==================== fc_input_packer_flat
### Layout detail, fc_input_packer_flat

Region (23, 109) to (63, 149) um. Cells in gray, sequential cells in the stronger gray; small squares are vias.
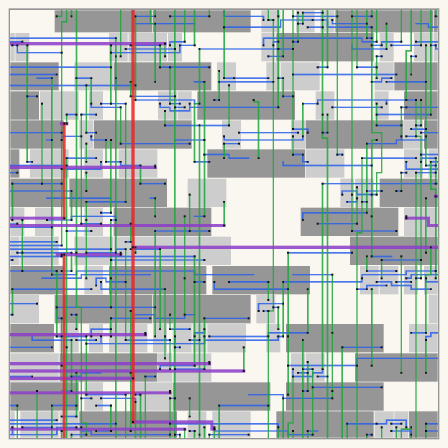

File: src/rtl/cnn_pkg.sv
// Shared widths, packer FSM encoding and datapath helpers
// for the CNN blocks feeding the fully-connected stage.
package cnn_pkg;

  localparam int CNN_DATA_W   = 32;
  localparam int FC_NUM_WORDS = 8;

  typedef logic [1:0] state_t;

  localparam state_t ST_FILL    = 2'd0;
  localparam state_t ST_FIRE    = 2'd1;
  localparam state_t ST_RELEASE = 2'd2;

  // Pure compare, so the most negative value needs no care.
  function automatic logic [CNN_DATA_W-1:0] smax(
    input logic [CNN_DATA_W-1:0] a,
    input logic [CNN_DATA_W-1:0] b
  );
    return ($signed(a) > $signed(b)) ? a : b;
  endfunction

endpackage

File: src/rtl/fc_input_packer_if.sv
// Sample stream in, packed frame plus enable/done out, for the
// FC input packer; master drives samples and done.
interface fc_input_packer_if
  import cnn_pkg::*;
#(
  parameter int DATA_W    = CNN_DATA_W,
  parameter int NUM_WORDS = FC_NUM_WORDS
);

  logic                        in_valid;
  logic                        in_ready;
  logic [DATA_W-1:0]           in_data;
  logic [DATA_W*NUM_WORDS-1:0] fc_input;
  logic                        fc_enable;
  logic                        fc_done;

  modport master (
    output in_valid,
    output in_data,
    output fc_done,
    input  in_ready,
    input  fc_input,
    input  fc_enable
  );

  modport slave (
    input  in_valid,
    input  in_data,
    input  fc_done,
    output in_ready,
    output fc_input,
    output fc_enable
  );

endinterface

File: src/rtl/maxpool_window.sv
// Running signed max over POOL accepted samples; pulses
// word_valid with the window result on the last sample.
module maxpool_window
  import cnn_pkg::*;
#(
  parameter int DATA_W = CNN_DATA_W,
  parameter int POOL   = 2
) (
  input  logic              clk,
  input  logic              rst,
  input  logic              accept,
  input  logic [DATA_W-1:0] sample,
  output logic              word_valid,
  output logic [DATA_W-1:0] word
);

  localparam int CW = (POOL > 1) ? $clog2(POOL) : 1;

  logic [CW-1:0]     pool_cnt;
  logic [DATA_W-1:0] max_q;
  logic [DATA_W-1:0] x;
  logic [DATA_W-1:0] combined;
  logic              last;

  always_comb begin
`ifdef FC_PACKER_RELU_EN
    x = sample[DATA_W-1] ? '0 : sample;
`else
    x = sample;
`endif
    combined = (pool_cnt == '0) ? x : smax(max_q, x);
  end

  assign last       = (pool_cnt == CW'(POOL - 1));
  assign word_valid = accept && last;
  assign word       = combined;

  always_ff @(posedge clk or negedge rst) begin
    if (!rst) begin
      pool_cnt <= '0;
      max_q    <= '0;
    end else if (accept) begin
      max_q    <= combined;
      pool_cnt <= last ? '0 : pool_cnt + 1'b1;
    end
  end

endmodule

File: src/rtl/fc_input_packer.sv
// Max-pools the sample stream into NUM_WORDS words and hands the frame
// to the FC stage. FC_PACKER_RELU_EN clamps negative samples to 0.
module fc_input_packer
  import cnn_pkg::*;
#(
  parameter int DATA_W    = CNN_DATA_W,
  parameter int NUM_WORDS = FC_NUM_WORDS,
  parameter int POOL      = 2
) (
  input  logic                clk,
  input  logic                rst,
  fc_input_packer_if.slave    bus,
  output logic [15:0]         frame_cnt
);

  localparam int IW = (NUM_WORDS > 1) ? $clog2(NUM_WORDS) : 1;

  state_t                      state_q;
  logic [IW-1:0]               word_idx_q;
  logic [DATA_W*NUM_WORDS-1:0] frame_q;
  logic                        enable_q;
  logic [15:0]                 frame_cnt_q;
  logic                        accept;
  logic                        word_valid;
  logic [DATA_W-1:0]           word;

  assign bus.in_ready  = (state_q == ST_FILL);
  assign accept        = bus.in_valid && bus.in_ready;
  assign bus.fc_input  = frame_q;
  assign bus.fc_enable = enable_q;
  assign frame_cnt     = frame_cnt_q;

  maxpool_window #(
    .DATA_W (DATA_W),
    .POOL   (POOL)
  ) u_pool (
    .clk        (clk),
    .rst        (rst),
    .accept     (accept),
    .sample     (bus.in_data),
    .word_valid (word_valid),
    .word       (word)
  );

  always_ff @(posedge clk or negedge rst) begin
    if (!rst) begin
      state_q     <= ST_FILL;
      word_idx_q  <= '0;
      frame_q     <= '0;
      enable_q    <= 1'b0;
      frame_cnt_q <= '0;
    end else begin
      unique case (1'b1)
        (state_q == ST_FILL): begin
          if (word_valid) begin
            frame_q[word_idx_q*DATA_W +: DATA_W] <= word;
            if (word_idx_q == IW'(NUM_WORDS - 1)) begin
              word_idx_q <= '0;
              enable_q   <= 1'b1;
              state_q    <= ST_FIRE;
            end else begin
              word_idx_q <= word_idx_q + 1'b1;
            end
          end
        end
        (state_q == ST_FIRE): begin
          if (bus.fc_done) begin
            enable_q    <= 1'b0;
            frame_cnt_q <= frame_cnt_q + 16'd1;
            state_q     <= ST_RELEASE;
          end
        end
        // One dead cycle so the FC stage sees enable low between frames.
        (state_q == ST_RELEASE): state_q <= ST_FILL;
        default: state_q <= ST_FILL;
      endcase
    end
  end

endmodule

File: src/flat_wrapper.sv
// flat-port wrapper written by rule: the top's interface ports become plain ports
module fc_input_packer_flat import cnn_pkg::*;
#(
  parameter int DATA_W    = CNN_DATA_W,
  parameter int NUM_WORDS = FC_NUM_WORDS,
  parameter int POOL      = 2
)
  (clk, rst, frame_cnt, bus_in_valid, bus_in_data, bus_fc_done, bus_in_ready, bus_fc_input, bus_fc_enable);
  fc_input_packer_if #(.DATA_W(DATA_W), .NUM_WORDS(NUM_WORDS)) bus_i ();
  input  logic clk;
  input  logic rst;
  output logic [15:0] frame_cnt;
  input wire logic [$bits(bus_i.in_valid)-1:0] bus_in_valid;
  input wire logic [$bits(bus_i.in_data)-1:0] bus_in_data;
  input wire logic [$bits(bus_i.fc_done)-1:0] bus_fc_done;
  output wire logic [$bits(bus_i.in_ready)-1:0] bus_in_ready;
  output wire logic [$bits(bus_i.fc_input)-1:0] bus_fc_input;
  output wire logic [$bits(bus_i.fc_enable)-1:0] bus_fc_enable;
  assign bus_i.in_valid = bus_in_valid;
  assign bus_i.in_data = bus_in_data;
  assign bus_i.fc_done = bus_fc_done;
  assign bus_in_ready = bus_i.in_ready;
  assign bus_fc_input = bus_i.fc_input;
  assign bus_fc_enable = bus_i.fc_enable;
  fc_input_packer #(.DATA_W(DATA_W), .NUM_WORDS(NUM_WORDS), .POOL(POOL)) u_core (.clk(clk), .rst(rst), .bus(bus_i), .frame_cnt(frame_cnt));
endmodule
File: config.mk
export PLATFORM = sky130hd
export DESIGN_NAME = fc_input_packer_flat
export DESIGN_NICKNAME = d
export VERILOG_FILES = /design/src/rtl/cnn_pkg.sv /design/src/rtl/fc_input_packer_if.sv /design/src/rtl/maxpool_window.sv /design/src/rtl/fc_input_packer.sv /design/src/flat_wrapper.sv
export SDC_FILE = /design/constraint.sdc
export NUM_CORES = 1
export LEC_CHECK = 0
export ABC_AREA = 1
export CORE_MARGIN = 4
export CORE_UTILIZATION = 51
export DETAILED_ROUTE_END_ITERATION = 8
export PLACE_DENSITY = 0.86
export SKIP_LAST_GASP = 1
export SLEW_MARGIN = 20
export SYNTH_ARGS = -nofsm -noshare
export SYNTH_HDL_FRONTEND = slang
export SYNTH_SLANG_ARGS = --single-unit
File: constraint.sdc
create_clock -name clk -period 3.15 [get_ports clk]
set_clock_uncertainty 0.05 [all_clocks]
set_input_delay 0.945 -clock clk [delete_from_list [all_inputs] [get_ports clk]]
set_output_delay 0.945 -clock clk [all_outputs]
set_load 0.01 [all_outputs]
==================== alu_exec_stage
[config.mk]
export PLATFORM = sky130hd
export DESIGN_NAME = alu_exec_stage
export DESIGN_NICKNAME = d
export VERILOG_FILES = /design/src/rtl/alu_exec_stage_pkg.sv /design/src/rtl/alu_exec_stage_alu.sv /design/src/rtl/alu_exec_stage.sv
export SDC_FILE = /design/constraint.sdc
export NUM_CORES = 1
export LEC_CHECK = 0
export CAP_MARGIN = 0
export CORE_ASPECT_RATIO = 0.75
export CORE_MARGIN = 2
export CORE_UTILIZATION = 35
export DETAILED_ROUTE_END_ITERATION = 10
export SLEW_MARGIN = 20
export SYNTH_ARGS = -nofsm -noshare
export SYNTH_HDL_FRONTEND = slang
export SYNTH_HIERARCHICAL = 1
export SYNTH_SLANG_ARGS = --single-unit
[constraint.sdc]
create_clock -name clk -period 6.8 [get_ports clk]
set_input_delay 1.36 -clock clk [delete_from_list [all_inputs] [get_ports clk]]
set_output_delay 1.36 -clock clk [all_outputs]
set_load 0.05 [all_outputs]
[src/rtl/alu_exec_stage_pkg.sv]
// Shared ALU definitions: operand width, opcode width and opcode encodings.
package alu_exec_stage_pkg;

  localparam int unsigned XLEN     = 64;
  localparam int unsigned ALU_OP_W = 2;

  typedef enum logic [ALU_OP_W-1:0] {
    ALU_OP_AND = 2'b00,
    ALU_OP_OR  = 2'b01,
    ALU_OP_ADD = 2'b10,
    ALU_OP_SUB = 2'b11
  } alu_op_e;

endpackage

[src/rtl/alu_exec_stage_alu.sv]
// Combinational 64-bit ALU: AND, OR, ADD, SUB (modulo 2^XLEN, carry discarded).
module alu
  import alu_exec_stage_pkg::*;
(
  input  logic [ALU_OP_W-1:0] op_i,
  input  logic [XLEN-1:0]     a_i,
  input  logic [XLEN-1:0]     b_i,
  output logic [XLEN-1:0]     result_o
);

  always_comb begin
    result_o = '0;
    case (alu_op_e'(op_i))
      ALU_OP_AND: result_o = a_i & b_i;
      ALU_OP_OR:  result_o = a_i | b_i;
      ALU_OP_ADD: result_o = a_i + b_i;
      ALU_OP_SUB: result_o = a_i - b_i;
      default:    result_o = '0;
    endcase
  end

endmodule

[src/rtl/alu_exec_stage.sv]
// Execute stage: registers ALU results behind a main + skid buffer pair so that
// in_ready comes from a flop and never depends combinationally on out_ready.
module alu_exec_stage
  import alu_exec_stage_pkg::*;
#(
  parameter int unsigned TAG_W = 5,
  parameter int unsigned CNT_W = 32
) (
  input  logic                clk,
  input  logic                rst,
  input  logic                flush,
  input  logic                in_valid,
  output logic                in_ready,
  input  logic [ALU_OP_W-1:0] in_op,
  input  logic [XLEN-1:0]     in_arg1,
  input  logic [XLEN-1:0]     in_arg2,
  input  logic [TAG_W-1:0]    in_tag,
  output logic                out_valid,
  input  logic                out_ready,
  output logic [XLEN-1:0]     out_result,
  output logic [TAG_W-1:0]    out_tag,
  output logic                out_zero,
  output logic [CNT_W-1:0]    retired_cnt
);

  logic [XLEN-1:0]  alu_res;
  logic             alu_zero;
  logic             in_fire;
  logic             out_fire;

  logic             main_v_q, main_v_d;
  logic [XLEN-1:0]  main_res_q, main_res_d;
  logic [TAG_W-1:0] main_tag_q, main_tag_d;
  logic             main_zero_q, main_zero_d;

  logic             skid_v_q, skid_v_d;
  logic [XLEN-1:0]  skid_res_q, skid_res_d;
  logic [TAG_W-1:0] skid_tag_q, skid_tag_d;
  logic             skid_zero_q, skid_zero_d;

  logic             rdy_q, rdy_d;
  logic [CNT_W-1:0] cnt_q, cnt_d;

  alu u_alu (
    .op_i     (in_op),
    .a_i      (in_arg1),
    .b_i      (in_arg2),
    .result_o (alu_res)
  );

  assign alu_zero = (alu_res == '0);

  // rdy_q resets to 1; masking with rst holds in_ready low only while reset is asserted
  assign in_ready = rdy_q & ~rst;
  assign in_fire  = in_valid & in_ready;
  assign out_fire = main_v_q & out_ready;

  always_comb begin
    main_v_d    = main_v_q;
    main_res_d  = main_res_q;
    main_tag_d  = main_tag_q;
    main_zero_d = main_zero_q;
    skid_v_d    = skid_v_q;
    skid_res_d  = skid_res_q;
    skid_tag_d  = skid_tag_q;
    skid_zero_d = skid_zero_q;
    cnt_d       = cnt_q + {{(CNT_W-1){1'b0}}, out_fire};

    if (flush) begin
      main_v_d = 1'b0;
      skid_v_d = 1'b0;
    end else if (out_fire || !main_v_q) begin
      // in_ready is low whenever skid is occupied, so skid refill and input fire never coincide
      if (skid_v_q) begin
        main_v_d    = 1'b1;
        main_res_d  = skid_res_q;
        main_tag_d  = skid_tag_q;
        main_zero_d = skid_zero_q;
        skid_v_d    = 1'b0;
      end else if (in_fire) begin
        main_v_d    = 1'b1;
        main_res_d  = alu_res;
        main_tag_d  = in_tag;
        main_zero_d = alu_zero;
      end else begin
        main_v_d = 1'b0;
      end
    end else if (in_fire) begin
      skid_v_d    = 1'b1;
      skid_res_d  = alu_res;
      skid_tag_d  = in_tag;
      skid_zero_d = alu_zero;
    end

    rdy_d = ~skid_v_d;
  end

  always_ff @(posedge clk) begin
    if (rst) begin
      main_v_q    <= 1'b0;
      main_res_q  <= '0;
      main_tag_q  <= '0;
      main_zero_q <= 1'b0;
      skid_v_q    <= 1'b0;
      skid_res_q  <= '0;
      skid_tag_q  <= '0;
      skid_zero_q <= 1'b0;
      rdy_q       <= 1'b1;
      cnt_q       <= '0;
    end else begin
      main_v_q    <= main_v_d;
      main_res_q  <= main_res_d;
      main_tag_q  <= main_tag_d;
      main_zero_q <= main_zero_d;
      skid_v_q    <= skid_v_d;
      skid_res_q  <= skid_res_d;
      skid_tag_q  <= skid_tag_d;
      skid_zero_q <= skid_zero_d;
      rdy_q       <= rdy_d;
      cnt_q       <= cnt_d;
    end
  end

  assign out_valid   = main_v_q;
  assign out_result  = main_res_q;
  assign out_tag     = main_tag_q;
  assign out_zero    = main_zero_q;
  assign retired_cnt = cnt_q;

endmodule

==================== lcd_hd44780_responder
--- src/rtl/lcd_hd44780_responder.sv ---
// HD44780 controller-side responder for the 4-bit LCD bus: assembles written bytes,
// tracks the address counter and busy flag, and answers busy-flag/address reads.
module lcd_hd44780_responder #(
  parameter int BUSY_CYCLES      = 2000,
  parameter int BUSY_CYCLES_LONG = 82000
) (
  input  logic       clk,
  input  logic       rst,
  input  logic       lcd_en,
  input  logic       lcd_rs,
  input  logic       lcd_rw,
  input  logic [3:0] lcd_data_in,
  output logic [3:0] lcd_data_out,
  output logic       lcd_data_oe,
  output logic       byte_valid,
  output logic       byte_rs,
  output logic [7:0] byte_data,
  output logic [6:0] byte_addr,
  output logic       busy,
  output logic       four_bit_mode,
  output logic       overrun
);

  typedef enum logic [1:0] {MODE8, MODE4_HI, MODE4_LO} state_t;

  state_t      state, state_next;
  logic [2:0]  en_sync;
  logic [1:0]  rs_sync, rw_sync;
  logic [3:0]  d_sync1, d_sync2;
  logic [3:0]  hi_nib;
  logic [16:0] busy_cnt;
  logic [6:0]  ac, ac_next;
  logic        inc, inc_next;

  logic        en_s, rs_s, rw_s, en_rise, en_fall;
  logic        wr_fall, complete, accept, is_home;
  logic [7:0]  full_byte;
  logic [3:0]  rd_val;

  assign en_s    = en_sync[1];
  assign rs_s    = rs_sync[1];
  assign rw_s    = rw_sync[1];
  assign en_rise = en_sync[1] & ~en_sync[2];
  assign en_fall = ~en_sync[1] & en_sync[2];

  assign busy          = (busy_cnt != 17'd0);
  assign four_bit_mode = (state != MODE8);

  // A byte completes on every 8-bit-mode write or on the low-nibble write in 4-bit mode.
  assign wr_fall   = en_fall & ~rw_s;
  assign complete  = wr_fall & (state != MODE4_HI);
  assign accept    = complete & ~busy;
  assign full_byte = (state == MODE8) ? {d_sync2, 4'h0} : {hi_nib, d_sync2};
  assign is_home   = ~rs_s & (full_byte[7:2] == 6'd0) & (full_byte[1:0] != 2'd0);
  assign rd_val    = rs_s ? 4'h0 : ((state == MODE4_LO) ? ac[3:0] : {busy, ac[6:4]});

  always_comb begin
    state_next = state;
    if (en_fall) begin
      case (state)
        MODE8:    if (accept && !rs_s && full_byte[7:4] == 4'b0010) state_next = MODE4_HI;
        MODE4_HI: state_next = MODE4_LO;
        MODE4_LO: begin
          if (accept && !rs_s && full_byte[7:4] == 4'b0011) state_next = MODE8;
          else state_next = MODE4_HI;
        end
        default:  state_next = MODE8;
      endcase
    end
  end

  always_comb begin
    ac_next  = ac;
    inc_next = inc;
    if (accept) begin
      if (rs_s) begin
        ac_next = inc ? ac + 7'd1 : ac - 7'd1;
      end else if (full_byte[7]) begin
        ac_next = full_byte[6:0];
      end else if (full_byte[7:2] == 6'b000001) begin
        inc_next = full_byte[1];
      end else if (is_home) begin
        ac_next = 7'd0;
        if (full_byte[1:0] == 2'b01) inc_next = 1'b1;
      end
    end
  end

  always_ff @(posedge clk) begin
    if (!rst) begin
      en_sync      <= '0;
      rs_sync      <= '0;
      rw_sync      <= '0;
      d_sync1      <= '0;
      d_sync2      <= '0;
      state        <= MODE8;
      hi_nib       <= '0;
      ac           <= '0;
      inc          <= 1'b1;
      busy_cnt     <= '0;
      overrun      <= 1'b0;
      byte_valid   <= 1'b0;
      byte_rs      <= 1'b0;
      byte_data    <= '0;
      byte_addr    <= '0;
      lcd_data_out <= '0;
      lcd_data_oe  <= 1'b0;
    end else begin
      en_sync    <= {en_sync[1:0], lcd_en};
      rs_sync    <= {rs_sync[0], lcd_rs};
      rw_sync    <= {rw_sync[0], lcd_rw};
      d_sync1    <= lcd_data_in;
      d_sync2    <= d_sync1;
      state      <= state_next;
      ac         <= ac_next;
      inc        <= inc_next;
      byte_valid <= accept;
      if (accept) begin
        byte_rs   <= rs_s;
        byte_data <= full_byte;
        byte_addr <= ac;
        busy_cnt  <= is_home ? 17'(BUSY_CYCLES_LONG) : 17'(BUSY_CYCLES);
      end else if (busy) begin
        busy_cnt <= busy_cnt - 17'd1;
      end
      if (complete && busy) overrun <= 1'b1;
      if (wr_fall && state == MODE4_HI) hi_nib <= d_sync2;
      // Read data is frozen at EN rise so the value is stable for the whole strobe.
      lcd_data_oe <= en_s & rw_s;
      if (en_rise && rw_s) lcd_data_out <= rd_val;
      else if (en_fall) lcd_data_out <= 4'h0;
    end
  end

endmodule

--- config.mk ---
export PLATFORM = sky130hd
export DESIGN_NAME = lcd_hd44780_responder
export DESIGN_NICKNAME = d
export VERILOG_FILES = /design/src/rtl/lcd_hd44780_responder.sv
export SDC_FILE = /design/constraint.sdc
export NUM_CORES = 1
export LEC_CHECK = 0
export CAP_MARGIN = 10
export CORE_ASPECT_RATIO = 0.5
export CORE_MARGIN = 2
export CORE_UTILIZATION = 53
export CTS_BUF_LIST = sky130_fd_sc_hd__clkbuf_4
export DETAILED_ROUTE_END_ITERATION = 8
export PLACE_DENSITY = 0.78
export SLEW_MARGIN = 20
export SYNTH_ARGS = -nofsm -noshare
export SYNTH_HDL_FRONTEND = slang
export SYNTH_SLANG_ARGS = --single-unit
export TNS_END_PERCENT = 100
--- constraint.sdc ---
create_clock -name clk -period 2.15 [get_ports clk]
set_input_delay 0.215 -clock clk [delete_from_list [all_inputs] [get_ports clk]]
set_output_delay 0.215 -clock clk [all_outputs]
set_load 0.02 [all_outputs]
==================== mux41_rr_arbiter
===== src/rtl/mux41_rr_arbiter.sv =====
// rtl/mux41_rr_arbiter.sv - round-robin arbiter owning a registered 4:1 select datapath
// Hold limit forces rotation only while another requester is waiting.
module mux41_rr_arbiter #(
  parameter int DATA_W   = 1,
  parameter int MAX_HOLD = 8
) (
  input  logic              clk,
  input  logic              rst,
  input  logic [3:0]        req,
  input  logic [DATA_W-1:0] a,
  input  logic [DATA_W-1:0] b,
  input  logic [DATA_W-1:0] c,
  input  logic [DATA_W-1:0] d,
  output logic [3:0]        grant,
  output logic              s1,
  output logic              s2,
  output logic [DATA_W-1:0] y,
  output logic              y_valid
);

  localparam int HW = (MAX_HOLD > 1) ? $clog2(MAX_HOLD) : 1;
  localparam logic [HW-1:0] HOLD_LAST = HW'(MAX_HOLD - 1);

  typedef enum logic {IDLE, GRANT} state_t;

  state_t            state_q, state_d;
  logic [1:0]        owner_q, owner_d;
  logic [1:0]        sel_q, sel_d;
  logic [HW-1:0]     hold_q, hold_d;
  logic [3:0]        grant_q, grant_d;
  logic [DATA_W-1:0] y_q, y_d;
  logic              y_valid_q, y_valid_d;

  logic [1:0]        pick;
  logic [1:0]        idx;
  logic              pick_any;
  logic              others;
  logic              take;
  logic [DATA_W-1:0] mux_out;

  // Scan starts just after the last owner; the owner itself is tried last.
  always_comb begin
    pick     = owner_q;
    pick_any = 1'b0;
    idx      = '0;
    for (int i = 1; i <= 4; i++) begin
      idx = owner_q + 2'(i);
      if (!pick_any && req[idx]) begin
        pick     = idx;
        pick_any = 1'b1;
      end
    end
    others = |(req & ~(4'b0001 << owner_q));
  end

  always_comb begin
    state_d = state_q;
    owner_d = owner_q;
    sel_d   = sel_q;
    hold_d  = hold_q;
    grant_d = grant_q;
    take    = 1'b0;
    case (state_q)
      IDLE: begin
        if (pick_any) take = 1'b1;
      end
      GRANT: begin
        if (!req[owner_q]) begin
          if (pick_any) begin
            take = 1'b1;
          end else begin
            state_d = IDLE;
            grant_d = '0;
          end
        end else if (hold_q == HOLD_LAST && others) begin
          take = 1'b1;
        end else if (hold_q != HOLD_LAST) begin
          hold_d = hold_q + 1'b1;
        end
      end
      default: state_d = IDLE;
    endcase
    if (take) begin
      state_d = GRANT;
      owner_d = pick;
      sel_d   = pick;
      hold_d  = '0;
      grant_d = 4'b0001 << pick;
    end
  end

  always_comb begin
    case (sel_q)
      2'd0:    mux_out = a;
      2'd1:    mux_out = b;
      2'd2:    mux_out = c;
      default: mux_out = d;
    endcase
    y_valid_d = |grant_q;
    y_d       = (|grant_q) ? mux_out : y_q;
  end

  always_ff @(posedge clk) begin
    if (rst) begin
      state_q   <= IDLE;
      owner_q   <= 2'd3;
      sel_q     <= 2'd0;
      hold_q    <= '0;
      grant_q   <= '0;
      y_q       <= '0;
      y_valid_q <= 1'b0;
    end else begin
      state_q   <= state_d;
      owner_q   <= owner_d;
      sel_q     <= sel_d;
      hold_q    <= hold_d;
      grant_q   <= grant_d;
      y_q       <= y_d;
      y_valid_q <= y_valid_d;
    end
  end

  assign grant   = grant_q;
  assign s1      = sel_q[1];
  assign s2      = sel_q[0];
  assign y       = y_q;
  assign y_valid = y_valid_q;

endmodule


===== config.mk =====
export PLATFORM = sky130hd
export DESIGN_NAME = mux41_rr_arbiter
export DESIGN_NICKNAME = d
export VERILOG_FILES = /design/src/rtl/mux41_rr_arbiter.sv
export SDC_FILE = /design/constraint.sdc
export NUM_CORES = 1
export LEC_CHECK = 0
export CELL_PAD_IN_SITES_DETAIL_PLACEMENT = 2
export CELL_PAD_IN_SITES_GLOBAL_PLACEMENT = 2
export CORE_UTILIZATION = 43
export CTS_BUF_LIST = sky130_fd_sc_hd__clkbuf_4 sky130_fd_sc_hd__clkbuf_8
export DETAILED_ROUTE_END_ITERATION = 8
export DONT_BUFFER_PORTS = 1
export PLACE_DENSITY = 0.95
export RECOVER_POWER = 100
export SLEW_MARGIN = 30
export SYNTH_ARGS = -nofsm -noshare
export SYNTH_HDL_FRONTEND = slang
export SYNTH_SLANG_ARGS = --single-unit
export TNS_END_PERCENT = 20

===== constraint.sdc =====
create_clock -name clk -period 3.3 [get_ports clk]
set_input_delay 0.66 -clock clk [delete_from_list [all_inputs] [get_ports clk]]
set_output_delay 0.66 -clock clk [all_outputs]
set_load 0.05 [all_outputs]

==================== pipe_acc_tree
<file path="config.mk">
export PLATFORM = sky130hd
export DESIGN_NAME = pipe_acc_tree
export DESIGN_NICKNAME = d
export VERILOG_FILES = /design/src/rtl/pipe_acc_tree.sv
export SDC_FILE = /design/constraint.sdc
export NUM_CORES = 1
export LEC_CHECK = 0
export ABC_AREA = 1
export CAP_MARGIN = 20
export CELL_PAD_IN_SITES_DETAIL_PLACEMENT = 1
export CELL_PAD_IN_SITES_GLOBAL_PLACEMENT = 2
export CORE_ASPECT_RATIO = 1.5
export CORE_MARGIN = 2
export CORE_UTILIZATION = 35
export CTS_BUF_LIST = sky130_fd_sc_hd__clkbuf_8
export DETAILED_ROUTE_END_ITERATION = 10
export PLACE_DENSITY_LB_ADDON = 0.1
export SLEW_MARGIN = 10
export SYNTH_ARGS = -nofsm -noshare
export SYNTH_HDL_FRONTEND = slang
export SYNTH_SLANG_ARGS = --single-unit
</file>
<file path="constraint.sdc">
create_clock -name clk -period 4.5 [get_ports clk]
set_clock_uncertainty 0.15 [all_clocks]
set_input_delay 0.45 -clock clk [delete_from_list [all_inputs] [get_ports clk]]
set_output_delay 0.45 -clock clk [all_outputs]
set_load 0.01 [all_outputs]
</file>
<file path="src/rtl/pipe_acc_tree.sv">
// pipe_acc_tree: registered pairwise adder tree feeding a windowed, optionally saturating accumulator.
// Latency: a sample captured at edge k is accumulated at edge k+log2(N_IN); the window result pulses the cycle after its last add.
// Backpressure: none; one sample per cycle is always accepted, and in_valid gaps simply pause the window.
module pipe_acc_tree #(
  parameter int N_IN   = 4,
  parameter int DATA_W = 8,
  parameter int ACC_W  = 16,
  parameter bit SAT    = 1'b1,
  parameter int CNT_W  = 8
) (
  input  logic                   clk,
  input  logic                   rst,
  input  logic                   in_valid,
  input  logic [N_IN*DATA_W-1:0] in_data,
  input  logic                   clear,
  input  logic [CNT_W-1:0]       acc_len,
  output logic                   out_valid,
  output logic [ACC_W-1:0]       out,
  output logic                   ovf,
  output logic                   busy
);
  localparam int L     = $clog2(N_IN);
  localparam int SUM_W = DATA_W + L;

  logic [L-1:0]     stg_vld;
  logic [SUM_W-1:0] tree_sum;
  logic             tree_vld;

  // Stage s halves the word count and grows each word by one bit, so no sum is ever truncated.
  genvar s;
  generate
    for (s = 1; s <= L; s++) begin : g_stage
      localparam int NW = N_IN >> s;
      localparam int W  = DATA_W + s;

      logic [2*NW-1:0][W-2:0] src;
      logic                   src_vld;
      logic [NW-1:0][W-1:0]   dat_q;
      logic                   vld_q;

      if (s == 1) begin : g_src
        assign src     = in_data;
        assign src_vld = in_valid;
      end else begin : g_src
        assign src     = g_stage[s-1].dat_q;
        assign src_vld = g_stage[s-1].vld_q;
      end

      // Stage valid: dropped by reset or clear, otherwise follows the level below.
      always_ff @(posedge clk) begin
        if (!rst || clear) begin
          vld_q <= 1'b0;
        end else begin
          vld_q <= src_vld;
        end
      end

      // Stage data: pairwise sums, loaded only together with a valid word (no reset needed).
      always_ff @(posedge clk) begin
        if (src_vld) begin
          for (int j = 0; j < NW; j++) begin
            dat_q[j] <= {1'b0, src[2*j]} + {1'b0, src[2*j+1]};
          end
        end
      end

      assign stg_vld[s-1] = vld_q;

      if (s == L) begin : g_last
        assign tree_sum = dat_q[0];
        assign tree_vld = vld_q;
      end
    end
  endgenerate

  logic [ACC_W-1:0] acc_q, acc_d;
  logic [CNT_W-1:0] cnt_q, cnt_d;
  logic [CNT_W-1:0] len_q, len_d;
  logic             flag_q, flag_d;
  logic [ACC_W-1:0] out_q, out_d;
  logic             ovf_q, ovf_d;
  logic             outv_q, outv_d;

  logic [ACC_W:0]   sum_ext;
  logic             carry;
  logic [ACC_W-1:0] acc_add;
  logic [CNT_W-1:0] cnt_inc;
  logic [CNT_W-1:0] eff_len;

  // One extra bit above the accumulator exposes the carry used for both clamping and the ovf flag.
  assign sum_ext = {1'b0, acc_q} + {{(ACC_W+1-SUM_W){1'b0}}, tree_sum};
  assign carry   = sum_ext[ACC_W];
  assign acc_add = (SAT && carry) ? '1 : sum_ext[ACC_W-1:0];
  assign cnt_inc = cnt_q + CNT_W'(1);
  // The window length is taken from acc_len only on a window's first add, so later changes wait for the next window.
  assign eff_len = (cnt_q != '0) ? len_q : ((acc_len == '0) ? CNT_W'(1) : acc_len);

  // Next-state for the window: clear wins over completion, completion restarts the window with no bubble.
  always_comb begin
    acc_d  = acc_q;
    cnt_d  = cnt_q;
    len_d  = len_q;
    flag_d = flag_q;
    out_d  = out_q;
    ovf_d  = ovf_q;
    outv_d = 1'b0;
    if (clear) begin
      acc_d  = '0;
      cnt_d  = '0;
      flag_d = 1'b0;
    end else if (tree_vld) begin
      if (cnt_inc == eff_len) begin
        out_d  = acc_add;
        ovf_d  = flag_q | carry;
        outv_d = 1'b1;
        acc_d  = '0;
        cnt_d  = '0;
        flag_d = 1'b0;
      end else begin
        acc_d  = acc_add;
        cnt_d  = cnt_inc;
        len_d  = eff_len;
        flag_d = flag_q | carry;
      end
    end
  end

  // Window and output registers with synchronous active-low reset.
  always_ff @(posedge clk) begin
    if (!rst) begin
      acc_q  <= '0;
      cnt_q  <= '0;
      len_q  <= '0;
      flag_q <= 1'b0;
      out_q  <= '0;
      ovf_q  <= 1'b0;
      outv_q <= 1'b0;
    end else begin
      acc_q  <= acc_d;
      cnt_q  <= cnt_d;
      len_q  <= len_d;
      flag_q <= flag_d;
      out_q  <= out_d;
      ovf_q  <= ovf_d;
      outv_q <= outv_d;
    end
  end

  assign out_valid = outv_q;
  assign out       = out_q;
  assign ovf       = ovf_q;
  assign busy      = (|stg_vld) | (cnt_q != '0);

endmodule

</file>
### Wiring heat map, mux41_rr_arbiter

9 x 9 tiles, from dark blue (low) to red (high), scaled to the fullest tile. Values are wire area over tile area, all layers added.
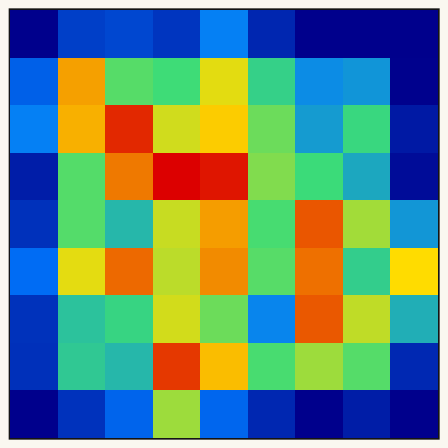
The emptiest ninth of the die: north-east. 9.9% of the tiles are nearly empty. The fullest tile reaches 0.32.
All-Layer GR Usage: 21.5%
Routed WL: 1910 um
per-cell routed wire length: 17.0 um
DR vias: 628

==> impl_metrics.toml, mux41_rr_arbiter <==
# flow metrics
[outcome]
status = "finished clean"

[synthesis]
most_common_cell = "dfxtp_1"
synthMuxAreaShare_pct = 15.3
aoi_share_pct = 17.0
ys_types = 34
synth-main-ff-cell = "dfxtp_1"
ys_warn_count = 0
synth.cell_area_um2 = 860
synthTopCellsByCount = "dfxtp_1 (14), nor2_1 (8), nand2_1 (7), ha_1 (6)"
syn_area_per_cell_um2 = 10.0
logic_family = "simple AND/OR/NAND/NOR gates"

[flow_run]
warning_count = 29

[critical_path]
crit_slowest_cell = "o21ai_0"
ff2ff_path_depth = 7
crit_family = "AND-OR/OR-AND gates"
path_cells = "inv_1 > ha_1 > nor2b_1 > o41a_1 > o21ai_0 > or2b_1 > o31ai_1"
path_buffers = 1
cp-startpoint = "owner_q[0]$_SDFFE_PP1P_"

[grt]
gr-total-overflow = 0
top_usage_layer = "met2"
gr-usage-met2_pct = 35.0

[worst_hold_path]
min_from = "rst"
min_path_type = "input pin to flip-flop"

[power_and_ir_drop]
ir_worst_vdd_uv = 499
combPwrFrac_pct = 31.8
pwr-share-seq_pct = 50.9
p_sw_share_pct = 46.3

[cells_and_area]
design_area_um2 = 883
final_util_pct = 49.0
instances_no_fill = 112
comb_share_pct = 58.9
clk_share_pct = 4.11
final-seq-area_um2 = 280
syn_to_final_growth_pct = 2.77
drive_gt1_share_pct = 16.1
signal_buffers = 0
layout_top_cells = "dfxtp_1 (14), nor2_1 (8), nand2_1 (7)"

[sta]
min_period_ns = 2.57
max_clock_freq_mhz = 390
maxSlewHeadroom_pct = 38.0
skew_ns = 0.00292
period_used_pct = 77.8

[placement]
place_inst = 108
portBuffers = 0
dpl_worst_slack_ns = 1.16

[clock_network]
post_cts_resized = 0
cts_hold_buf = 0
cts_tree = "yes"
root_buffer = "clkbuf_4"

[routing]
maxUsedRoutingLayer = "met4"
viasPerCell = 5.61
met1_length_um = 799
wl_met2_um = 960

[floorplan]
core_mm2 = 0.00180
rows = 15
chip_area_mm2 = 0.00218
[mux41_rr_arbiter: power by group through the flow]
| stage | combinational, uW | clock (uW) | sequential, uW |
|---|---|---|---|
| 5_1_grt | 250 | 138 | 377 |
| 3_5_place_dp | 246 | 0 | 372 |
| 2_1_floorplan | 221 | 0 | 353 |
| 3_3_place_gp | 230 | 0 | 369 |
| 6_report | 228 | 124 | 366 |
| 4_1_cts | 248 | 129 | 367 |
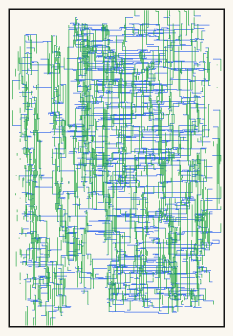
*Wiring by layer, pipe_acc_tree*
Two of the layers only.
Key: blue = metal 1 [wire length 5510 um]; green = metal 2 [wire length 7830 um]
Routed WL: 13800 um
All-Layer GR Usage: 18.9%
per-cell routed wire length: 14.4 um
DR vias: 4604

==> impl_metrics.toml, pipe_acc_tree <==
# flow metrics
[outcome]
status = "finished clean"

[critical_path]
regToRegEndpoint = "out[3]$_SDFFE_PN0P_"
ff2ff_setup_slack_ns = 1.72
reg2reg_from = "g_stage[2].dat_q[0]$_DFFE_PP_"
slowest_delay_ns = 0.54
worstSetupEndpoint = "busy"
crit_family = "simple AND/OR/NAND/NOR gates"
path_class = "flip-flop to output pin"

[synthesis]
logic_family = "simple AND/OR/NAND/NOR gates"
synth-async-reset-ratio_pct = 0
synthMuxAreaShare_pct = 0
syn_area_per_cell_um2 = 7.24
synthSimpleGateAreaFrac_pct = 31.4
numSynthFlops = 81
ys_seq_share_pct = 37.2

[floorplan]
rows = 54
taps = 196
core_mm2 = 0.0144
chip_area_mm2 = 0.0156
initCoreUtil_pct = 35.5

[grt]
top_usage_layer = "met2"
grt_use_met3_pct = 2.85
grt_pass1_vias = 4840

[clock_network]
cts_hold_buf = 0
postCtsSetupRepairBufs = 0
clock-sinks = 81
clock_path_buffers = 2
root_buffer = "clkbuf_8"
path_clk_slew_ns = 0.09
htreeDepth = 3

[power_and_ir_drop]
ir_worst_vdd_uv = 130
power-top-group = "sequential cells"
power.density_mw_per_mm2 = 276
combPwrFrac_pct = 18.8
power_uw = 1670
p_leak_uw = 0.00284

[placement]
portBuffers = 62
place_inst = 947
dpl_worst_slack_ns = 1.67

[routing]
ant_nets = 0
wl_met2_um = 7830
first_iter_violations = 119
met1_length_um = 5510

[sta]
finalSetupTns_ns = 0
hold_viol = 0
min_period_ns = 2.89
max_clock_freq_mhz = 346

[cells_and_area]
seq_share_pct = 31.4
layout_top_cell = "nand2_1"
flop-count = 81
inv_count = 94
drive_gt1_share_pct = 6.00
final-seq-area_mm2 = 0.00190
top_area_cell_class = "logic gates"
top_register = "g_stage.dat_q"
bufAreaShareNonClock_pct = 10.6

[worst_hold_path]
hold_depth = 2
[pipe_acc_tree: cells in the mapped netlist (3+ instances only)]
master / count
a21o_1: 3
a21oi_1: 50
buf_2: 4
buf_6: 5
clkbuf_1: 9
dfxtp_1: 53
edfxtp_1: 28
fa_1: 4
ha_1: 37
inv_1: 90
nand2_1: 202
nand2_2: 8
nand3_1: 64
nor2_1: 78
nor3_1: 3
o21ai_0: 9
o21bai_1: 7
or2_2: 9
xor2_1: 24
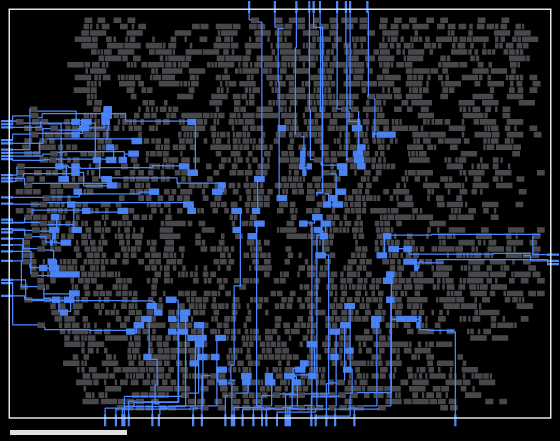
*I/O nets highlighted, alu_exec_stage*
Scale bar: 50 um.
Key: blue = in_arg1 [bits 64, direction input, end cells 135, wire 3980 um]
Port Buf Inserts: 243
I/O pin count: 244

### Wiring by layer, alu_exec_stage

Two of the layers only.
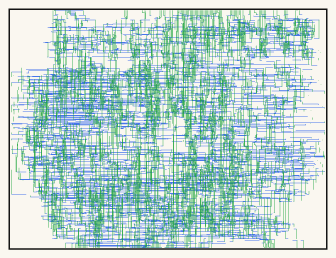
Key: green = metal 2 [wire length 23.1 mm]; blue = metal 1 [wire length 24.9 mm]
Routed WL: 51400 um
All-Layer GR Usage: 24.9%
per-cell routed wire length: 18.1 um
DR vias: 15100

==> impl_metrics.toml, alu_exec_stage <==
# flow metrics
[sta]
setup_viol = 2
setup_slack_ns = -0.00977

[clock_network]
clock-sinks = 175

[critical_path]
crit_family = "simple AND/OR/NAND/NOR gates"
cpMostUsedCell = "buf_4"

[routing]
viasPerCell = 5.31

[synthesis]
numSynthFlops = 175
aoi_share_pct = 24.5
xor_area_share_pct = 8.02

[power_and_ir_drop]
power_uw = 3640

[cells_and_area]
syn_to_final_growth_pct = 47.6

[outcome]
violations = "setup timing"
status = "finished, violations left"

[flow_run]
warning_count = 32

[floorplan]
die_w_um = 231
## alu_exec_stage: kinds of logic (layout without fill, tap and decap cells)
group | Yosys count | after routing
and+or+nand+nor | 614 | 614
DFF | 175 | 175
adders and majority gates | 129 | 129
other | 0 | 5
AOI/OAI and AO/OA | 538 | 538
muxes | 70 | 70
buffers and inverters | 148 | 666
xor gates and xnor gates | 124 | 124
## alu_exec_stage: where the power goes
part | switching [uW] | internal, uW
sequential | 14.2 | 1050
combinational | 840 | 736
clock | 505 | 493
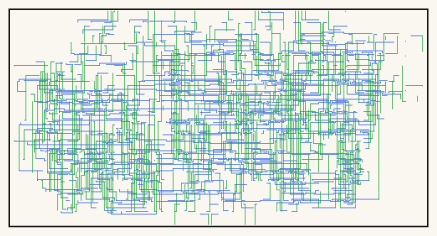
*Wiring by layer, lcd_hd44780_responder*
Two of the layers only.
Key: green = metal 2 [wire length 3970 um]; blue = metal 1 [wire length 3710 um]
All-Layer GR Usage: 25.7%
DR vias: 3062

==> impl_metrics.toml, lcd_hd44780_responder <==
# flow metrics
[synthesis]
syn_area_per_cell_um2 = 8.49

[sta]
drv_slew = 0
setup_slack_ns = -0.130
setup_viol = 12
skew_ns = 0.0120

[power_and_ir_drop]
ir_worst_vdd_uv = 841

[routing]
wl_met3_um = 624
wl_met2_um = 3970

[placement]
hpwl_um = 5680

[outcome]
violations = "setup timing"
status = "finished, violations left"

[critical_path]
crit_family = "simple AND/OR/NAND/NOR gates"

[worst_hold_path]
min_to = "d_sync1[3]$_SDFF_PN0_"
min_from = "lcd_data_in[3]"

[cells_and_area]
final_util_pct = 69.5

[floorplan]
die_y_um = 59.3
lcd_hd44780_responder: repair_timing:
item                       4_1_cts  5_1_grt
gates resized                    6       26
buffers inserted                 1        6
setup endpoints to repair       27       31
pin swaps                        0        4
gates cloned                     0        1
lcd_hd44780_responder: area by class of cell:
type                       instances  area (um^2)
inverter                           7         26.3
sequential                        69         1380
tap                               77         96.3
fill                             470         1820
timing repair buffer              75          667
multi-input combinational        283         1830
clock inverter                     7         88.8
clock buffer                       9         67.6
lcd_hd44780_responder: power breakdown:
group / internal (uW) / switching [uW]
clock network: 467 / 483
registers: 1410 / 156
logic: 634 / 724
total: 2510 / 1360
### I/O nets highlighted, fc_input_packer_flat

Scale bar: 50 um.
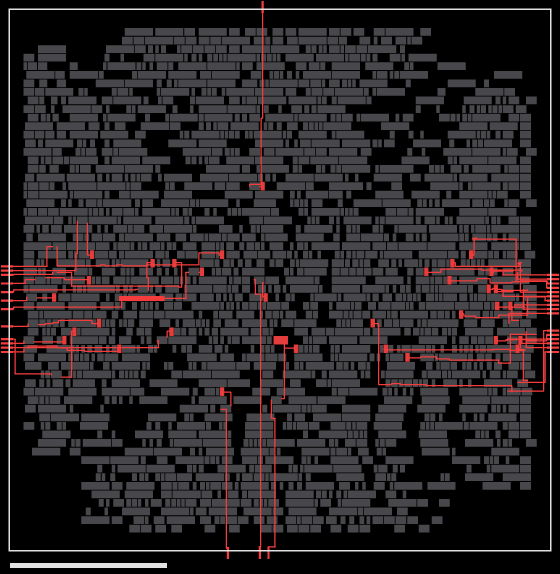
Key: red = bus_in_data [bits 32, direction input, end cells 33, wire 1430 um]
Port Buf Inserts: 309
I/O pin count: 310

### Sequential cells colored by netlist name, fc_input_packer_flat

Scale bar: 50 um. Other sequential cells in the stronger gray, the rest of the logic in the fainter gray.
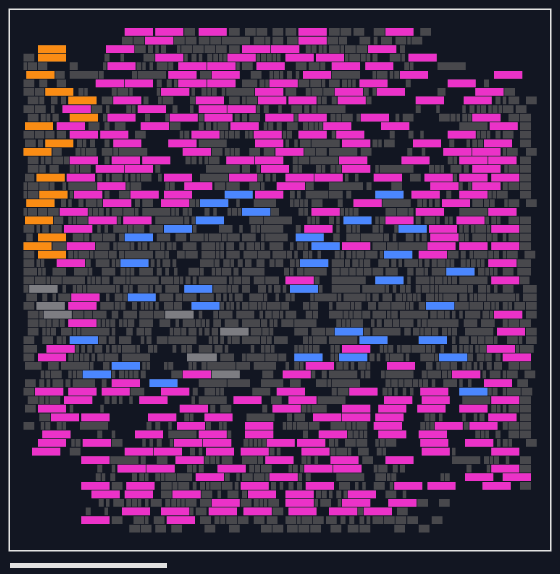
Key: orange = u_core.frame_cnt [flops 16]; magenta = u_core.bus.fc_input [flops 256, where widely spread]; blue = u_core.u_pool.max_q [flops 32]
Another 7 sequential cells are not colored.
Seq area share: 40.9%
Flop+latch power: 6560 uW
Final Core Density: 72.7%

## Picture notes: 'Layout detail' of fc_input_packer_flat
Key: purple = metal 3; red = metal 4; blue = metal 1; green = metal 2
99 logic cells have their middle in the window. Most frequent: dfrtp_1 (30), clkdlybuf4s50_1 (17). Sequential cells in the window: 30. Netlist names of flops here include u_core.bus.fc_input (28), u_core.frame_cnt (2).

==> impl_metrics.toml, fc_input_packer_flat <==
# flow metrics
[outcome]
status = "finished clean"

[routing]
viasPerCell = 5.47
drc = 0
drt-total-wl_um = 41200
vias = 11600

[critical_path]
ff2ff_setup_slack_ns = 0.52
worstSetupEndpoint = "u_core.bus.fc_input[59]$_DFFE_PN0P_"
path_cells = "clkdlybuf4s50_1 > inv_1 > ha_4 > nand2_1 > nor2_2 > nand2_2 > nor2_4 > buf_4 > a21oi_4 > buf_12 > buf_12 > nand3_1 > nand4_2 > a21oi_1"
end_kind = "flip-flop"
required_ns = 3.51

[synthesis]
logic_family = "simple AND/OR/NAND/NOR gates"
ys_warn_count = 0
synth-async-reset-ratio_pct = 100
synth-area-yosys_mm2 = 0.0136
synth.cell_area_mm2 = 0.0136
aoi_share_pct = 11.6
most_common_cell = "dfrtp_1"
edf_count = 0
synthSimpleGateAreaFrac_pct = 21.0

[floorplan]
die_w_um = 172

[grt]
gr-total-overflow = 0
antenna_found_initial = 2

[power_and_ir_drop]
combPwrFrac_pct = 47.5
comb-power_uw = 9730
internal-power_uw = 12400
p_switching_uw = 8080
power-top-group = "combinational cells"

[flow_run]
warning_count = 28
cap_violations = 0

[sta]
setup_viol = 0
rsz0062_at_grt = "true"
drv_slew = 0
period_used_pct = 98.1

[cells_and_area]
nNetsFinal = 1839

[placement]
place_inst = 2061
dpl-instance-area_mm2 = 0.0175

[clock_network]
clock_path_buffers = 3
root_buffer = "clkbuf_16"
cts_hold_buf = 0
fc_input_packer_flat: area by class of cell:
class                      count  area [um^2]
sequential                   311         7780
fill                        1783         7170
multi-input combinational    920         5340
timing repair buffer         375         3820
clock buffer                  48         1030
inverter                     124          467
tap                          335          419
clock inverter                14          181
antenna                        1         2.50
fc_input_packer_flat: routing by layer:
layer / track usage (%) / part of all wire [%] / vias to the layer above
met5: 0 / 0.029 / -
met4: 11.5 / 4.4 / 2
met3: 6.94 / 7.9 / 109
met2: 46.4 / 50 / 462
met1: 33.6 / 37 / 5680
li1: - / - / 5388

==================== bsr_chain
### Layout detail, bsr_chain

Region (42, 166) to (82, 206) um. Cells in gray, sequential cells in the stronger gray; small squares are vias.
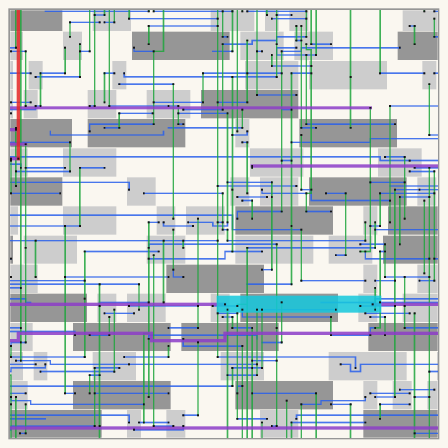

--- src/rtl/bsr_chain.sv ---
// bsr_chain: boundary-scan register chain of CHANNELS channels, WIDTH bits each.
// Each channel has a shift register and an update register. With the optional
// macro BSR_SEGMENT_SELECT_EN defined, each channel also has a bypass flop, and a
// selection mask decides whether that channel's shift register or its bypass flop
// sits in the scan path. Without the macro every channel is always in the path.
module bsr_chain #(
    parameter int CHANNELS = 6,
    parameter int WIDTH    = 32
) (
    input  logic                      tck,
    input  logic                      trst,
    input  logic                      tdi,
    output logic                      tdo,
    input  logic                      capture_dr,
    input  logic                      shift_dr,
    input  logic                      update_dr,
    input  logic [CHANNELS-1:0]       mode,
    input  logic [CHANNELS-1:0]       seg_sel,
    input  logic                      seg_load,
    input  logic [CHANNELS*WIDTH-1:0] parallel_in,
    output logic [CHANNELS*WIDTH-1:0] parallel_out
);

    logic [CHANNELS*WIDTH-1:0] sr_q, sr_d;
    logic [CHANNELS*WIDTH-1:0] ur_q, ur_d;
    logic [CHANNELS-1:0]       sel;
    logic [CHANNELS-1:0]       chain_in;
    logic [CHANNELS-1:0]       chain_out;

`ifdef BSR_SEGMENT_SELECT_EN
    logic [CHANNELS-1:0] mask_q, mask_d;
    logic [CHANNELS-1:0] bp_q, bp_d;

    // Load a new mask only outside shifting so the chain length never changes mid-shift.
    always_comb begin
        mask_d = mask_q;
        if (seg_load && !shift_dr) begin
            mask_d = seg_sel;
        end
    end

    // Bypass flops capture 0 and shift only for deselected channels.
    always_comb begin
        bp_d = bp_q;
        for (int k = 0; k < CHANNELS; k++) begin
            if (!mask_q[k]) begin
                if (capture_dr) begin
                    bp_d[k] = 1'b0;
                end else if (shift_dr) begin
                    bp_d[k] = chain_in[k];
                end
            end
        end
    end

    // Mask resets to all channels selected; bypass flops reset to 0.
    always_ff @(posedge tck or negedge trst) begin
        if (!trst) begin
            mask_q <= '1;
            bp_q   <= '0;
        end else begin
            mask_q <= mask_d;
            bp_q   <= bp_d;
        end
    end

    assign sel = mask_q;
`else
    logic unused_seg;

    assign sel        = '1;
    assign unused_seg = ^{seg_sel, seg_load};
`endif

    // Scan output of each channel: SR bit 0 when selected, else its bypass flop.
    always_comb begin
        chain_out = '0;
        for (int k = 0; k < CHANNELS; k++) begin
`ifdef BSR_SEGMENT_SELECT_EN
            chain_out[k] = sel[k] ? sr_q[k*WIDTH] : bp_q[k];
`else
            chain_out[k] = sr_q[k*WIDTH];
`endif
        end
    end

    // Scan input of each channel: tdi for channel 0, previous channel's output otherwise.
    always_comb begin
        chain_in = '0;
        for (int k = 0; k < CHANNELS; k++) begin
            if (k == 0) begin
                chain_in[k] = tdi;
            end else begin
                chain_in[k] = chain_out[k-1];
            end
        end
    end

    // Shift registers of selected channels capture or shift; capture wins over shift.
    always_comb begin
        logic [WIDTH-1:0] shifted;
        sr_d    = sr_q;
        shifted = '0;
        for (int k = 0; k < CHANNELS; k++) begin
            shifted            = sr_q[k*WIDTH +: WIDTH] >> 1;
            shifted[WIDTH-1]   = chain_in[k];
            if (sel[k]) begin
                if (capture_dr) begin
                    sr_d[k*WIDTH +: WIDTH] = parallel_in[k*WIDTH +: WIDTH];
                end else if (shift_dr) begin
                    sr_d[k*WIDTH +: WIDTH] = shifted;
                end
            end
        end
    end

    // Update registers of selected channels take the pre-edge shift register value.
    always_comb begin
        ur_d = ur_q;
        for (int k = 0; k < CHANNELS; k++) begin
            if (sel[k] && update_dr) begin
                ur_d[k*WIDTH +: WIDTH] = sr_q[k*WIDTH +: WIDTH];
            end
        end
    end

    // Scan and update state; reset discards any partial shift and clears the outputs.
    always_ff @(posedge tck or negedge trst) begin
        if (!trst) begin
            sr_q <= '0;
            ur_q <= '0;
        end else begin
            sr_q <= sr_d;
            ur_q <= ur_d;
        end
    end

    // Per-channel output mux: functional pass-through or update register in test mode.
    always_comb begin
        parallel_out = parallel_in;
        for (int k = 0; k < CHANNELS; k++) begin
            if (mode[k]) begin
                parallel_out[k*WIDTH +: WIDTH] = ur_q[k*WIDTH +: WIDTH];
            end
        end
    end

    assign tdo = chain_out[CHANNELS-1];

endmodule

--- config.mk ---
export PLATFORM = sky130hd
export DESIGN_NAME = bsr_chain
export DESIGN_NICKNAME = d
export VERILOG_FILES = /design/src/rtl/bsr_chain.sv
export SDC_FILE = /design/constraint.sdc
export NUM_CORES = 1
export LEC_CHECK = 0
export CELL_PAD_IN_SITES_DETAIL_PLACEMENT = 1
export CELL_PAD_IN_SITES_GLOBAL_PLACEMENT = 2
export CORE_MARGIN = 4
export CORE_UTILIZATION = 32
export CTS_BUF_LIST = sky130_fd_sc_hd__clkbuf_8
export DETAILED_ROUTE_END_ITERATION = 8
export PLACE_DENSITY = 0.76
export SETUP_SLACK_MARGIN = 0.05
export SKIP_CTS_REPAIR_TIMING = 1
export SLEW_MARGIN = 20
export SYNTH_ARGS = -nofsm -noshare
export SYNTH_HDL_FRONTEND = slang
export SYNTH_SLANG_ARGS = --single-unit
export TNS_END_PERCENT = 50
--- constraint.sdc ---
create_clock -name tck -period 1.6 [get_ports tck]
set_input_delay 0.48 -clock tck [delete_from_list [all_inputs] [get_ports tck]]
set_output_delay 0.48 -clock tck [all_outputs]
set_load 0.03 [all_outputs]
==================== calc_cmd_parser_flat
==> config.mk <==
export PLATFORM = sky130hd
export DESIGN_NAME = calc_cmd_parser_flat
export DESIGN_NICKNAME = d
export VERILOG_FILES = /design/src/rtl/calc_pkg.sv /design/src/rtl/calc_cmd_parser_if.sv /design/src/rtl/calc_dec_acc.sv /design/src/rtl/calc_cmd_parser.sv /design/src/flat_wrapper.sv
export SDC_FILE = /design/constraint.sdc
export NUM_CORES = 1
export LEC_CHECK = 0
export CORE_MARGIN = 3
export CORE_UTILIZATION = 35
export DETAILED_ROUTE_END_ITERATION = 10
export PLACE_DENSITY = 0.6
export SLEW_MARGIN = 30
export SYNTH_ARGS = -nofsm -noshare
export SYNTH_HDL_FRONTEND = slang
export SYNTH_SLANG_ARGS = --single-unit
==> constraint.sdc <==
create_clock -name clk -period 4 [get_ports clk]
set_clock_uncertainty 0.15 [all_clocks]
set_input_delay 0.8 -clock clk [delete_from_list [all_inputs] [get_ports clk]]
set_output_delay 0.8 -clock clk [all_outputs]
set_load 0.02 [all_outputs]
==> src/rtl/calc_pkg.sv <==
// calc_pkg: shared ASCII constants, opcode and state encodings for the command parser
package calc_pkg;
  localparam logic [7:0] CHR_CR    = 8'h0D;
  localparam logic [7:0] CHR_SP    = 8'h20;
  localparam logic [7:0] CHR_0     = 8'h30;
  localparam logic [7:0] CHR_9     = 8'h39;
  localparam logic [7:0] CHR_PLUS  = 8'h2B;
  localparam logic [7:0] CHR_MINUS = 8'h2D;
  localparam logic [7:0] CHR_MUL   = 8'h2A;
  localparam logic [7:0] CHR_DIV   = 8'h2F;
  typedef enum logic [1:0] {OP_ADD, OP_SUB, OP_MUL, OP_DIV} op_e;
  typedef enum logic [1:0] {S_A, S_B, S_HOLD, S_ERR} state_e;
  function automatic logic is_op_chr(input logic [7:0] c);
    return c == CHR_PLUS || c == CHR_MINUS || c == CHR_MUL || c == CHR_DIV;
  endfunction
  function automatic op_e op_of(input logic [7:0] c);
    return c == CHR_MINUS ? OP_SUB : c == CHR_MUL ? OP_MUL : c == CHR_DIV ? OP_DIV : OP_ADD;
  endfunction
endpackage

==> src/rtl/calc_cmd_parser_if.sv <==
// calc_cmd_parser_if: byte input, command handshake and status bundle of the parser
interface calc_cmd_parser_if;
  logic [7:0] usrt_data;
  logic       rdy;
  logic       cmd_ack;
  logic [7:0] op_a;
  logic [7:0] op_b;
  logic [1:0] op_code;
  logic       cmd_valid;
  logic       cmd_err;
  logic       ovf;
  modport master (output usrt_data, rdy, cmd_ack, input op_a, op_b, op_code, cmd_valid, cmd_err, ovf);
  modport slave (input usrt_data, rdy, cmd_ack, output op_a, op_b, op_code, cmd_valid, cmd_err, ovf);
endinterface

==> src/rtl/calc_dec_acc.sv <==
// calc_dec_acc: decimal digit accumulator shared by both operands
module calc_dec_acc #(
  parameter int MAX_DIGITS = 3
) (
  input  logic       clk,
  input  logic       rst,
  input  logic [3:0] digit,
  input  logic       load,
  input  logic       clear,
  output logic [7:0] val,
  output logic [1:0] cnt,
  output logic       too_long,
  output logic       too_big
);
  logic [9:0]  acc;
  logic [13:0] nxt;
  assign nxt      = 14'(acc) * 14'd10 + 14'(digit);
  assign too_long = cnt == 2'(MAX_DIGITS);
  assign too_big  = nxt > 14'd255;
  assign val      = acc[7:0];
  // accumulate one digit per load; clear wins so an error or latch starts a fresh operand
  always_ff @(posedge clk or negedge rst) begin
    if (!rst) begin
      acc <= '0;
      cnt <= '0;
    end else if (clear) begin
      acc <= '0;
      cnt <= '0;
    end else if (load) begin
      acc <= nxt[9:0];
      cnt <= cnt + 2'd1;
    end
  end
endmodule

==> src/rtl/calc_cmd_parser.sv <==
// calc_cmd_parser: parses "<A><op><B>\r" ASCII lines into operand/opcode commands
module calc_cmd_parser
  import calc_pkg::*;
#(
  parameter int MAX_DIGITS = 3
) (
  input logic             clk,
  input logic             rst,
  calc_cmd_parser_if.slave bus
);
  state_e     state, state_nxt;
  logic [7:0] c;
  logic       is_dig, is_op, is_cr, is_sp;
  logic       proc, in_a, in_b, collect, dig_ok, ok;
  logic       load, clear, err, lat_a, lat_b;
  logic [7:0] val;
  logic [1:0] cnt;
  logic       too_long, too_big;
  logic [7:0] op_a_q, op_b_q, op_a_nxt, op_b_nxt;
  logic [1:0] op_code_q, op_code_nxt;
  logic       valid_q, err_q, ovf_q, valid_nxt, ovf_nxt;
  assign c       = bus.usrt_data;
  assign is_dig  = c >= CHR_0 && c <= CHR_9;
  assign is_op   = is_op_chr(c);
  assign is_cr   = c == CHR_CR;
  assign is_sp   = c == CHR_SP;
  assign proc    = bus.rdy && (state != S_HOLD || bus.cmd_ack);
  assign in_a    = state == S_A || state == S_HOLD;
  assign in_b    = state == S_B;
  assign collect = proc && (in_a || in_b);
  assign dig_ok  = is_dig && !too_long && !too_big;
  assign ok      = is_sp || dig_ok || (in_a && is_op && cnt != 0) || (in_a && is_cr && cnt == 0) || (in_b && is_cr && cnt != 0);
  assign err     = collect && !ok;
  assign load    = collect && dig_ok;
  assign lat_a   = collect && in_a && is_op && cnt != 0;
  assign lat_b   = collect && in_b && is_cr && cnt != 0;
  assign clear   = err || lat_a || lat_b;
  calc_dec_acc #(.MAX_DIGITS(MAX_DIGITS)) u_acc (
    .clk(clk), .rst(rst), .digit(c[3:0]), .load(load), .clear(clear),
    .val(val), .cnt(cnt), .too_long(too_long), .too_big(too_big)
  );
  // state and registered outputs
  always_ff @(posedge clk or negedge rst) begin
    if (!rst) begin
      state     <= S_A;
      op_a_q    <= '0;
      op_b_q    <= '0;
      op_code_q <= '0;
      valid_q   <= 1'b0;
      err_q     <= 1'b0;
      ovf_q     <= 1'b0;
    end else begin
      state     <= state_nxt;
      op_a_q    <= op_a_nxt;
      op_b_q    <= op_b_nxt;
      op_code_q <= op_code_nxt;
      valid_q   <= valid_nxt;
      err_q     <= err;
      ovf_q     <= ovf_nxt;
    end
  end
  // next state: an error on '\r' already ends the line, otherwise skip to the next '\r'
  always_comb begin
    state_nxt = state;
    if (state == S_HOLD && bus.cmd_ack) state_nxt = S_A;
    if (state == S_ERR && bus.rdy && is_cr) state_nxt = S_A;
    if (lat_a) state_nxt = S_B;
    if (lat_b) state_nxt = S_HOLD;
    if (err) state_nxt = is_cr ? S_A : S_ERR;
  end
  // next outputs: operands latch on their terminator; ovf lives only while holding
  always_comb begin
    op_a_nxt    = lat_a ? val : op_a_q;
    op_code_nxt = lat_a ? op_of(c) : op_code_q;
    op_b_nxt    = lat_b ? val : op_b_q;
    valid_nxt   = lat_b || (valid_q && !bus.cmd_ack);
    ovf_nxt     = state == S_HOLD && !bus.cmd_ack && (ovf_q || bus.rdy);
  end
  assign bus.op_a      = op_a_q;
  assign bus.op_b      = op_b_q;
  assign bus.op_code   = op_code_q;
  assign bus.cmd_valid = valid_q;
  assign bus.cmd_err   = err_q;
  assign bus.ovf       = ovf_q;
endmodule

==> src/flat_wrapper.sv <==
// flat-port wrapper written by rule: the top's interface ports become plain ports
module calc_cmd_parser_flat import calc_pkg::*;
#(
  parameter int MAX_DIGITS = 3
)
  (clk, rst, bus_usrt_data, bus_rdy, bus_cmd_ack, bus_op_a, bus_op_b, bus_op_code, bus_cmd_valid, bus_cmd_err, bus_ovf);
  calc_cmd_parser_if bus_i ();
  input logic clk;
  input logic rst;
  input wire logic [$bits(bus_i.usrt_data)-1:0] bus_usrt_data;
  input wire logic [$bits(bus_i.rdy)-1:0] bus_rdy;
  input wire logic [$bits(bus_i.cmd_ack)-1:0] bus_cmd_ack;
  output wire logic [$bits(bus_i.op_a)-1:0] bus_op_a;
  output wire logic [$bits(bus_i.op_b)-1:0] bus_op_b;
  output wire logic [$bits(bus_i.op_code)-1:0] bus_op_code;
  output wire logic [$bits(bus_i.cmd_valid)-1:0] bus_cmd_valid;
  output wire logic [$bits(bus_i.cmd_err)-1:0] bus_cmd_err;
  output wire logic [$bits(bus_i.ovf)-1:0] bus_ovf;
  assign bus_i.usrt_data = bus_usrt_data;
  assign bus_i.rdy = bus_rdy;
  assign bus_i.cmd_ack = bus_cmd_ack;
  assign bus_op_a = bus_i.op_a;
  assign bus_op_b = bus_i.op_b;
  assign bus_op_code = bus_i.op_code;
  assign bus_cmd_valid = bus_i.cmd_valid;
  assign bus_cmd_err = bus_i.cmd_err;
  assign bus_ovf = bus_i.ovf;
  calc_cmd_parser #(.MAX_DIGITS(MAX_DIGITS)) u_core (.clk(clk), .rst(rst), .bus(bus_i));
endmodule
==================== mmio_uart_bridge
[src/rtl/mmio_uart_pkg.sv]
// mmio_uart_pkg: register offsets, STATUS/CTRL bit indices and TX drain states for mmio_uart_bridge
package mmio_uart_pkg;
  localparam logic [1:0] OFS_STATUS = 2'd0;
  localparam logic [1:0] OFS_TX = 2'd1;
  localparam logic [1:0] OFS_RX = 2'd2;
  localparam logic [1:0] OFS_CTRL = 2'd3;
  localparam int ST_RX_NE = 0;
  localparam int ST_TX_FULL = 1;
  localparam int ST_RX_OVR = 2;
  localparam int ST_TX_DROP = 3;
  localparam int ST_TX_IDLE = 4;
  localparam int CTRL_RX_IE = 0;
  localparam int CTRL_TX_IE = 1;
  localparam int CTRL_LOOP = 2;
  typedef enum logic [1:0] {IDLE, LOAD, WAIT_BUSY, WAIT_DONE} tx_state_t;
  function automatic logic [7:0] sat8(input logic [8:0] c);
    return c[8] ? 8'hFF : c[7:0];
  endfunction
endpackage

[src/rtl/sync_fifo.sv]
// sync_fifo: single-clock FIFO; when full, a same-cycle pop frees the slot for the push
module sync_fifo #(
  parameter int WIDTH = 8,
  parameter int DEPTH = 16
) (
  input  logic                     clock,
  input  logic                     RST,
  input  logic                     push,
  input  logic                     pop,
  input  logic [WIDTH-1:0]         din,
  output logic [WIDTH-1:0]         dout,
  output logic                     full,
  output logic                     empty,
  output logic [$clog2(DEPTH):0]   count
);
  localparam int AW = $clog2(DEPTH);
  logic [WIDTH-1:0] mem [DEPTH];
  logic [AW-1:0] wr_ptr, rd_ptr;
  logic do_push, do_pop;
  assign empty = count == '0;
  assign full = count == (AW+1)'(DEPTH);
  assign do_pop = pop & ~empty;
  assign do_push = push & (~full | do_pop);
  assign dout = mem[rd_ptr];
  always_ff @(posedge clock) begin
    if (RST) begin
      wr_ptr <= '0;
      rd_ptr <= '0;
      count <= '0;
    end else begin
      if (do_push) wr_ptr <= wr_ptr + 1'b1;
      if (do_pop) rd_ptr <= rd_ptr + 1'b1;
      count <= count + (AW+1)'(do_push) - (AW+1)'(do_pop);
    end
  end
  always_ff @(posedge clock) if (do_push) mem[wr_ptr] <= din;
endmodule

[src/rtl/mmio_uart_bridge.sv]
// mmio_uart_bridge: MMIO window to uartTx/uartRx with FIFOs, sticky flags and irq; loopback under MMIO_UART_LOOPBACK_EN
module mmio_uart_bridge
  import mmio_uart_pkg::*;
#(
  parameter logic [31:0] BASE_ADDR = 32'h200,
  parameter int RX_DEPTH = 16,
  parameter int TX_DEPTH = 16,
  parameter int BUSY_TIMEOUT = 4
) (
  input  logic        clock,
  input  logic        RST,
  input  logic [31:0] vaddr,
  input  logic [31:0] data,
  input  logic        memWE,
  input  logic        memRE,
  output logic [31:0] q,
  output logic        hit,
  output logic [7:0]  txByte,
  output logic        txWE,
  input  logic        txBusy,
  input  logic [7:0]  rxByte,
  input  logic        rxFin,
  output logic        irq
);
  localparam int RCW = $clog2(RX_DEPTH) + 1;
  localparam int TCW = $clog2(TX_DEPTH) + 1;
  localparam int TW = $clog2(BUSY_TIMEOUT + 1);
  tx_state_t state, state_nx;
  logic [31:0] ofs_full, status;
  logic [1:0] ofs;
  logic [2:0] ctrl;
  logic [TW-1:0] timer;
  logic [7:0] rx_din, rx_head, tx_head;
  logic [RCW-1:0] rx_count;
  logic [TCW-1:0] tx_count;
  logic rd, wr, loop, loop_push, rx_fin_q, rx_edge, rx_push, rx_pop, rx_full, rx_empty;
  logic tx_push, tx_pop, tx_full, tx_empty, tx_idle, rx_overrun, tx_drop, timeout, clr;
  logic unused_data;
  assign ofs_full = vaddr - BASE_ADDR;
  assign hit = ofs_full < 32'd4;
  assign ofs = ofs_full[1:0];
  assign rd = hit & memRE;
  assign wr = hit & memWE;
  assign clr = wr & (ofs == OFS_STATUS);
  assign unused_data = ^data[31:8];
`ifdef MMIO_UART_LOOPBACK_EN
  localparam logic [2:0] CTRL_MASK = 3'b111;
  assign loop = ctrl[CTRL_LOOP];
`else
  localparam logic [2:0] CTRL_MASK = 3'b111 ^ (3'b1 << CTRL_LOOP);
  assign loop = 1'b0;
`endif
  // loopback diverts the LOAD byte into RX and masks the real receiver
  assign loop_push = (state == LOAD) & loop;
  assign rx_edge = rxFin & ~rx_fin_q & ~loop;
  assign rx_push = rx_edge | loop_push;
  assign rx_din = loop_push ? tx_head : rxByte;
  assign rx_pop = rd & (ofs == OFS_RX);
  assign tx_push = wr & (ofs == OFS_TX);
  assign tx_pop = state == LOAD;
  assign tx_idle = tx_empty & (state == IDLE);
  assign txWE = (state == LOAD) & ~loop;
  assign txByte = txWE ? tx_head : 8'h0;
  sync_fifo #(.WIDTH(8), .DEPTH(RX_DEPTH)) u_rx (
    .clock(clock), .RST(RST), .push(rx_push), .pop(rx_pop), .din(rx_din),
    .dout(rx_head), .full(rx_full), .empty(rx_empty), .count(rx_count)
  );
  sync_fifo #(.WIDTH(8), .DEPTH(TX_DEPTH)) u_tx (
    .clock(clock), .RST(RST), .push(tx_push), .pop(tx_pop), .din(data[7:0]),
    .dout(tx_head), .full(tx_full), .empty(tx_empty), .count(tx_count)
  );
  always_comb begin
    state_nx = state;
    timeout = 1'b0;
    case (state)
      IDLE: state_nx = (~tx_empty & ~txBusy) ? LOAD : IDLE;
      LOAD: state_nx = loop ? IDLE : WAIT_BUSY;
      WAIT_BUSY: begin
        timeout = ~txBusy & (timer == TW'(BUSY_TIMEOUT - 1));
        state_nx = txBusy ? WAIT_DONE : timeout ? IDLE : WAIT_BUSY;
      end
      default: state_nx = txBusy ? WAIT_DONE : IDLE;
    endcase
  end
  always_comb begin
    status = '0;
    status[ST_RX_NE] = ~rx_empty;
    status[ST_TX_FULL] = tx_full;
    status[ST_RX_OVR] = rx_overrun;
    status[ST_TX_DROP] = tx_drop;
    status[ST_TX_IDLE] = tx_idle;
    status[15:8] = sat8(9'(rx_count));
    status[23:16] = sat8(9'(tx_count));
  end
  assign q = ~hit ? 32'h0 :
             ofs == OFS_STATUS ? status :
             ofs == OFS_RX ? {24'h0, rx_empty ? 8'h0 : rx_head} :
             ofs == OFS_CTRL ? {29'h0, ctrl} : 32'h0;
  always_ff @(posedge clock) begin
    if (RST) begin
      state <= IDLE;
      timer <= '0;
      rx_fin_q <= 1'b0;
      rx_overrun <= 1'b0;
      tx_drop <= 1'b0;
      ctrl <= '0;
      irq <= 1'b0;
    end else begin
      state <= state_nx;
      timer <= (state == WAIT_BUSY) ? timer + 1'b1 : '0;
      rx_fin_q <= rxFin;
      rx_overrun <= (rx_overrun & ~(clr & data[ST_RX_OVR])) | (rx_push & rx_full & ~rx_pop);
      tx_drop <= (tx_drop & ~(clr & data[ST_TX_DROP])) | (tx_push & tx_full & ~tx_pop) | timeout;
      if (wr & (ofs == OFS_CTRL)) ctrl <= data[2:0] & CTRL_MASK;
      irq <= (ctrl[CTRL_RX_IE] & ~rx_empty) | (ctrl[CTRL_TX_IE] & tx_idle) | rx_overrun | tx_drop;
    end
  end
endmodule

[config.mk]
export PLATFORM = sky130hd
export DESIGN_NAME = mmio_uart_bridge
export DESIGN_NICKNAME = d
export VERILOG_FILES = /design/src/rtl/mmio_uart_pkg.sv /design/src/rtl/sync_fifo.sv /design/src/rtl/mmio_uart_bridge.sv
export SDC_FILE = /design/constraint.sdc
export NUM_CORES = 1
export LEC_CHECK = 0
export CORE_MARGIN = 10
export CORE_UTILIZATION = 45
export CTS_CLUSTER_DIAMETER = 50
export CTS_CLUSTER_SIZE = 24
export DETAILED_ROUTE_END_ITERATION = 8
export DONT_BUFFER_PORTS = 1
export SYNTH_ARGS = -nofsm -noshare
export SYNTH_HDL_FRONTEND = slang
export SYNTH_SLANG_ARGS = --single-unit
export TNS_END_PERCENT = 20
[constraint.sdc]
create_clock -name clock -period 4.9 [get_ports clock]
set_input_delay 0.735 -clock clock [delete_from_list [all_inputs] [get_ports clock]]
set_output_delay 0.735 -clock clock [all_outputs]
set_load 0.1 [all_outputs]
==================== fetch_unit_flat
### src/rtl/fetch_unit_if.sv
// Instruction-memory request/response bundle between the fetch stage and imem.
// The master issues req/addr; the slave answers with ready/rdata.
interface fetch_unit_if #(
  parameter int unsigned ADDR_W = 32,
  parameter int unsigned INST_W = 32
) ();
  logic              imem_req;
  logic [ADDR_W-1:0] imem_addr;
  logic              imem_ready;
  logic [INST_W-1:0] imem_rdata;

  modport master (output imem_req, imem_addr, input imem_ready, imem_rdata);
  modport slave  (input imem_req, imem_addr, output imem_ready, imem_rdata);
endinterface

### src/rtl/fetch_unit.sv
// Pipelined MIPS instruction-fetch stage: owns the PC, talks to a variable-latency
// imem, fills IF/ID and arbitrates exception / branch / jump / interrupt redirects.
module fetch_unit #(
  parameter int unsigned       ADDR_W    = 32,
  parameter int unsigned       INST_W    = 32,
  parameter logic [ADDR_W-1:0] RESET_VEC = 32'h8000_0000,
  parameter logic [ADDR_W-1:0] IRQ_VEC   = 32'h8000_0004,
  parameter logic [ADDR_W-1:0] EXC_VEC   = 32'h8000_0008
) (
  input  logic              clk,
  input  logic              reset,
  input  logic              stall,
  input  logic              br_taken,
  input  logic [ADDR_W-1:0] br_target,
  input  logic              jmp_valid,
  input  logic [ADDR_W-1:0] jmp_target,
  input  logic              irq,
  input  logic              exc,
  input  logic [ADDR_W-1:0] exc_pc,
  fetch_unit_if.master      imem,
  output logic              if_valid,
  output logic [INST_W-1:0] if_inst,
  output logic [ADDR_W-1:0] if_pc,
  output logic [ADDR_W-1:0] if_pcp4,
  output logic              flush,
  output logic [ADDR_W-1:0] epc,
  output logic              epc_we
);

  typedef enum logic [1:0] {FETCH, HOLD, DROP} state_t;

  state_t            state_q, state_d;
  logic              started_q;
  logic [ADDR_W-1:0] pc_q, pc_d, pc_seq;
  logic [ADDR_W-1:0] drop_addr_q, drop_addr_d;
  logic [INST_W-1:0] hold_inst_q, hold_inst_d;
  logic              if_valid_d, flush_d, epc_we_d;
  logic [INST_W-1:0] if_inst_d;
  logic [ADDR_W-1:0] if_pc_d, if_pcp4_d, epc_d;
  logic              req, user_mode;
  logic              redir_hit, save_epc;
  logic [ADDR_W-1:0] target, epc_src;

  // Sequential increment stays inside the current half of the address space.
  function automatic logic [ADDR_W-1:0] seq_addr(input logic [ADDR_W-1:0] a);
    return {a[ADDR_W-1], a[ADDR_W-2:0] + (ADDR_W-1)'(4)};
  endfunction

  // User code may not jump into kernel space; kernel code may go anywhere.
  function automatic logic [ADDR_W-1:0] clip(input logic [ADDR_W-1:0] t, input logic user);
    return user ? {1'b0, t[ADDR_W-2:0]} : t;
  endfunction

  assign user_mode      = ~pc_q[ADDR_W-1];
  assign pc_seq         = seq_addr(pc_q);
  assign req            = started_q && (state_q != HOLD);
  assign imem.imem_req  = req;
  assign imem.imem_addr = !started_q         ? '0 :
                          (state_q == DROP)  ? drop_addr_q : pc_q;

  // Fixed-priority redirect select: exc > br_taken > jmp_valid > irq.
  always_comb begin
    // NOTE: every variable gets a default before any branch so no latch is inferred.
    redir_hit = 1'b1;
    target    = pc_q;
    save_epc  = 1'b0;
    epc_src   = exc_pc;
    if (exc) begin
      target   = EXC_VEC;
      save_epc = 1'b1;
    end else if (br_taken) begin
      target = clip(br_target, user_mode);
    end else if (jmp_valid) begin
      target = clip(jmp_target, user_mode);
    end else if (irq && user_mode) begin
      target   = IRQ_VEC;
      save_epc = 1'b1;
      epc_src  = pc_q;
    end else begin
      redir_hit = 1'b0;
    end
  end

  always_comb begin
    state_d     = state_q;
    pc_d        = pc_q;
    drop_addr_d = drop_addr_q;
    hold_inst_d = hold_inst_q;
    if_valid_d  = if_valid;
    if_inst_d   = if_inst;
    if_pc_d     = if_pc;
    if_pcp4_d   = if_pcp4;
    flush_d     = 1'b0;
    epc_d       = epc;
    epc_we_d    = 1'b0;
    if (started_q) begin
      if (redir_hit) begin
        pc_d       = target;
        flush_d    = 1'b1;
        if_valid_d = 1'b0;
        if (save_epc) begin
          epc_d    = epc_src;
          epc_we_d = 1'b1;
        end
        // A request still in flight must be answered before the new one can go out.
        if (req && !imem.imem_ready) begin
          state_d     = DROP;
          drop_addr_d = imem.imem_addr;
        end else begin
          state_d = FETCH;
        end
      end else begin
        unique case (state_q)
          FETCH: begin
            if (imem.imem_ready) begin
              if (!stall) begin
                if_valid_d = 1'b1;
                if_inst_d  = imem.imem_rdata;
                if_pc_d    = pc_q;
                if_pcp4_d  = pc_seq;
                pc_d       = pc_seq;
              end else begin
                hold_inst_d = imem.imem_rdata;
                state_d     = HOLD;
              end
            end else if (!stall) begin
              if_valid_d = 1'b0;
            end
          end
          HOLD: begin
            if (!stall) begin
              if_valid_d = 1'b1;
              if_inst_d  = hold_inst_q;
              if_pc_d    = pc_q;
              if_pcp4_d  = pc_seq;
              pc_d       = pc_seq;
              state_d    = FETCH;
            end
          end
          DROP: begin
            if (imem.imem_ready) state_d = FETCH;
            if (!stall) if_valid_d = 1'b0;
          end
          default: state_d = FETCH;
        endcase
      end
    end
  end

  always_ff @(posedge clk or negedge reset) begin
    if (!reset) begin
      state_q   <= FETCH;
      started_q <= 1'b0;
      pc_q      <= RESET_VEC;
      if_valid  <= 1'b0;
      if_inst   <= '0;
      if_pc     <= '0;
      if_pcp4   <= '0;
      flush     <= 1'b0;
      epc       <= '0;
      epc_we    <= 1'b0;
    end else begin
      state_q   <= state_d;
      started_q <= 1'b1;
      pc_q      <= pc_d;
      if_valid  <= if_valid_d;
      if_inst   <= if_inst_d;
      if_pc     <= if_pc_d;
      if_pcp4   <= if_pcp4_d;
      flush     <= flush_d;
      epc       <= epc_d;
      epc_we    <= epc_we_d;
    end
  end

  // NOTE: pure data holders need no reset; they are only read once a state marks them valid.
  always_ff @(posedge clk) begin
    hold_inst_q <= hold_inst_d;
    drop_addr_q <= drop_addr_d;
  end

endmodule

### src/flat_wrapper.sv
// flat-port wrapper written by rule: the top's interface ports become plain ports
module fetch_unit_flat 
#(
  parameter int unsigned       ADDR_W    = 32,
  parameter int unsigned       INST_W    = 32,
  parameter logic [ADDR_W-1:0] RESET_VEC = 32'h8000_0000,
  parameter logic [ADDR_W-1:0] IRQ_VEC   = 32'h8000_0004,
  parameter logic [ADDR_W-1:0] EXC_VEC   = 32'h8000_0008
)
  (clk, reset, stall, br_taken, br_target, jmp_valid, jmp_target, irq, exc, exc_pc, if_valid, if_inst, if_pc, if_pcp4, flush, epc, epc_we, imem_imem_req, imem_imem_addr, imem_imem_ready, imem_imem_rdata);
  fetch_unit_if #(.ADDR_W(ADDR_W), .INST_W(INST_W)) imem_i ();
  input  logic clk;
  input  logic reset;
  input  logic stall;
  input  logic br_taken;
  input  logic [ADDR_W-1:0] br_target;
  input  logic jmp_valid;
  input  logic [ADDR_W-1:0] jmp_target;
  input  logic irq;
  input  logic exc;
  input  logic [ADDR_W-1:0] exc_pc;
  output logic if_valid;
  output logic [INST_W-1:0] if_inst;
  output logic [ADDR_W-1:0] if_pc;
  output logic [ADDR_W-1:0] if_pcp4;
  output logic flush;
  output logic [ADDR_W-1:0] epc;
  output logic epc_we;
  output wire logic [$bits(imem_i.imem_req)-1:0] imem_imem_req;
  output wire logic [$bits(imem_i.imem_addr)-1:0] imem_imem_addr;
  input wire logic [$bits(imem_i.imem_ready)-1:0] imem_imem_ready;
  input wire logic [$bits(imem_i.imem_rdata)-1:0] imem_imem_rdata;
  assign imem_imem_req = imem_i.imem_req;
  assign imem_imem_addr = imem_i.imem_addr;
  assign imem_i.imem_ready = imem_imem_ready;
  assign imem_i.imem_rdata = imem_imem_rdata;
  fetch_unit #(.ADDR_W(ADDR_W), .INST_W(INST_W), .RESET_VEC(RESET_VEC), .IRQ_VEC(IRQ_VEC), .EXC_VEC(EXC_VEC)) u_core (.clk(clk), .reset(reset), .stall(stall), .br_taken(br_taken), .br_target(br_target), .jmp_valid(jmp_valid), .jmp_target(jmp_target), .irq(irq), .exc(exc), .exc_pc(exc_pc), .imem(imem_i), .if_valid(if_valid), .if_inst(if_inst), .if_pc(if_pc), .if_pcp4(if_pcp4), .flush(flush), .epc(epc), .epc_we(epc_we));
endmodule
### config.mk
export PLATFORM = sky130hd
export DESIGN_NAME = fetch_unit_flat
export DESIGN_NICKNAME = d
export VERILOG_FILES = /design/src/rtl/fetch_unit_if.sv /design/src/rtl/fetch_unit.sv /design/src/flat_wrapper.sv
export SDC_FILE = /design/constraint.sdc
export NUM_CORES = 1
export LEC_CHECK = 0
export ABC_AREA = 0
export CAP_MARGIN = 20
export CORE_ASPECT_RATIO = 1.75
export CORE_MARGIN = 2
export CORE_UTILIZATION = 48
export DETAILED_ROUTE_END_ITERATION = 6
export PLACE_DENSITY = 0.8
export SLEW_MARGIN = 20
export SYNTH_ARGS = -nofsm -noshare
export SYNTH_HDL_FRONTEND = slang
export SYNTH_SLANG_ARGS = --single-unit
### constraint.sdc
create_clock -name clk -period 5 [get_ports clk]
set_input_delay 0.75 -clock clk [delete_from_list [all_inputs] [get_ports clk]]
set_output_delay 0.75 -clock clk [all_outputs]
set_load 0.005 [all_outputs]
### Sequential cells colored by netlist name, mmio_uart_bridge

Scale bar: 50 um. Other sequential cells in the stronger gray, the rest of the logic in the fainter gray.
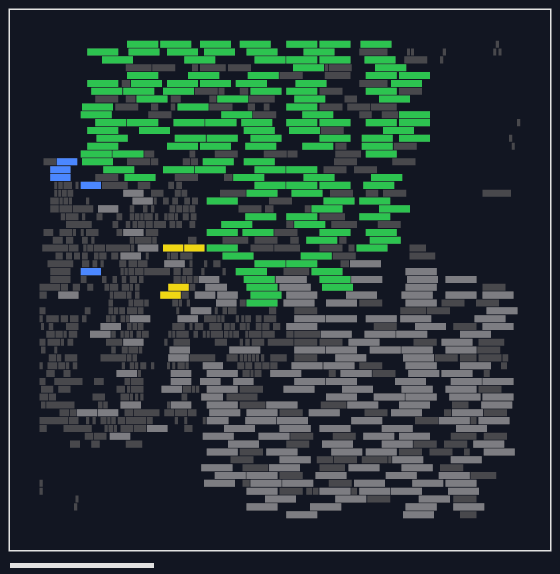
Key: yellow = u_rx.rd_ptr [flops 4]; blue = u_rx.count [flops 5]; green = u_rx.mem [flops 128]
Another 164 sequential cells are not colored.
Final Core Density: 52.4%
Reg area: 0.00859 mm^2
Flop+latch power: 2890 uW

### I/O nets highlighted, mmio_uart_bridge

Scale bar: 50 um.
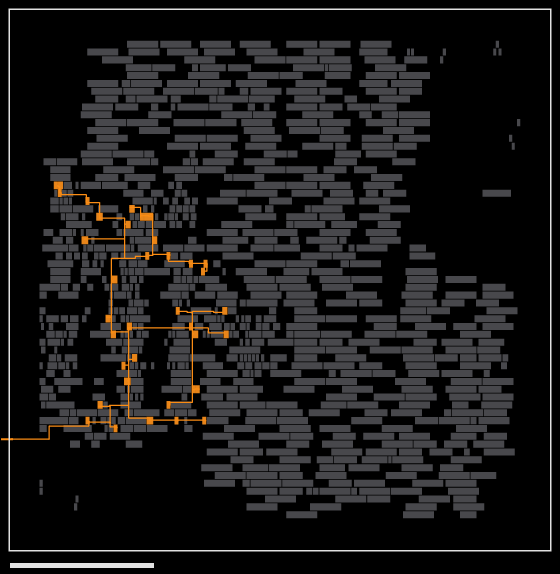
Key: orange = RST [bits 1, direction input, end cells 37, wire 388 um]
I/O pin count: 121
Port Buf Inserts: 0

==> impl_metrics.toml, mmio_uart_bridge <==
# flow metrics
[outcome]
status = "finished clean"

[synthesis]
ys_cells = 742
ys_types = 57
most_common_cell = "edfxtp_1"
syn_area_per_cell_um2 = 17.0

[routing]
ant_nets = 0
drt-total-wl_um = 27300

[critical_path]
critPathLaunchType = "flip-flop"

[cells_and_area]
logic_gate_count = 377
fill_cells = 2198
seq_share_pct = 59.2
layout_top_cell = "edfxtp_1"
final-comb-area_mm2 = 0.00380
top_area_cell_class = "flip-flops and latches"

[grt]
grt_use_met3_pct = 3.82

[sta]
min_period_ns = 4.04
period_used_pct = 82.5
hold_viol = 0

[floorplan]
die_w_um = 187

[clock_network]
path_clk_slew_ns = 0.07
## mmio_uart_bridge: worst paths after layout
kind / startpoint / to / slack (ns) / depth (start not counted)
hold reg to reg: timer[0]$_SDFF_PP0_ / timer[0]$_SDFF_PP0_ / 0.45 / 1
setup reg to reg: u_tx.count[2]$_SDFF_PP0_ / u_tx.count[4]$_SDFF_PP0_ / 1.50 / 12
hold / removal: RST / flip-flop / 0.25 / 1
setup / recovery: flip-flop / txByte[0] / 0.86 / 4
## mmio_uart_bridge: power by group
part	internal (uW)	total [uW]	switching (uW)
Clock	1220	2310	1090
Combinational	242	653	411
Sequential	2830	2890	60.6
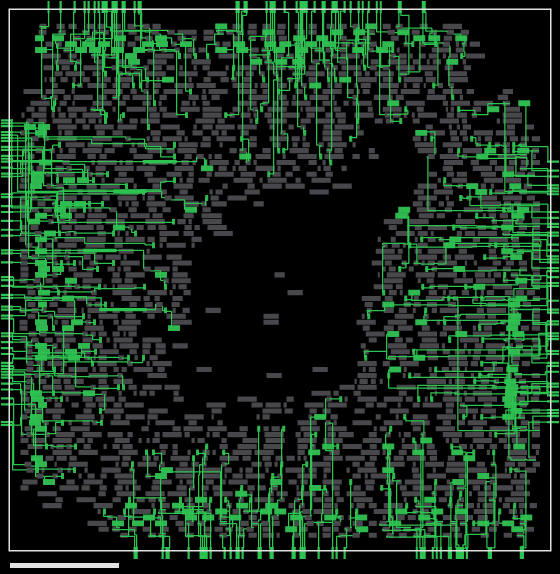
*I/O nets highlighted, bsr_chain*
Scale bar: 50 um.
Key: green = parallel_in [bits 192, direction input, end cells 384, wire 11500 um]
I/O pin count: 404
Port Buf Inserts: 396

## Picture notes: 'Layout detail' of bsr_chain
Key: cyan = metal 5; blue = metal 1; red = metal 4; purple = metal 3; green = metal 2
Sequential cells in the window: 21. Netlist names of flops here include sr_q (11), ur_q (10). Most frequent: dfrtp_1 (21), nand2_1 (11), o21ai_1 (11). 71 logic cells have their middle in the window.

==> impl_metrics.toml, bsr_chain <==
# flow metrics
[outcome]
status = "finished, violations left"
violations = "setup timing"

[grt]
antenna_found_initial = 5
gr-total-overflow = 0
grt_use_met3_pct = 4.51

[routing]
vias = 13900
viasPerCell = 4.78

[sta]
drv_slew = 0
setup_slack_ns = -0.372
hold_viol = 0
setup_viol = 193

[floorplan]
chip_area_mm2 = 0.0616
core_mm2 = 0.0567
die_y_um = 248

[synthesis]
ys_sh_adder_pct = 0
xor_area_share_pct = 0
most_common_cell = "dfrtp_1"
numSynthFlops = 384
area_leaders = "dfrtp_1 (52%), mux2_2 (23%), mux2i_1 (10%)"
aoi_share_pct = 5.30
syn_area_per_cell_um2 = 12.7

[power_and_ir_drop]
power-top-group = "sequential cells"
p_sw_share_pct = 30.1
pwr-share-seq_pct = 41.2
power.density_mw_per_mm2 = 1050

[critical_path]
cp_data_arrival_time_ns = 1.49
ff2ff_path_depth = 3
critPathMaxFanout = 2
path_class = "flip-flop to output pin"

[cells_and_area]
num_antenna_cells = 2
top_area_cell_class = "flip-flops and latches"
syn_to_final_growth_pct = 49.1
layout_top_cell = "dfrtp_1"
num-clock-buffers = 92
flop-count = 384
comb_share_pct = 31.4
final-comb-area_mm2 = 0.00866
signal_buffers = 672

[placement]
dpl-instance-area_mm2 = 0.0250

[clock_network]
path_clk_slew_ns = 0.06
cts_tree = "yes"
clock-sinks = 384
htreeDepth = 3

[flow_run]
cap_violations = 0
==> bsr_chain: critical path, delay by kind of cell, from the launching register on <==
family / cells / cell delay (ns)
buffers and inverters: 1 / 0.14
flip-flops: 1 / 0.44
multiplexers: 1 / 0.29
==> bsr_chain: cell families after synthesis <==
family	Yosys count
buffers and inverters	110
AND-OR/OR-AND	192
flip-flops	384
multiplexers	576
AND/OR/NAND/NOR	192
==> bsr_chain: state kept, by name, summed over array words and instances (netlist names) <==
name / cells
sr_q: 192
ur_q: 192
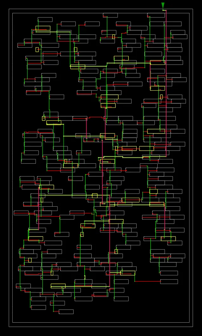
*Clock wiring as the flow saved it, fetch_unit_flat*
later-pin clock latency in the skew report: 0.51 ns
clk sinks: 227
clock group power: 1630 uW
Num CTS Buffers: 21

==> impl_metrics.toml, fetch_unit_flat <==
# flow metrics
[cells_and_area]
final-seq-area_mm2 = 0.00600
num_antenna_cells = 1
flop-count = 227
drive_gt1_share_pct = 5.56
instances_no_fill = 1592
layout_top_cell = "clkdlybuf4s50_1"
logic_gate_count = 704
comb_share_pct = 29.5
syn_to_final_growth_pct = 35.8
design_area_mm2 = 0.0145
num-clock-buffers = 23
seq_share_pct = 41.4
fill_cells = 1803
inv_count = 11

[critical_path]
reg2reg_from = "u_core.state_q[0]$_DFFE_PN0P_"
path_buffers = 2
regToRegEndpoint = "u_core.if_pcp4[10]$_DFFE_PN0P_"
cp-startpoint = "u_core.state_q[0]$_DFFE_PN0P_"
crit_family = "buffers and inverters"
slowest_delay_ns = 0.60
end_kind = "output pin"
required_ns = 4.25
cp_data_arrival_time_ns = 2.66
critPathMaxFanout = 34

[sta]
skew_ns = 0.0155
hold_slack_ns = 0.256
hold_viol = 0
max_clock_freq_mhz = 294
tightest_slew_ns = 0.986
drv_slew = 0

[synthesis]
numSynthFlops = 227
ys_types = 56
most_common_cell = "nand2_1"
top_area_cell = "dfrtp_1"
synth.cell_area_mm2 = 0.0107
synth-async-reset-ratio_pct = 71.8
area_leaders = "dfrtp_1 (38%), edfxtp_1 (18%), mux2i_1 (9.3%)"
ys_seq_share_pct = 56.3
synthTopCellsByCount = "nand2_1 (204), dfrtp_1 (162), o21ai_0 (127), mux2i_1 (99), edfxtp_1 (64)"

[grt]
antenna_found_initial = 1
top_usage_layer = "met2"
gr-total-overflow = 0
grt_use_met3_pct = 4.64
grt_util_met1_pct = 31.9
grt_pass1_wl_um = 47500

[floorplan]
ios = 300

[clock_network]
post_cts_resized = 0
cts_tree = "yes"
root_buffer = "clkbuf_16"
htreeDepth = 1
path_clk_slew_ns = 0.07

[routing]
vias = 8731
wl_met3_um = 2130
drt-total-wl_um = 31100
ant_nets = 0
wl_met2_um = 15600

[power_and_ir_drop]
combPwrFrac_pct = 19.2
powerSeq_uw = 2270
ir_worst_vdd_uv = 212
p_switching_uw = 1250
internal-power_uw = 3570
pwr-share-seq_pct = 47.0
power_uw = 4830

[placement]
place_inst = 1553
portBuffers = 299

[flow_run]
cap_violations = 0

[outcome]
status = "finished clean"

[worst_hold_path]
min_path_type = "input pin to asynchronous set/reset pin"
[fetch_unit_flat: cells by family after synthesis]
kind of cell,count (synthesis),share of synthesized area [%]
and+or+nand+nor,352,15.1
DFF,227,56.3
muxes,100,9.39
adders and majority gates,4,0.469
xor gates and xnor gates,25,2.05
AOI/OAI and AO/OA,222,12.4
other,1,0.0351
buffers and inverters,102,4.33
### Sequential cells colored by netlist name, calc_cmd_parser_flat

Scale bar: 20 um. Other sequential cells in the stronger gray, the rest of the logic in the fainter gray.
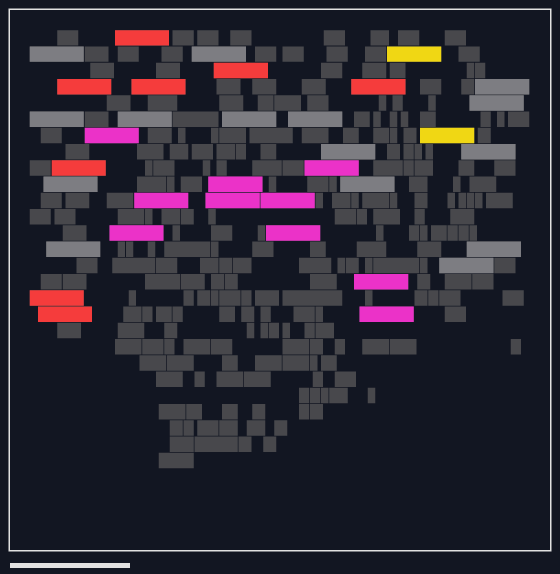
Key: magenta = u_core.u_acc.acc [flops 10]; yellow = u_core.bus.op_code [flops 2]; red = u_core.bus.op_b [flops 8]
Another 15 sequential cells are not colored.
Seq area share: 29.2%
Flop+latch power: 396 uW
Final Core Density: 43.8%

### Wiring by layer, calc_cmd_parser_flat

Two of the layers only.
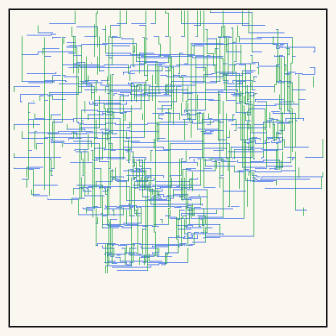
Key: blue = metal 1 [wire length 2660 um]; green = metal 2 [wire length 2630 um]
per-cell routed wire length: 14.8 um
Routed WL: 5470 um

==> impl_metrics.toml, calc_cmd_parser_flat <==
# flow metrics
[cells_and_area]
bufAreaShareNonClock_pct = 11.5
nNetsFinal = 307
drive_gt1_share_pct = 17.2
fill_cells = 691
largest_reg_flops = 10

[clock_network]
clock-sinks = 35
post_cts_resized = 0
postCtsSetupRepairBufs = 0

[outcome]
status = "finished clean"

[critical_path]
cpMostUsedCell = "ha_1"
cp_data_arrival_time_ns = 3.74
regToRegEndpoint = "u_core.u_acc.acc[3]$_DFFE_PN0P_"
crit_slowest_cell = "fa_1"

[routing]
vias = 1897
wl_met2_um = 2630

[synthesis]
synthSimpleGateAreaFrac_pct = 16.8
syn_area_per_cell_um2 = 10.6
ys_cells = 235
most_common_cell = "dfrtp_1"

[sta]
finalSetupTns_ns = 0
hold_viol = 0

[grt]
gr-usage-met2_pct = 23.1
grt_use_met3_pct = 2.83
antenna_found_initial = 0

[floorplan]
core_mm2 = 0.00683
die_w_um = 90.3

[power_and_ir_drop]
p_leak_uw = 0.00151

[flow_run]
warning_count = 27
[calc_cmd_parser_flat: metrics by stage]
stage                     hold WS (ns)  cells  total power, uW
final                            0.334    369              792
after global routing             0.355    369              842
after CTS                        0.338    369              804
after detailed placement         0.322    361              558
after global placement           0.318    361              557
after floorplan                  0.354    235              509
[calc_cmd_parser_flat: power by group through the flow]
stage                     Combinational [uW]  Sequential, uW  Clock, uW
after floorplan                          115             394          0
after global placement                   155             403          0
after detailed placement                 155             403          0
after CTS                                157             397        251
after global routing                     173             401        268
final                                    154             396        242

==> layout pictures side by side <==
Layout detail.
shot_01.png
Region (27, 120) to (67, 160) um. Cells in gray, sequential cells in the stronger gray; small squares are vias.
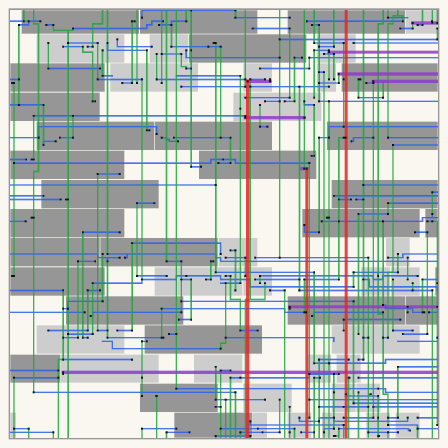
shot_02.png
Region (3, 48) to (43, 88) um. Cells in gray, sequential cells in the stronger gray; small squares are vias.
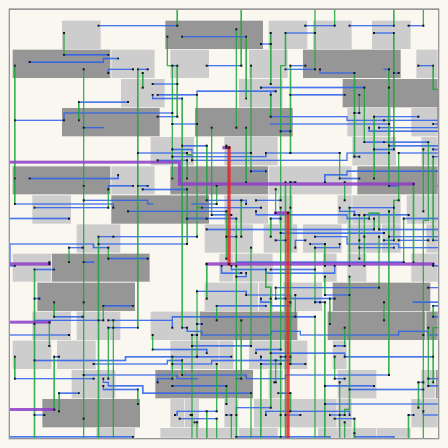
shot_03.png
Region (9, 131) to (49, 171) um. Cells in gray, sequential cells in the stronger gray; small squares are vias.
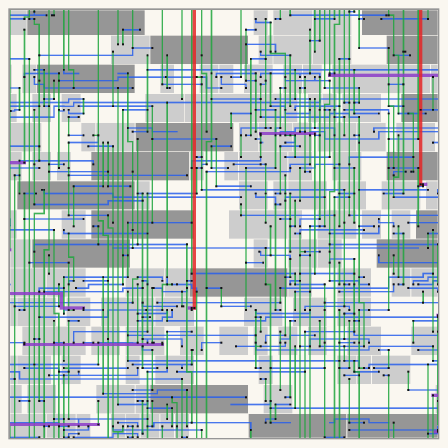
| picture | from |
|---|---|
| shot_01.png | mmio_uart_bridge |
| shot_02.png | calc_cmd_parser_flat |
| shot_03.png | fetch_unit_flat |

Key to shot_02.png:
Key: blue = metal 1; purple = metal 3; red = metal 4; green = metal 2
Netlist names of flops here include u_core.bus.op_a (7), u_core.bus.op_b (5), u_core.u_acc.acc (5). Most frequent: dfrtp_1 (17), mux2_2 (12), clkdlybuf4s50_1 (12). 74 logic cells have their middle in the window. Sequential cells in the window: 17.



==> gallery <==
Sequential cells colored by netlist name.
panel A
Scale bar: 20 um. Other sequential cells in the stronger gray, the rest of the logic in the fainter gray.
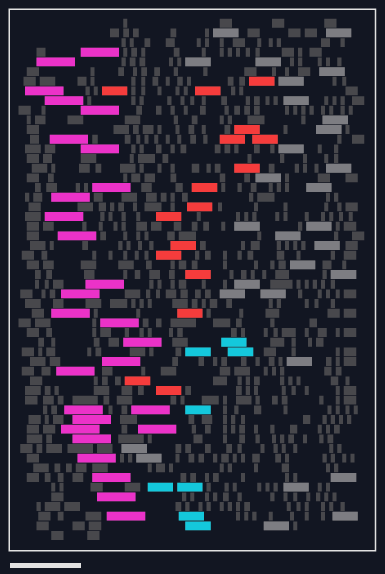
panel B
Scale bar: 10 um. Other sequential cells in the stronger gray, the rest of the logic in the fainter gray.
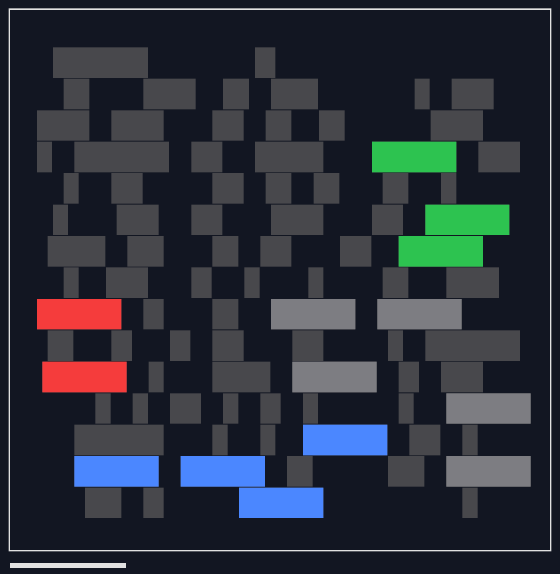
panel C
Scale bar: 50 um. Other sequential cells in the stronger gray, the rest of the logic in the fainter gray.
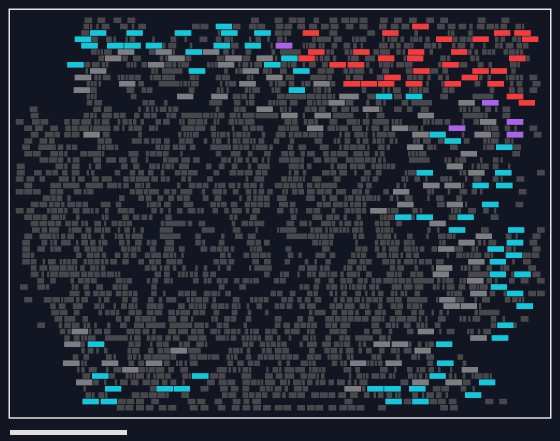
panel D
Scale bar: 20 um. Other sequential cells in the stronger gray, the rest of the logic in the fainter gray.
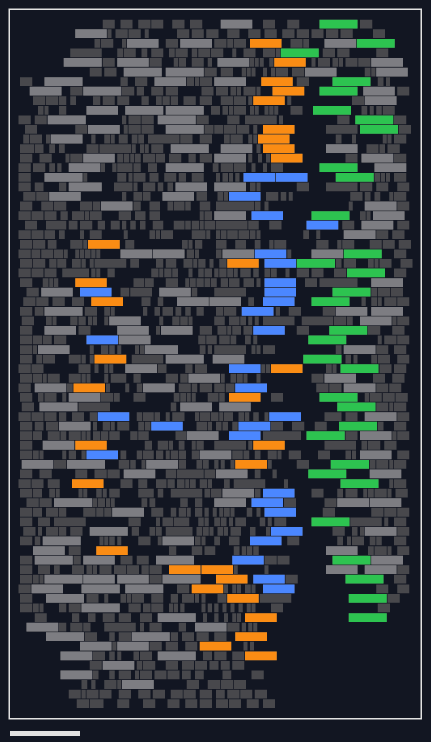
panel E
Scale bar: 20 um. Other sequential cells in the stronger gray, the rest of the logic in the fainter gray.
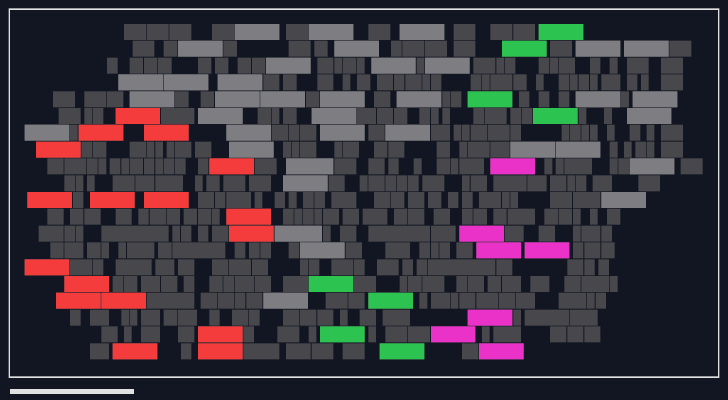
alu_exec_stage: panel C
lcd_hd44780_responder: panel E
mux41_rr_arbiter: panel B
pipe_acc_tree: panel A
fetch_unit_flat: panel D


==> layout pictures side by side <==
Clock wiring as the flow saved it.
(a)
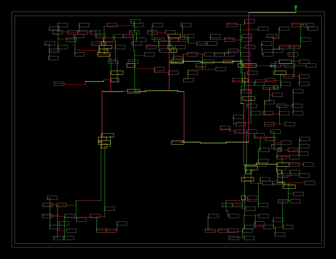
(b)
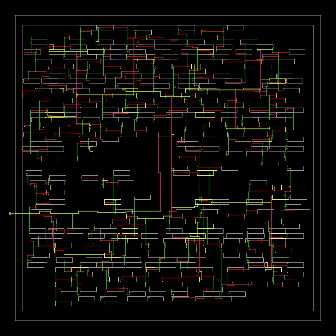
(c)
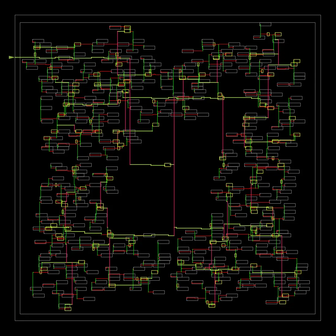
(d)
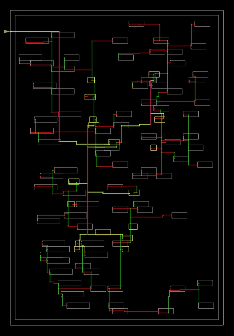
(e)
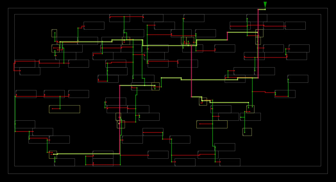
(f)
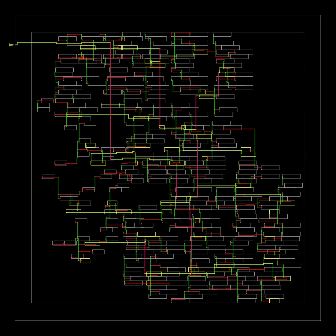
lcd_hd44780_responder is (e).
mmio_uart_bridge is (f).
pipe_acc_tree is (d).
fc_input_packer_flat is (b).
alu_exec_stage is (a).
bsr_chain is (c).

Power is estimated from default activity; no workload was simulated.
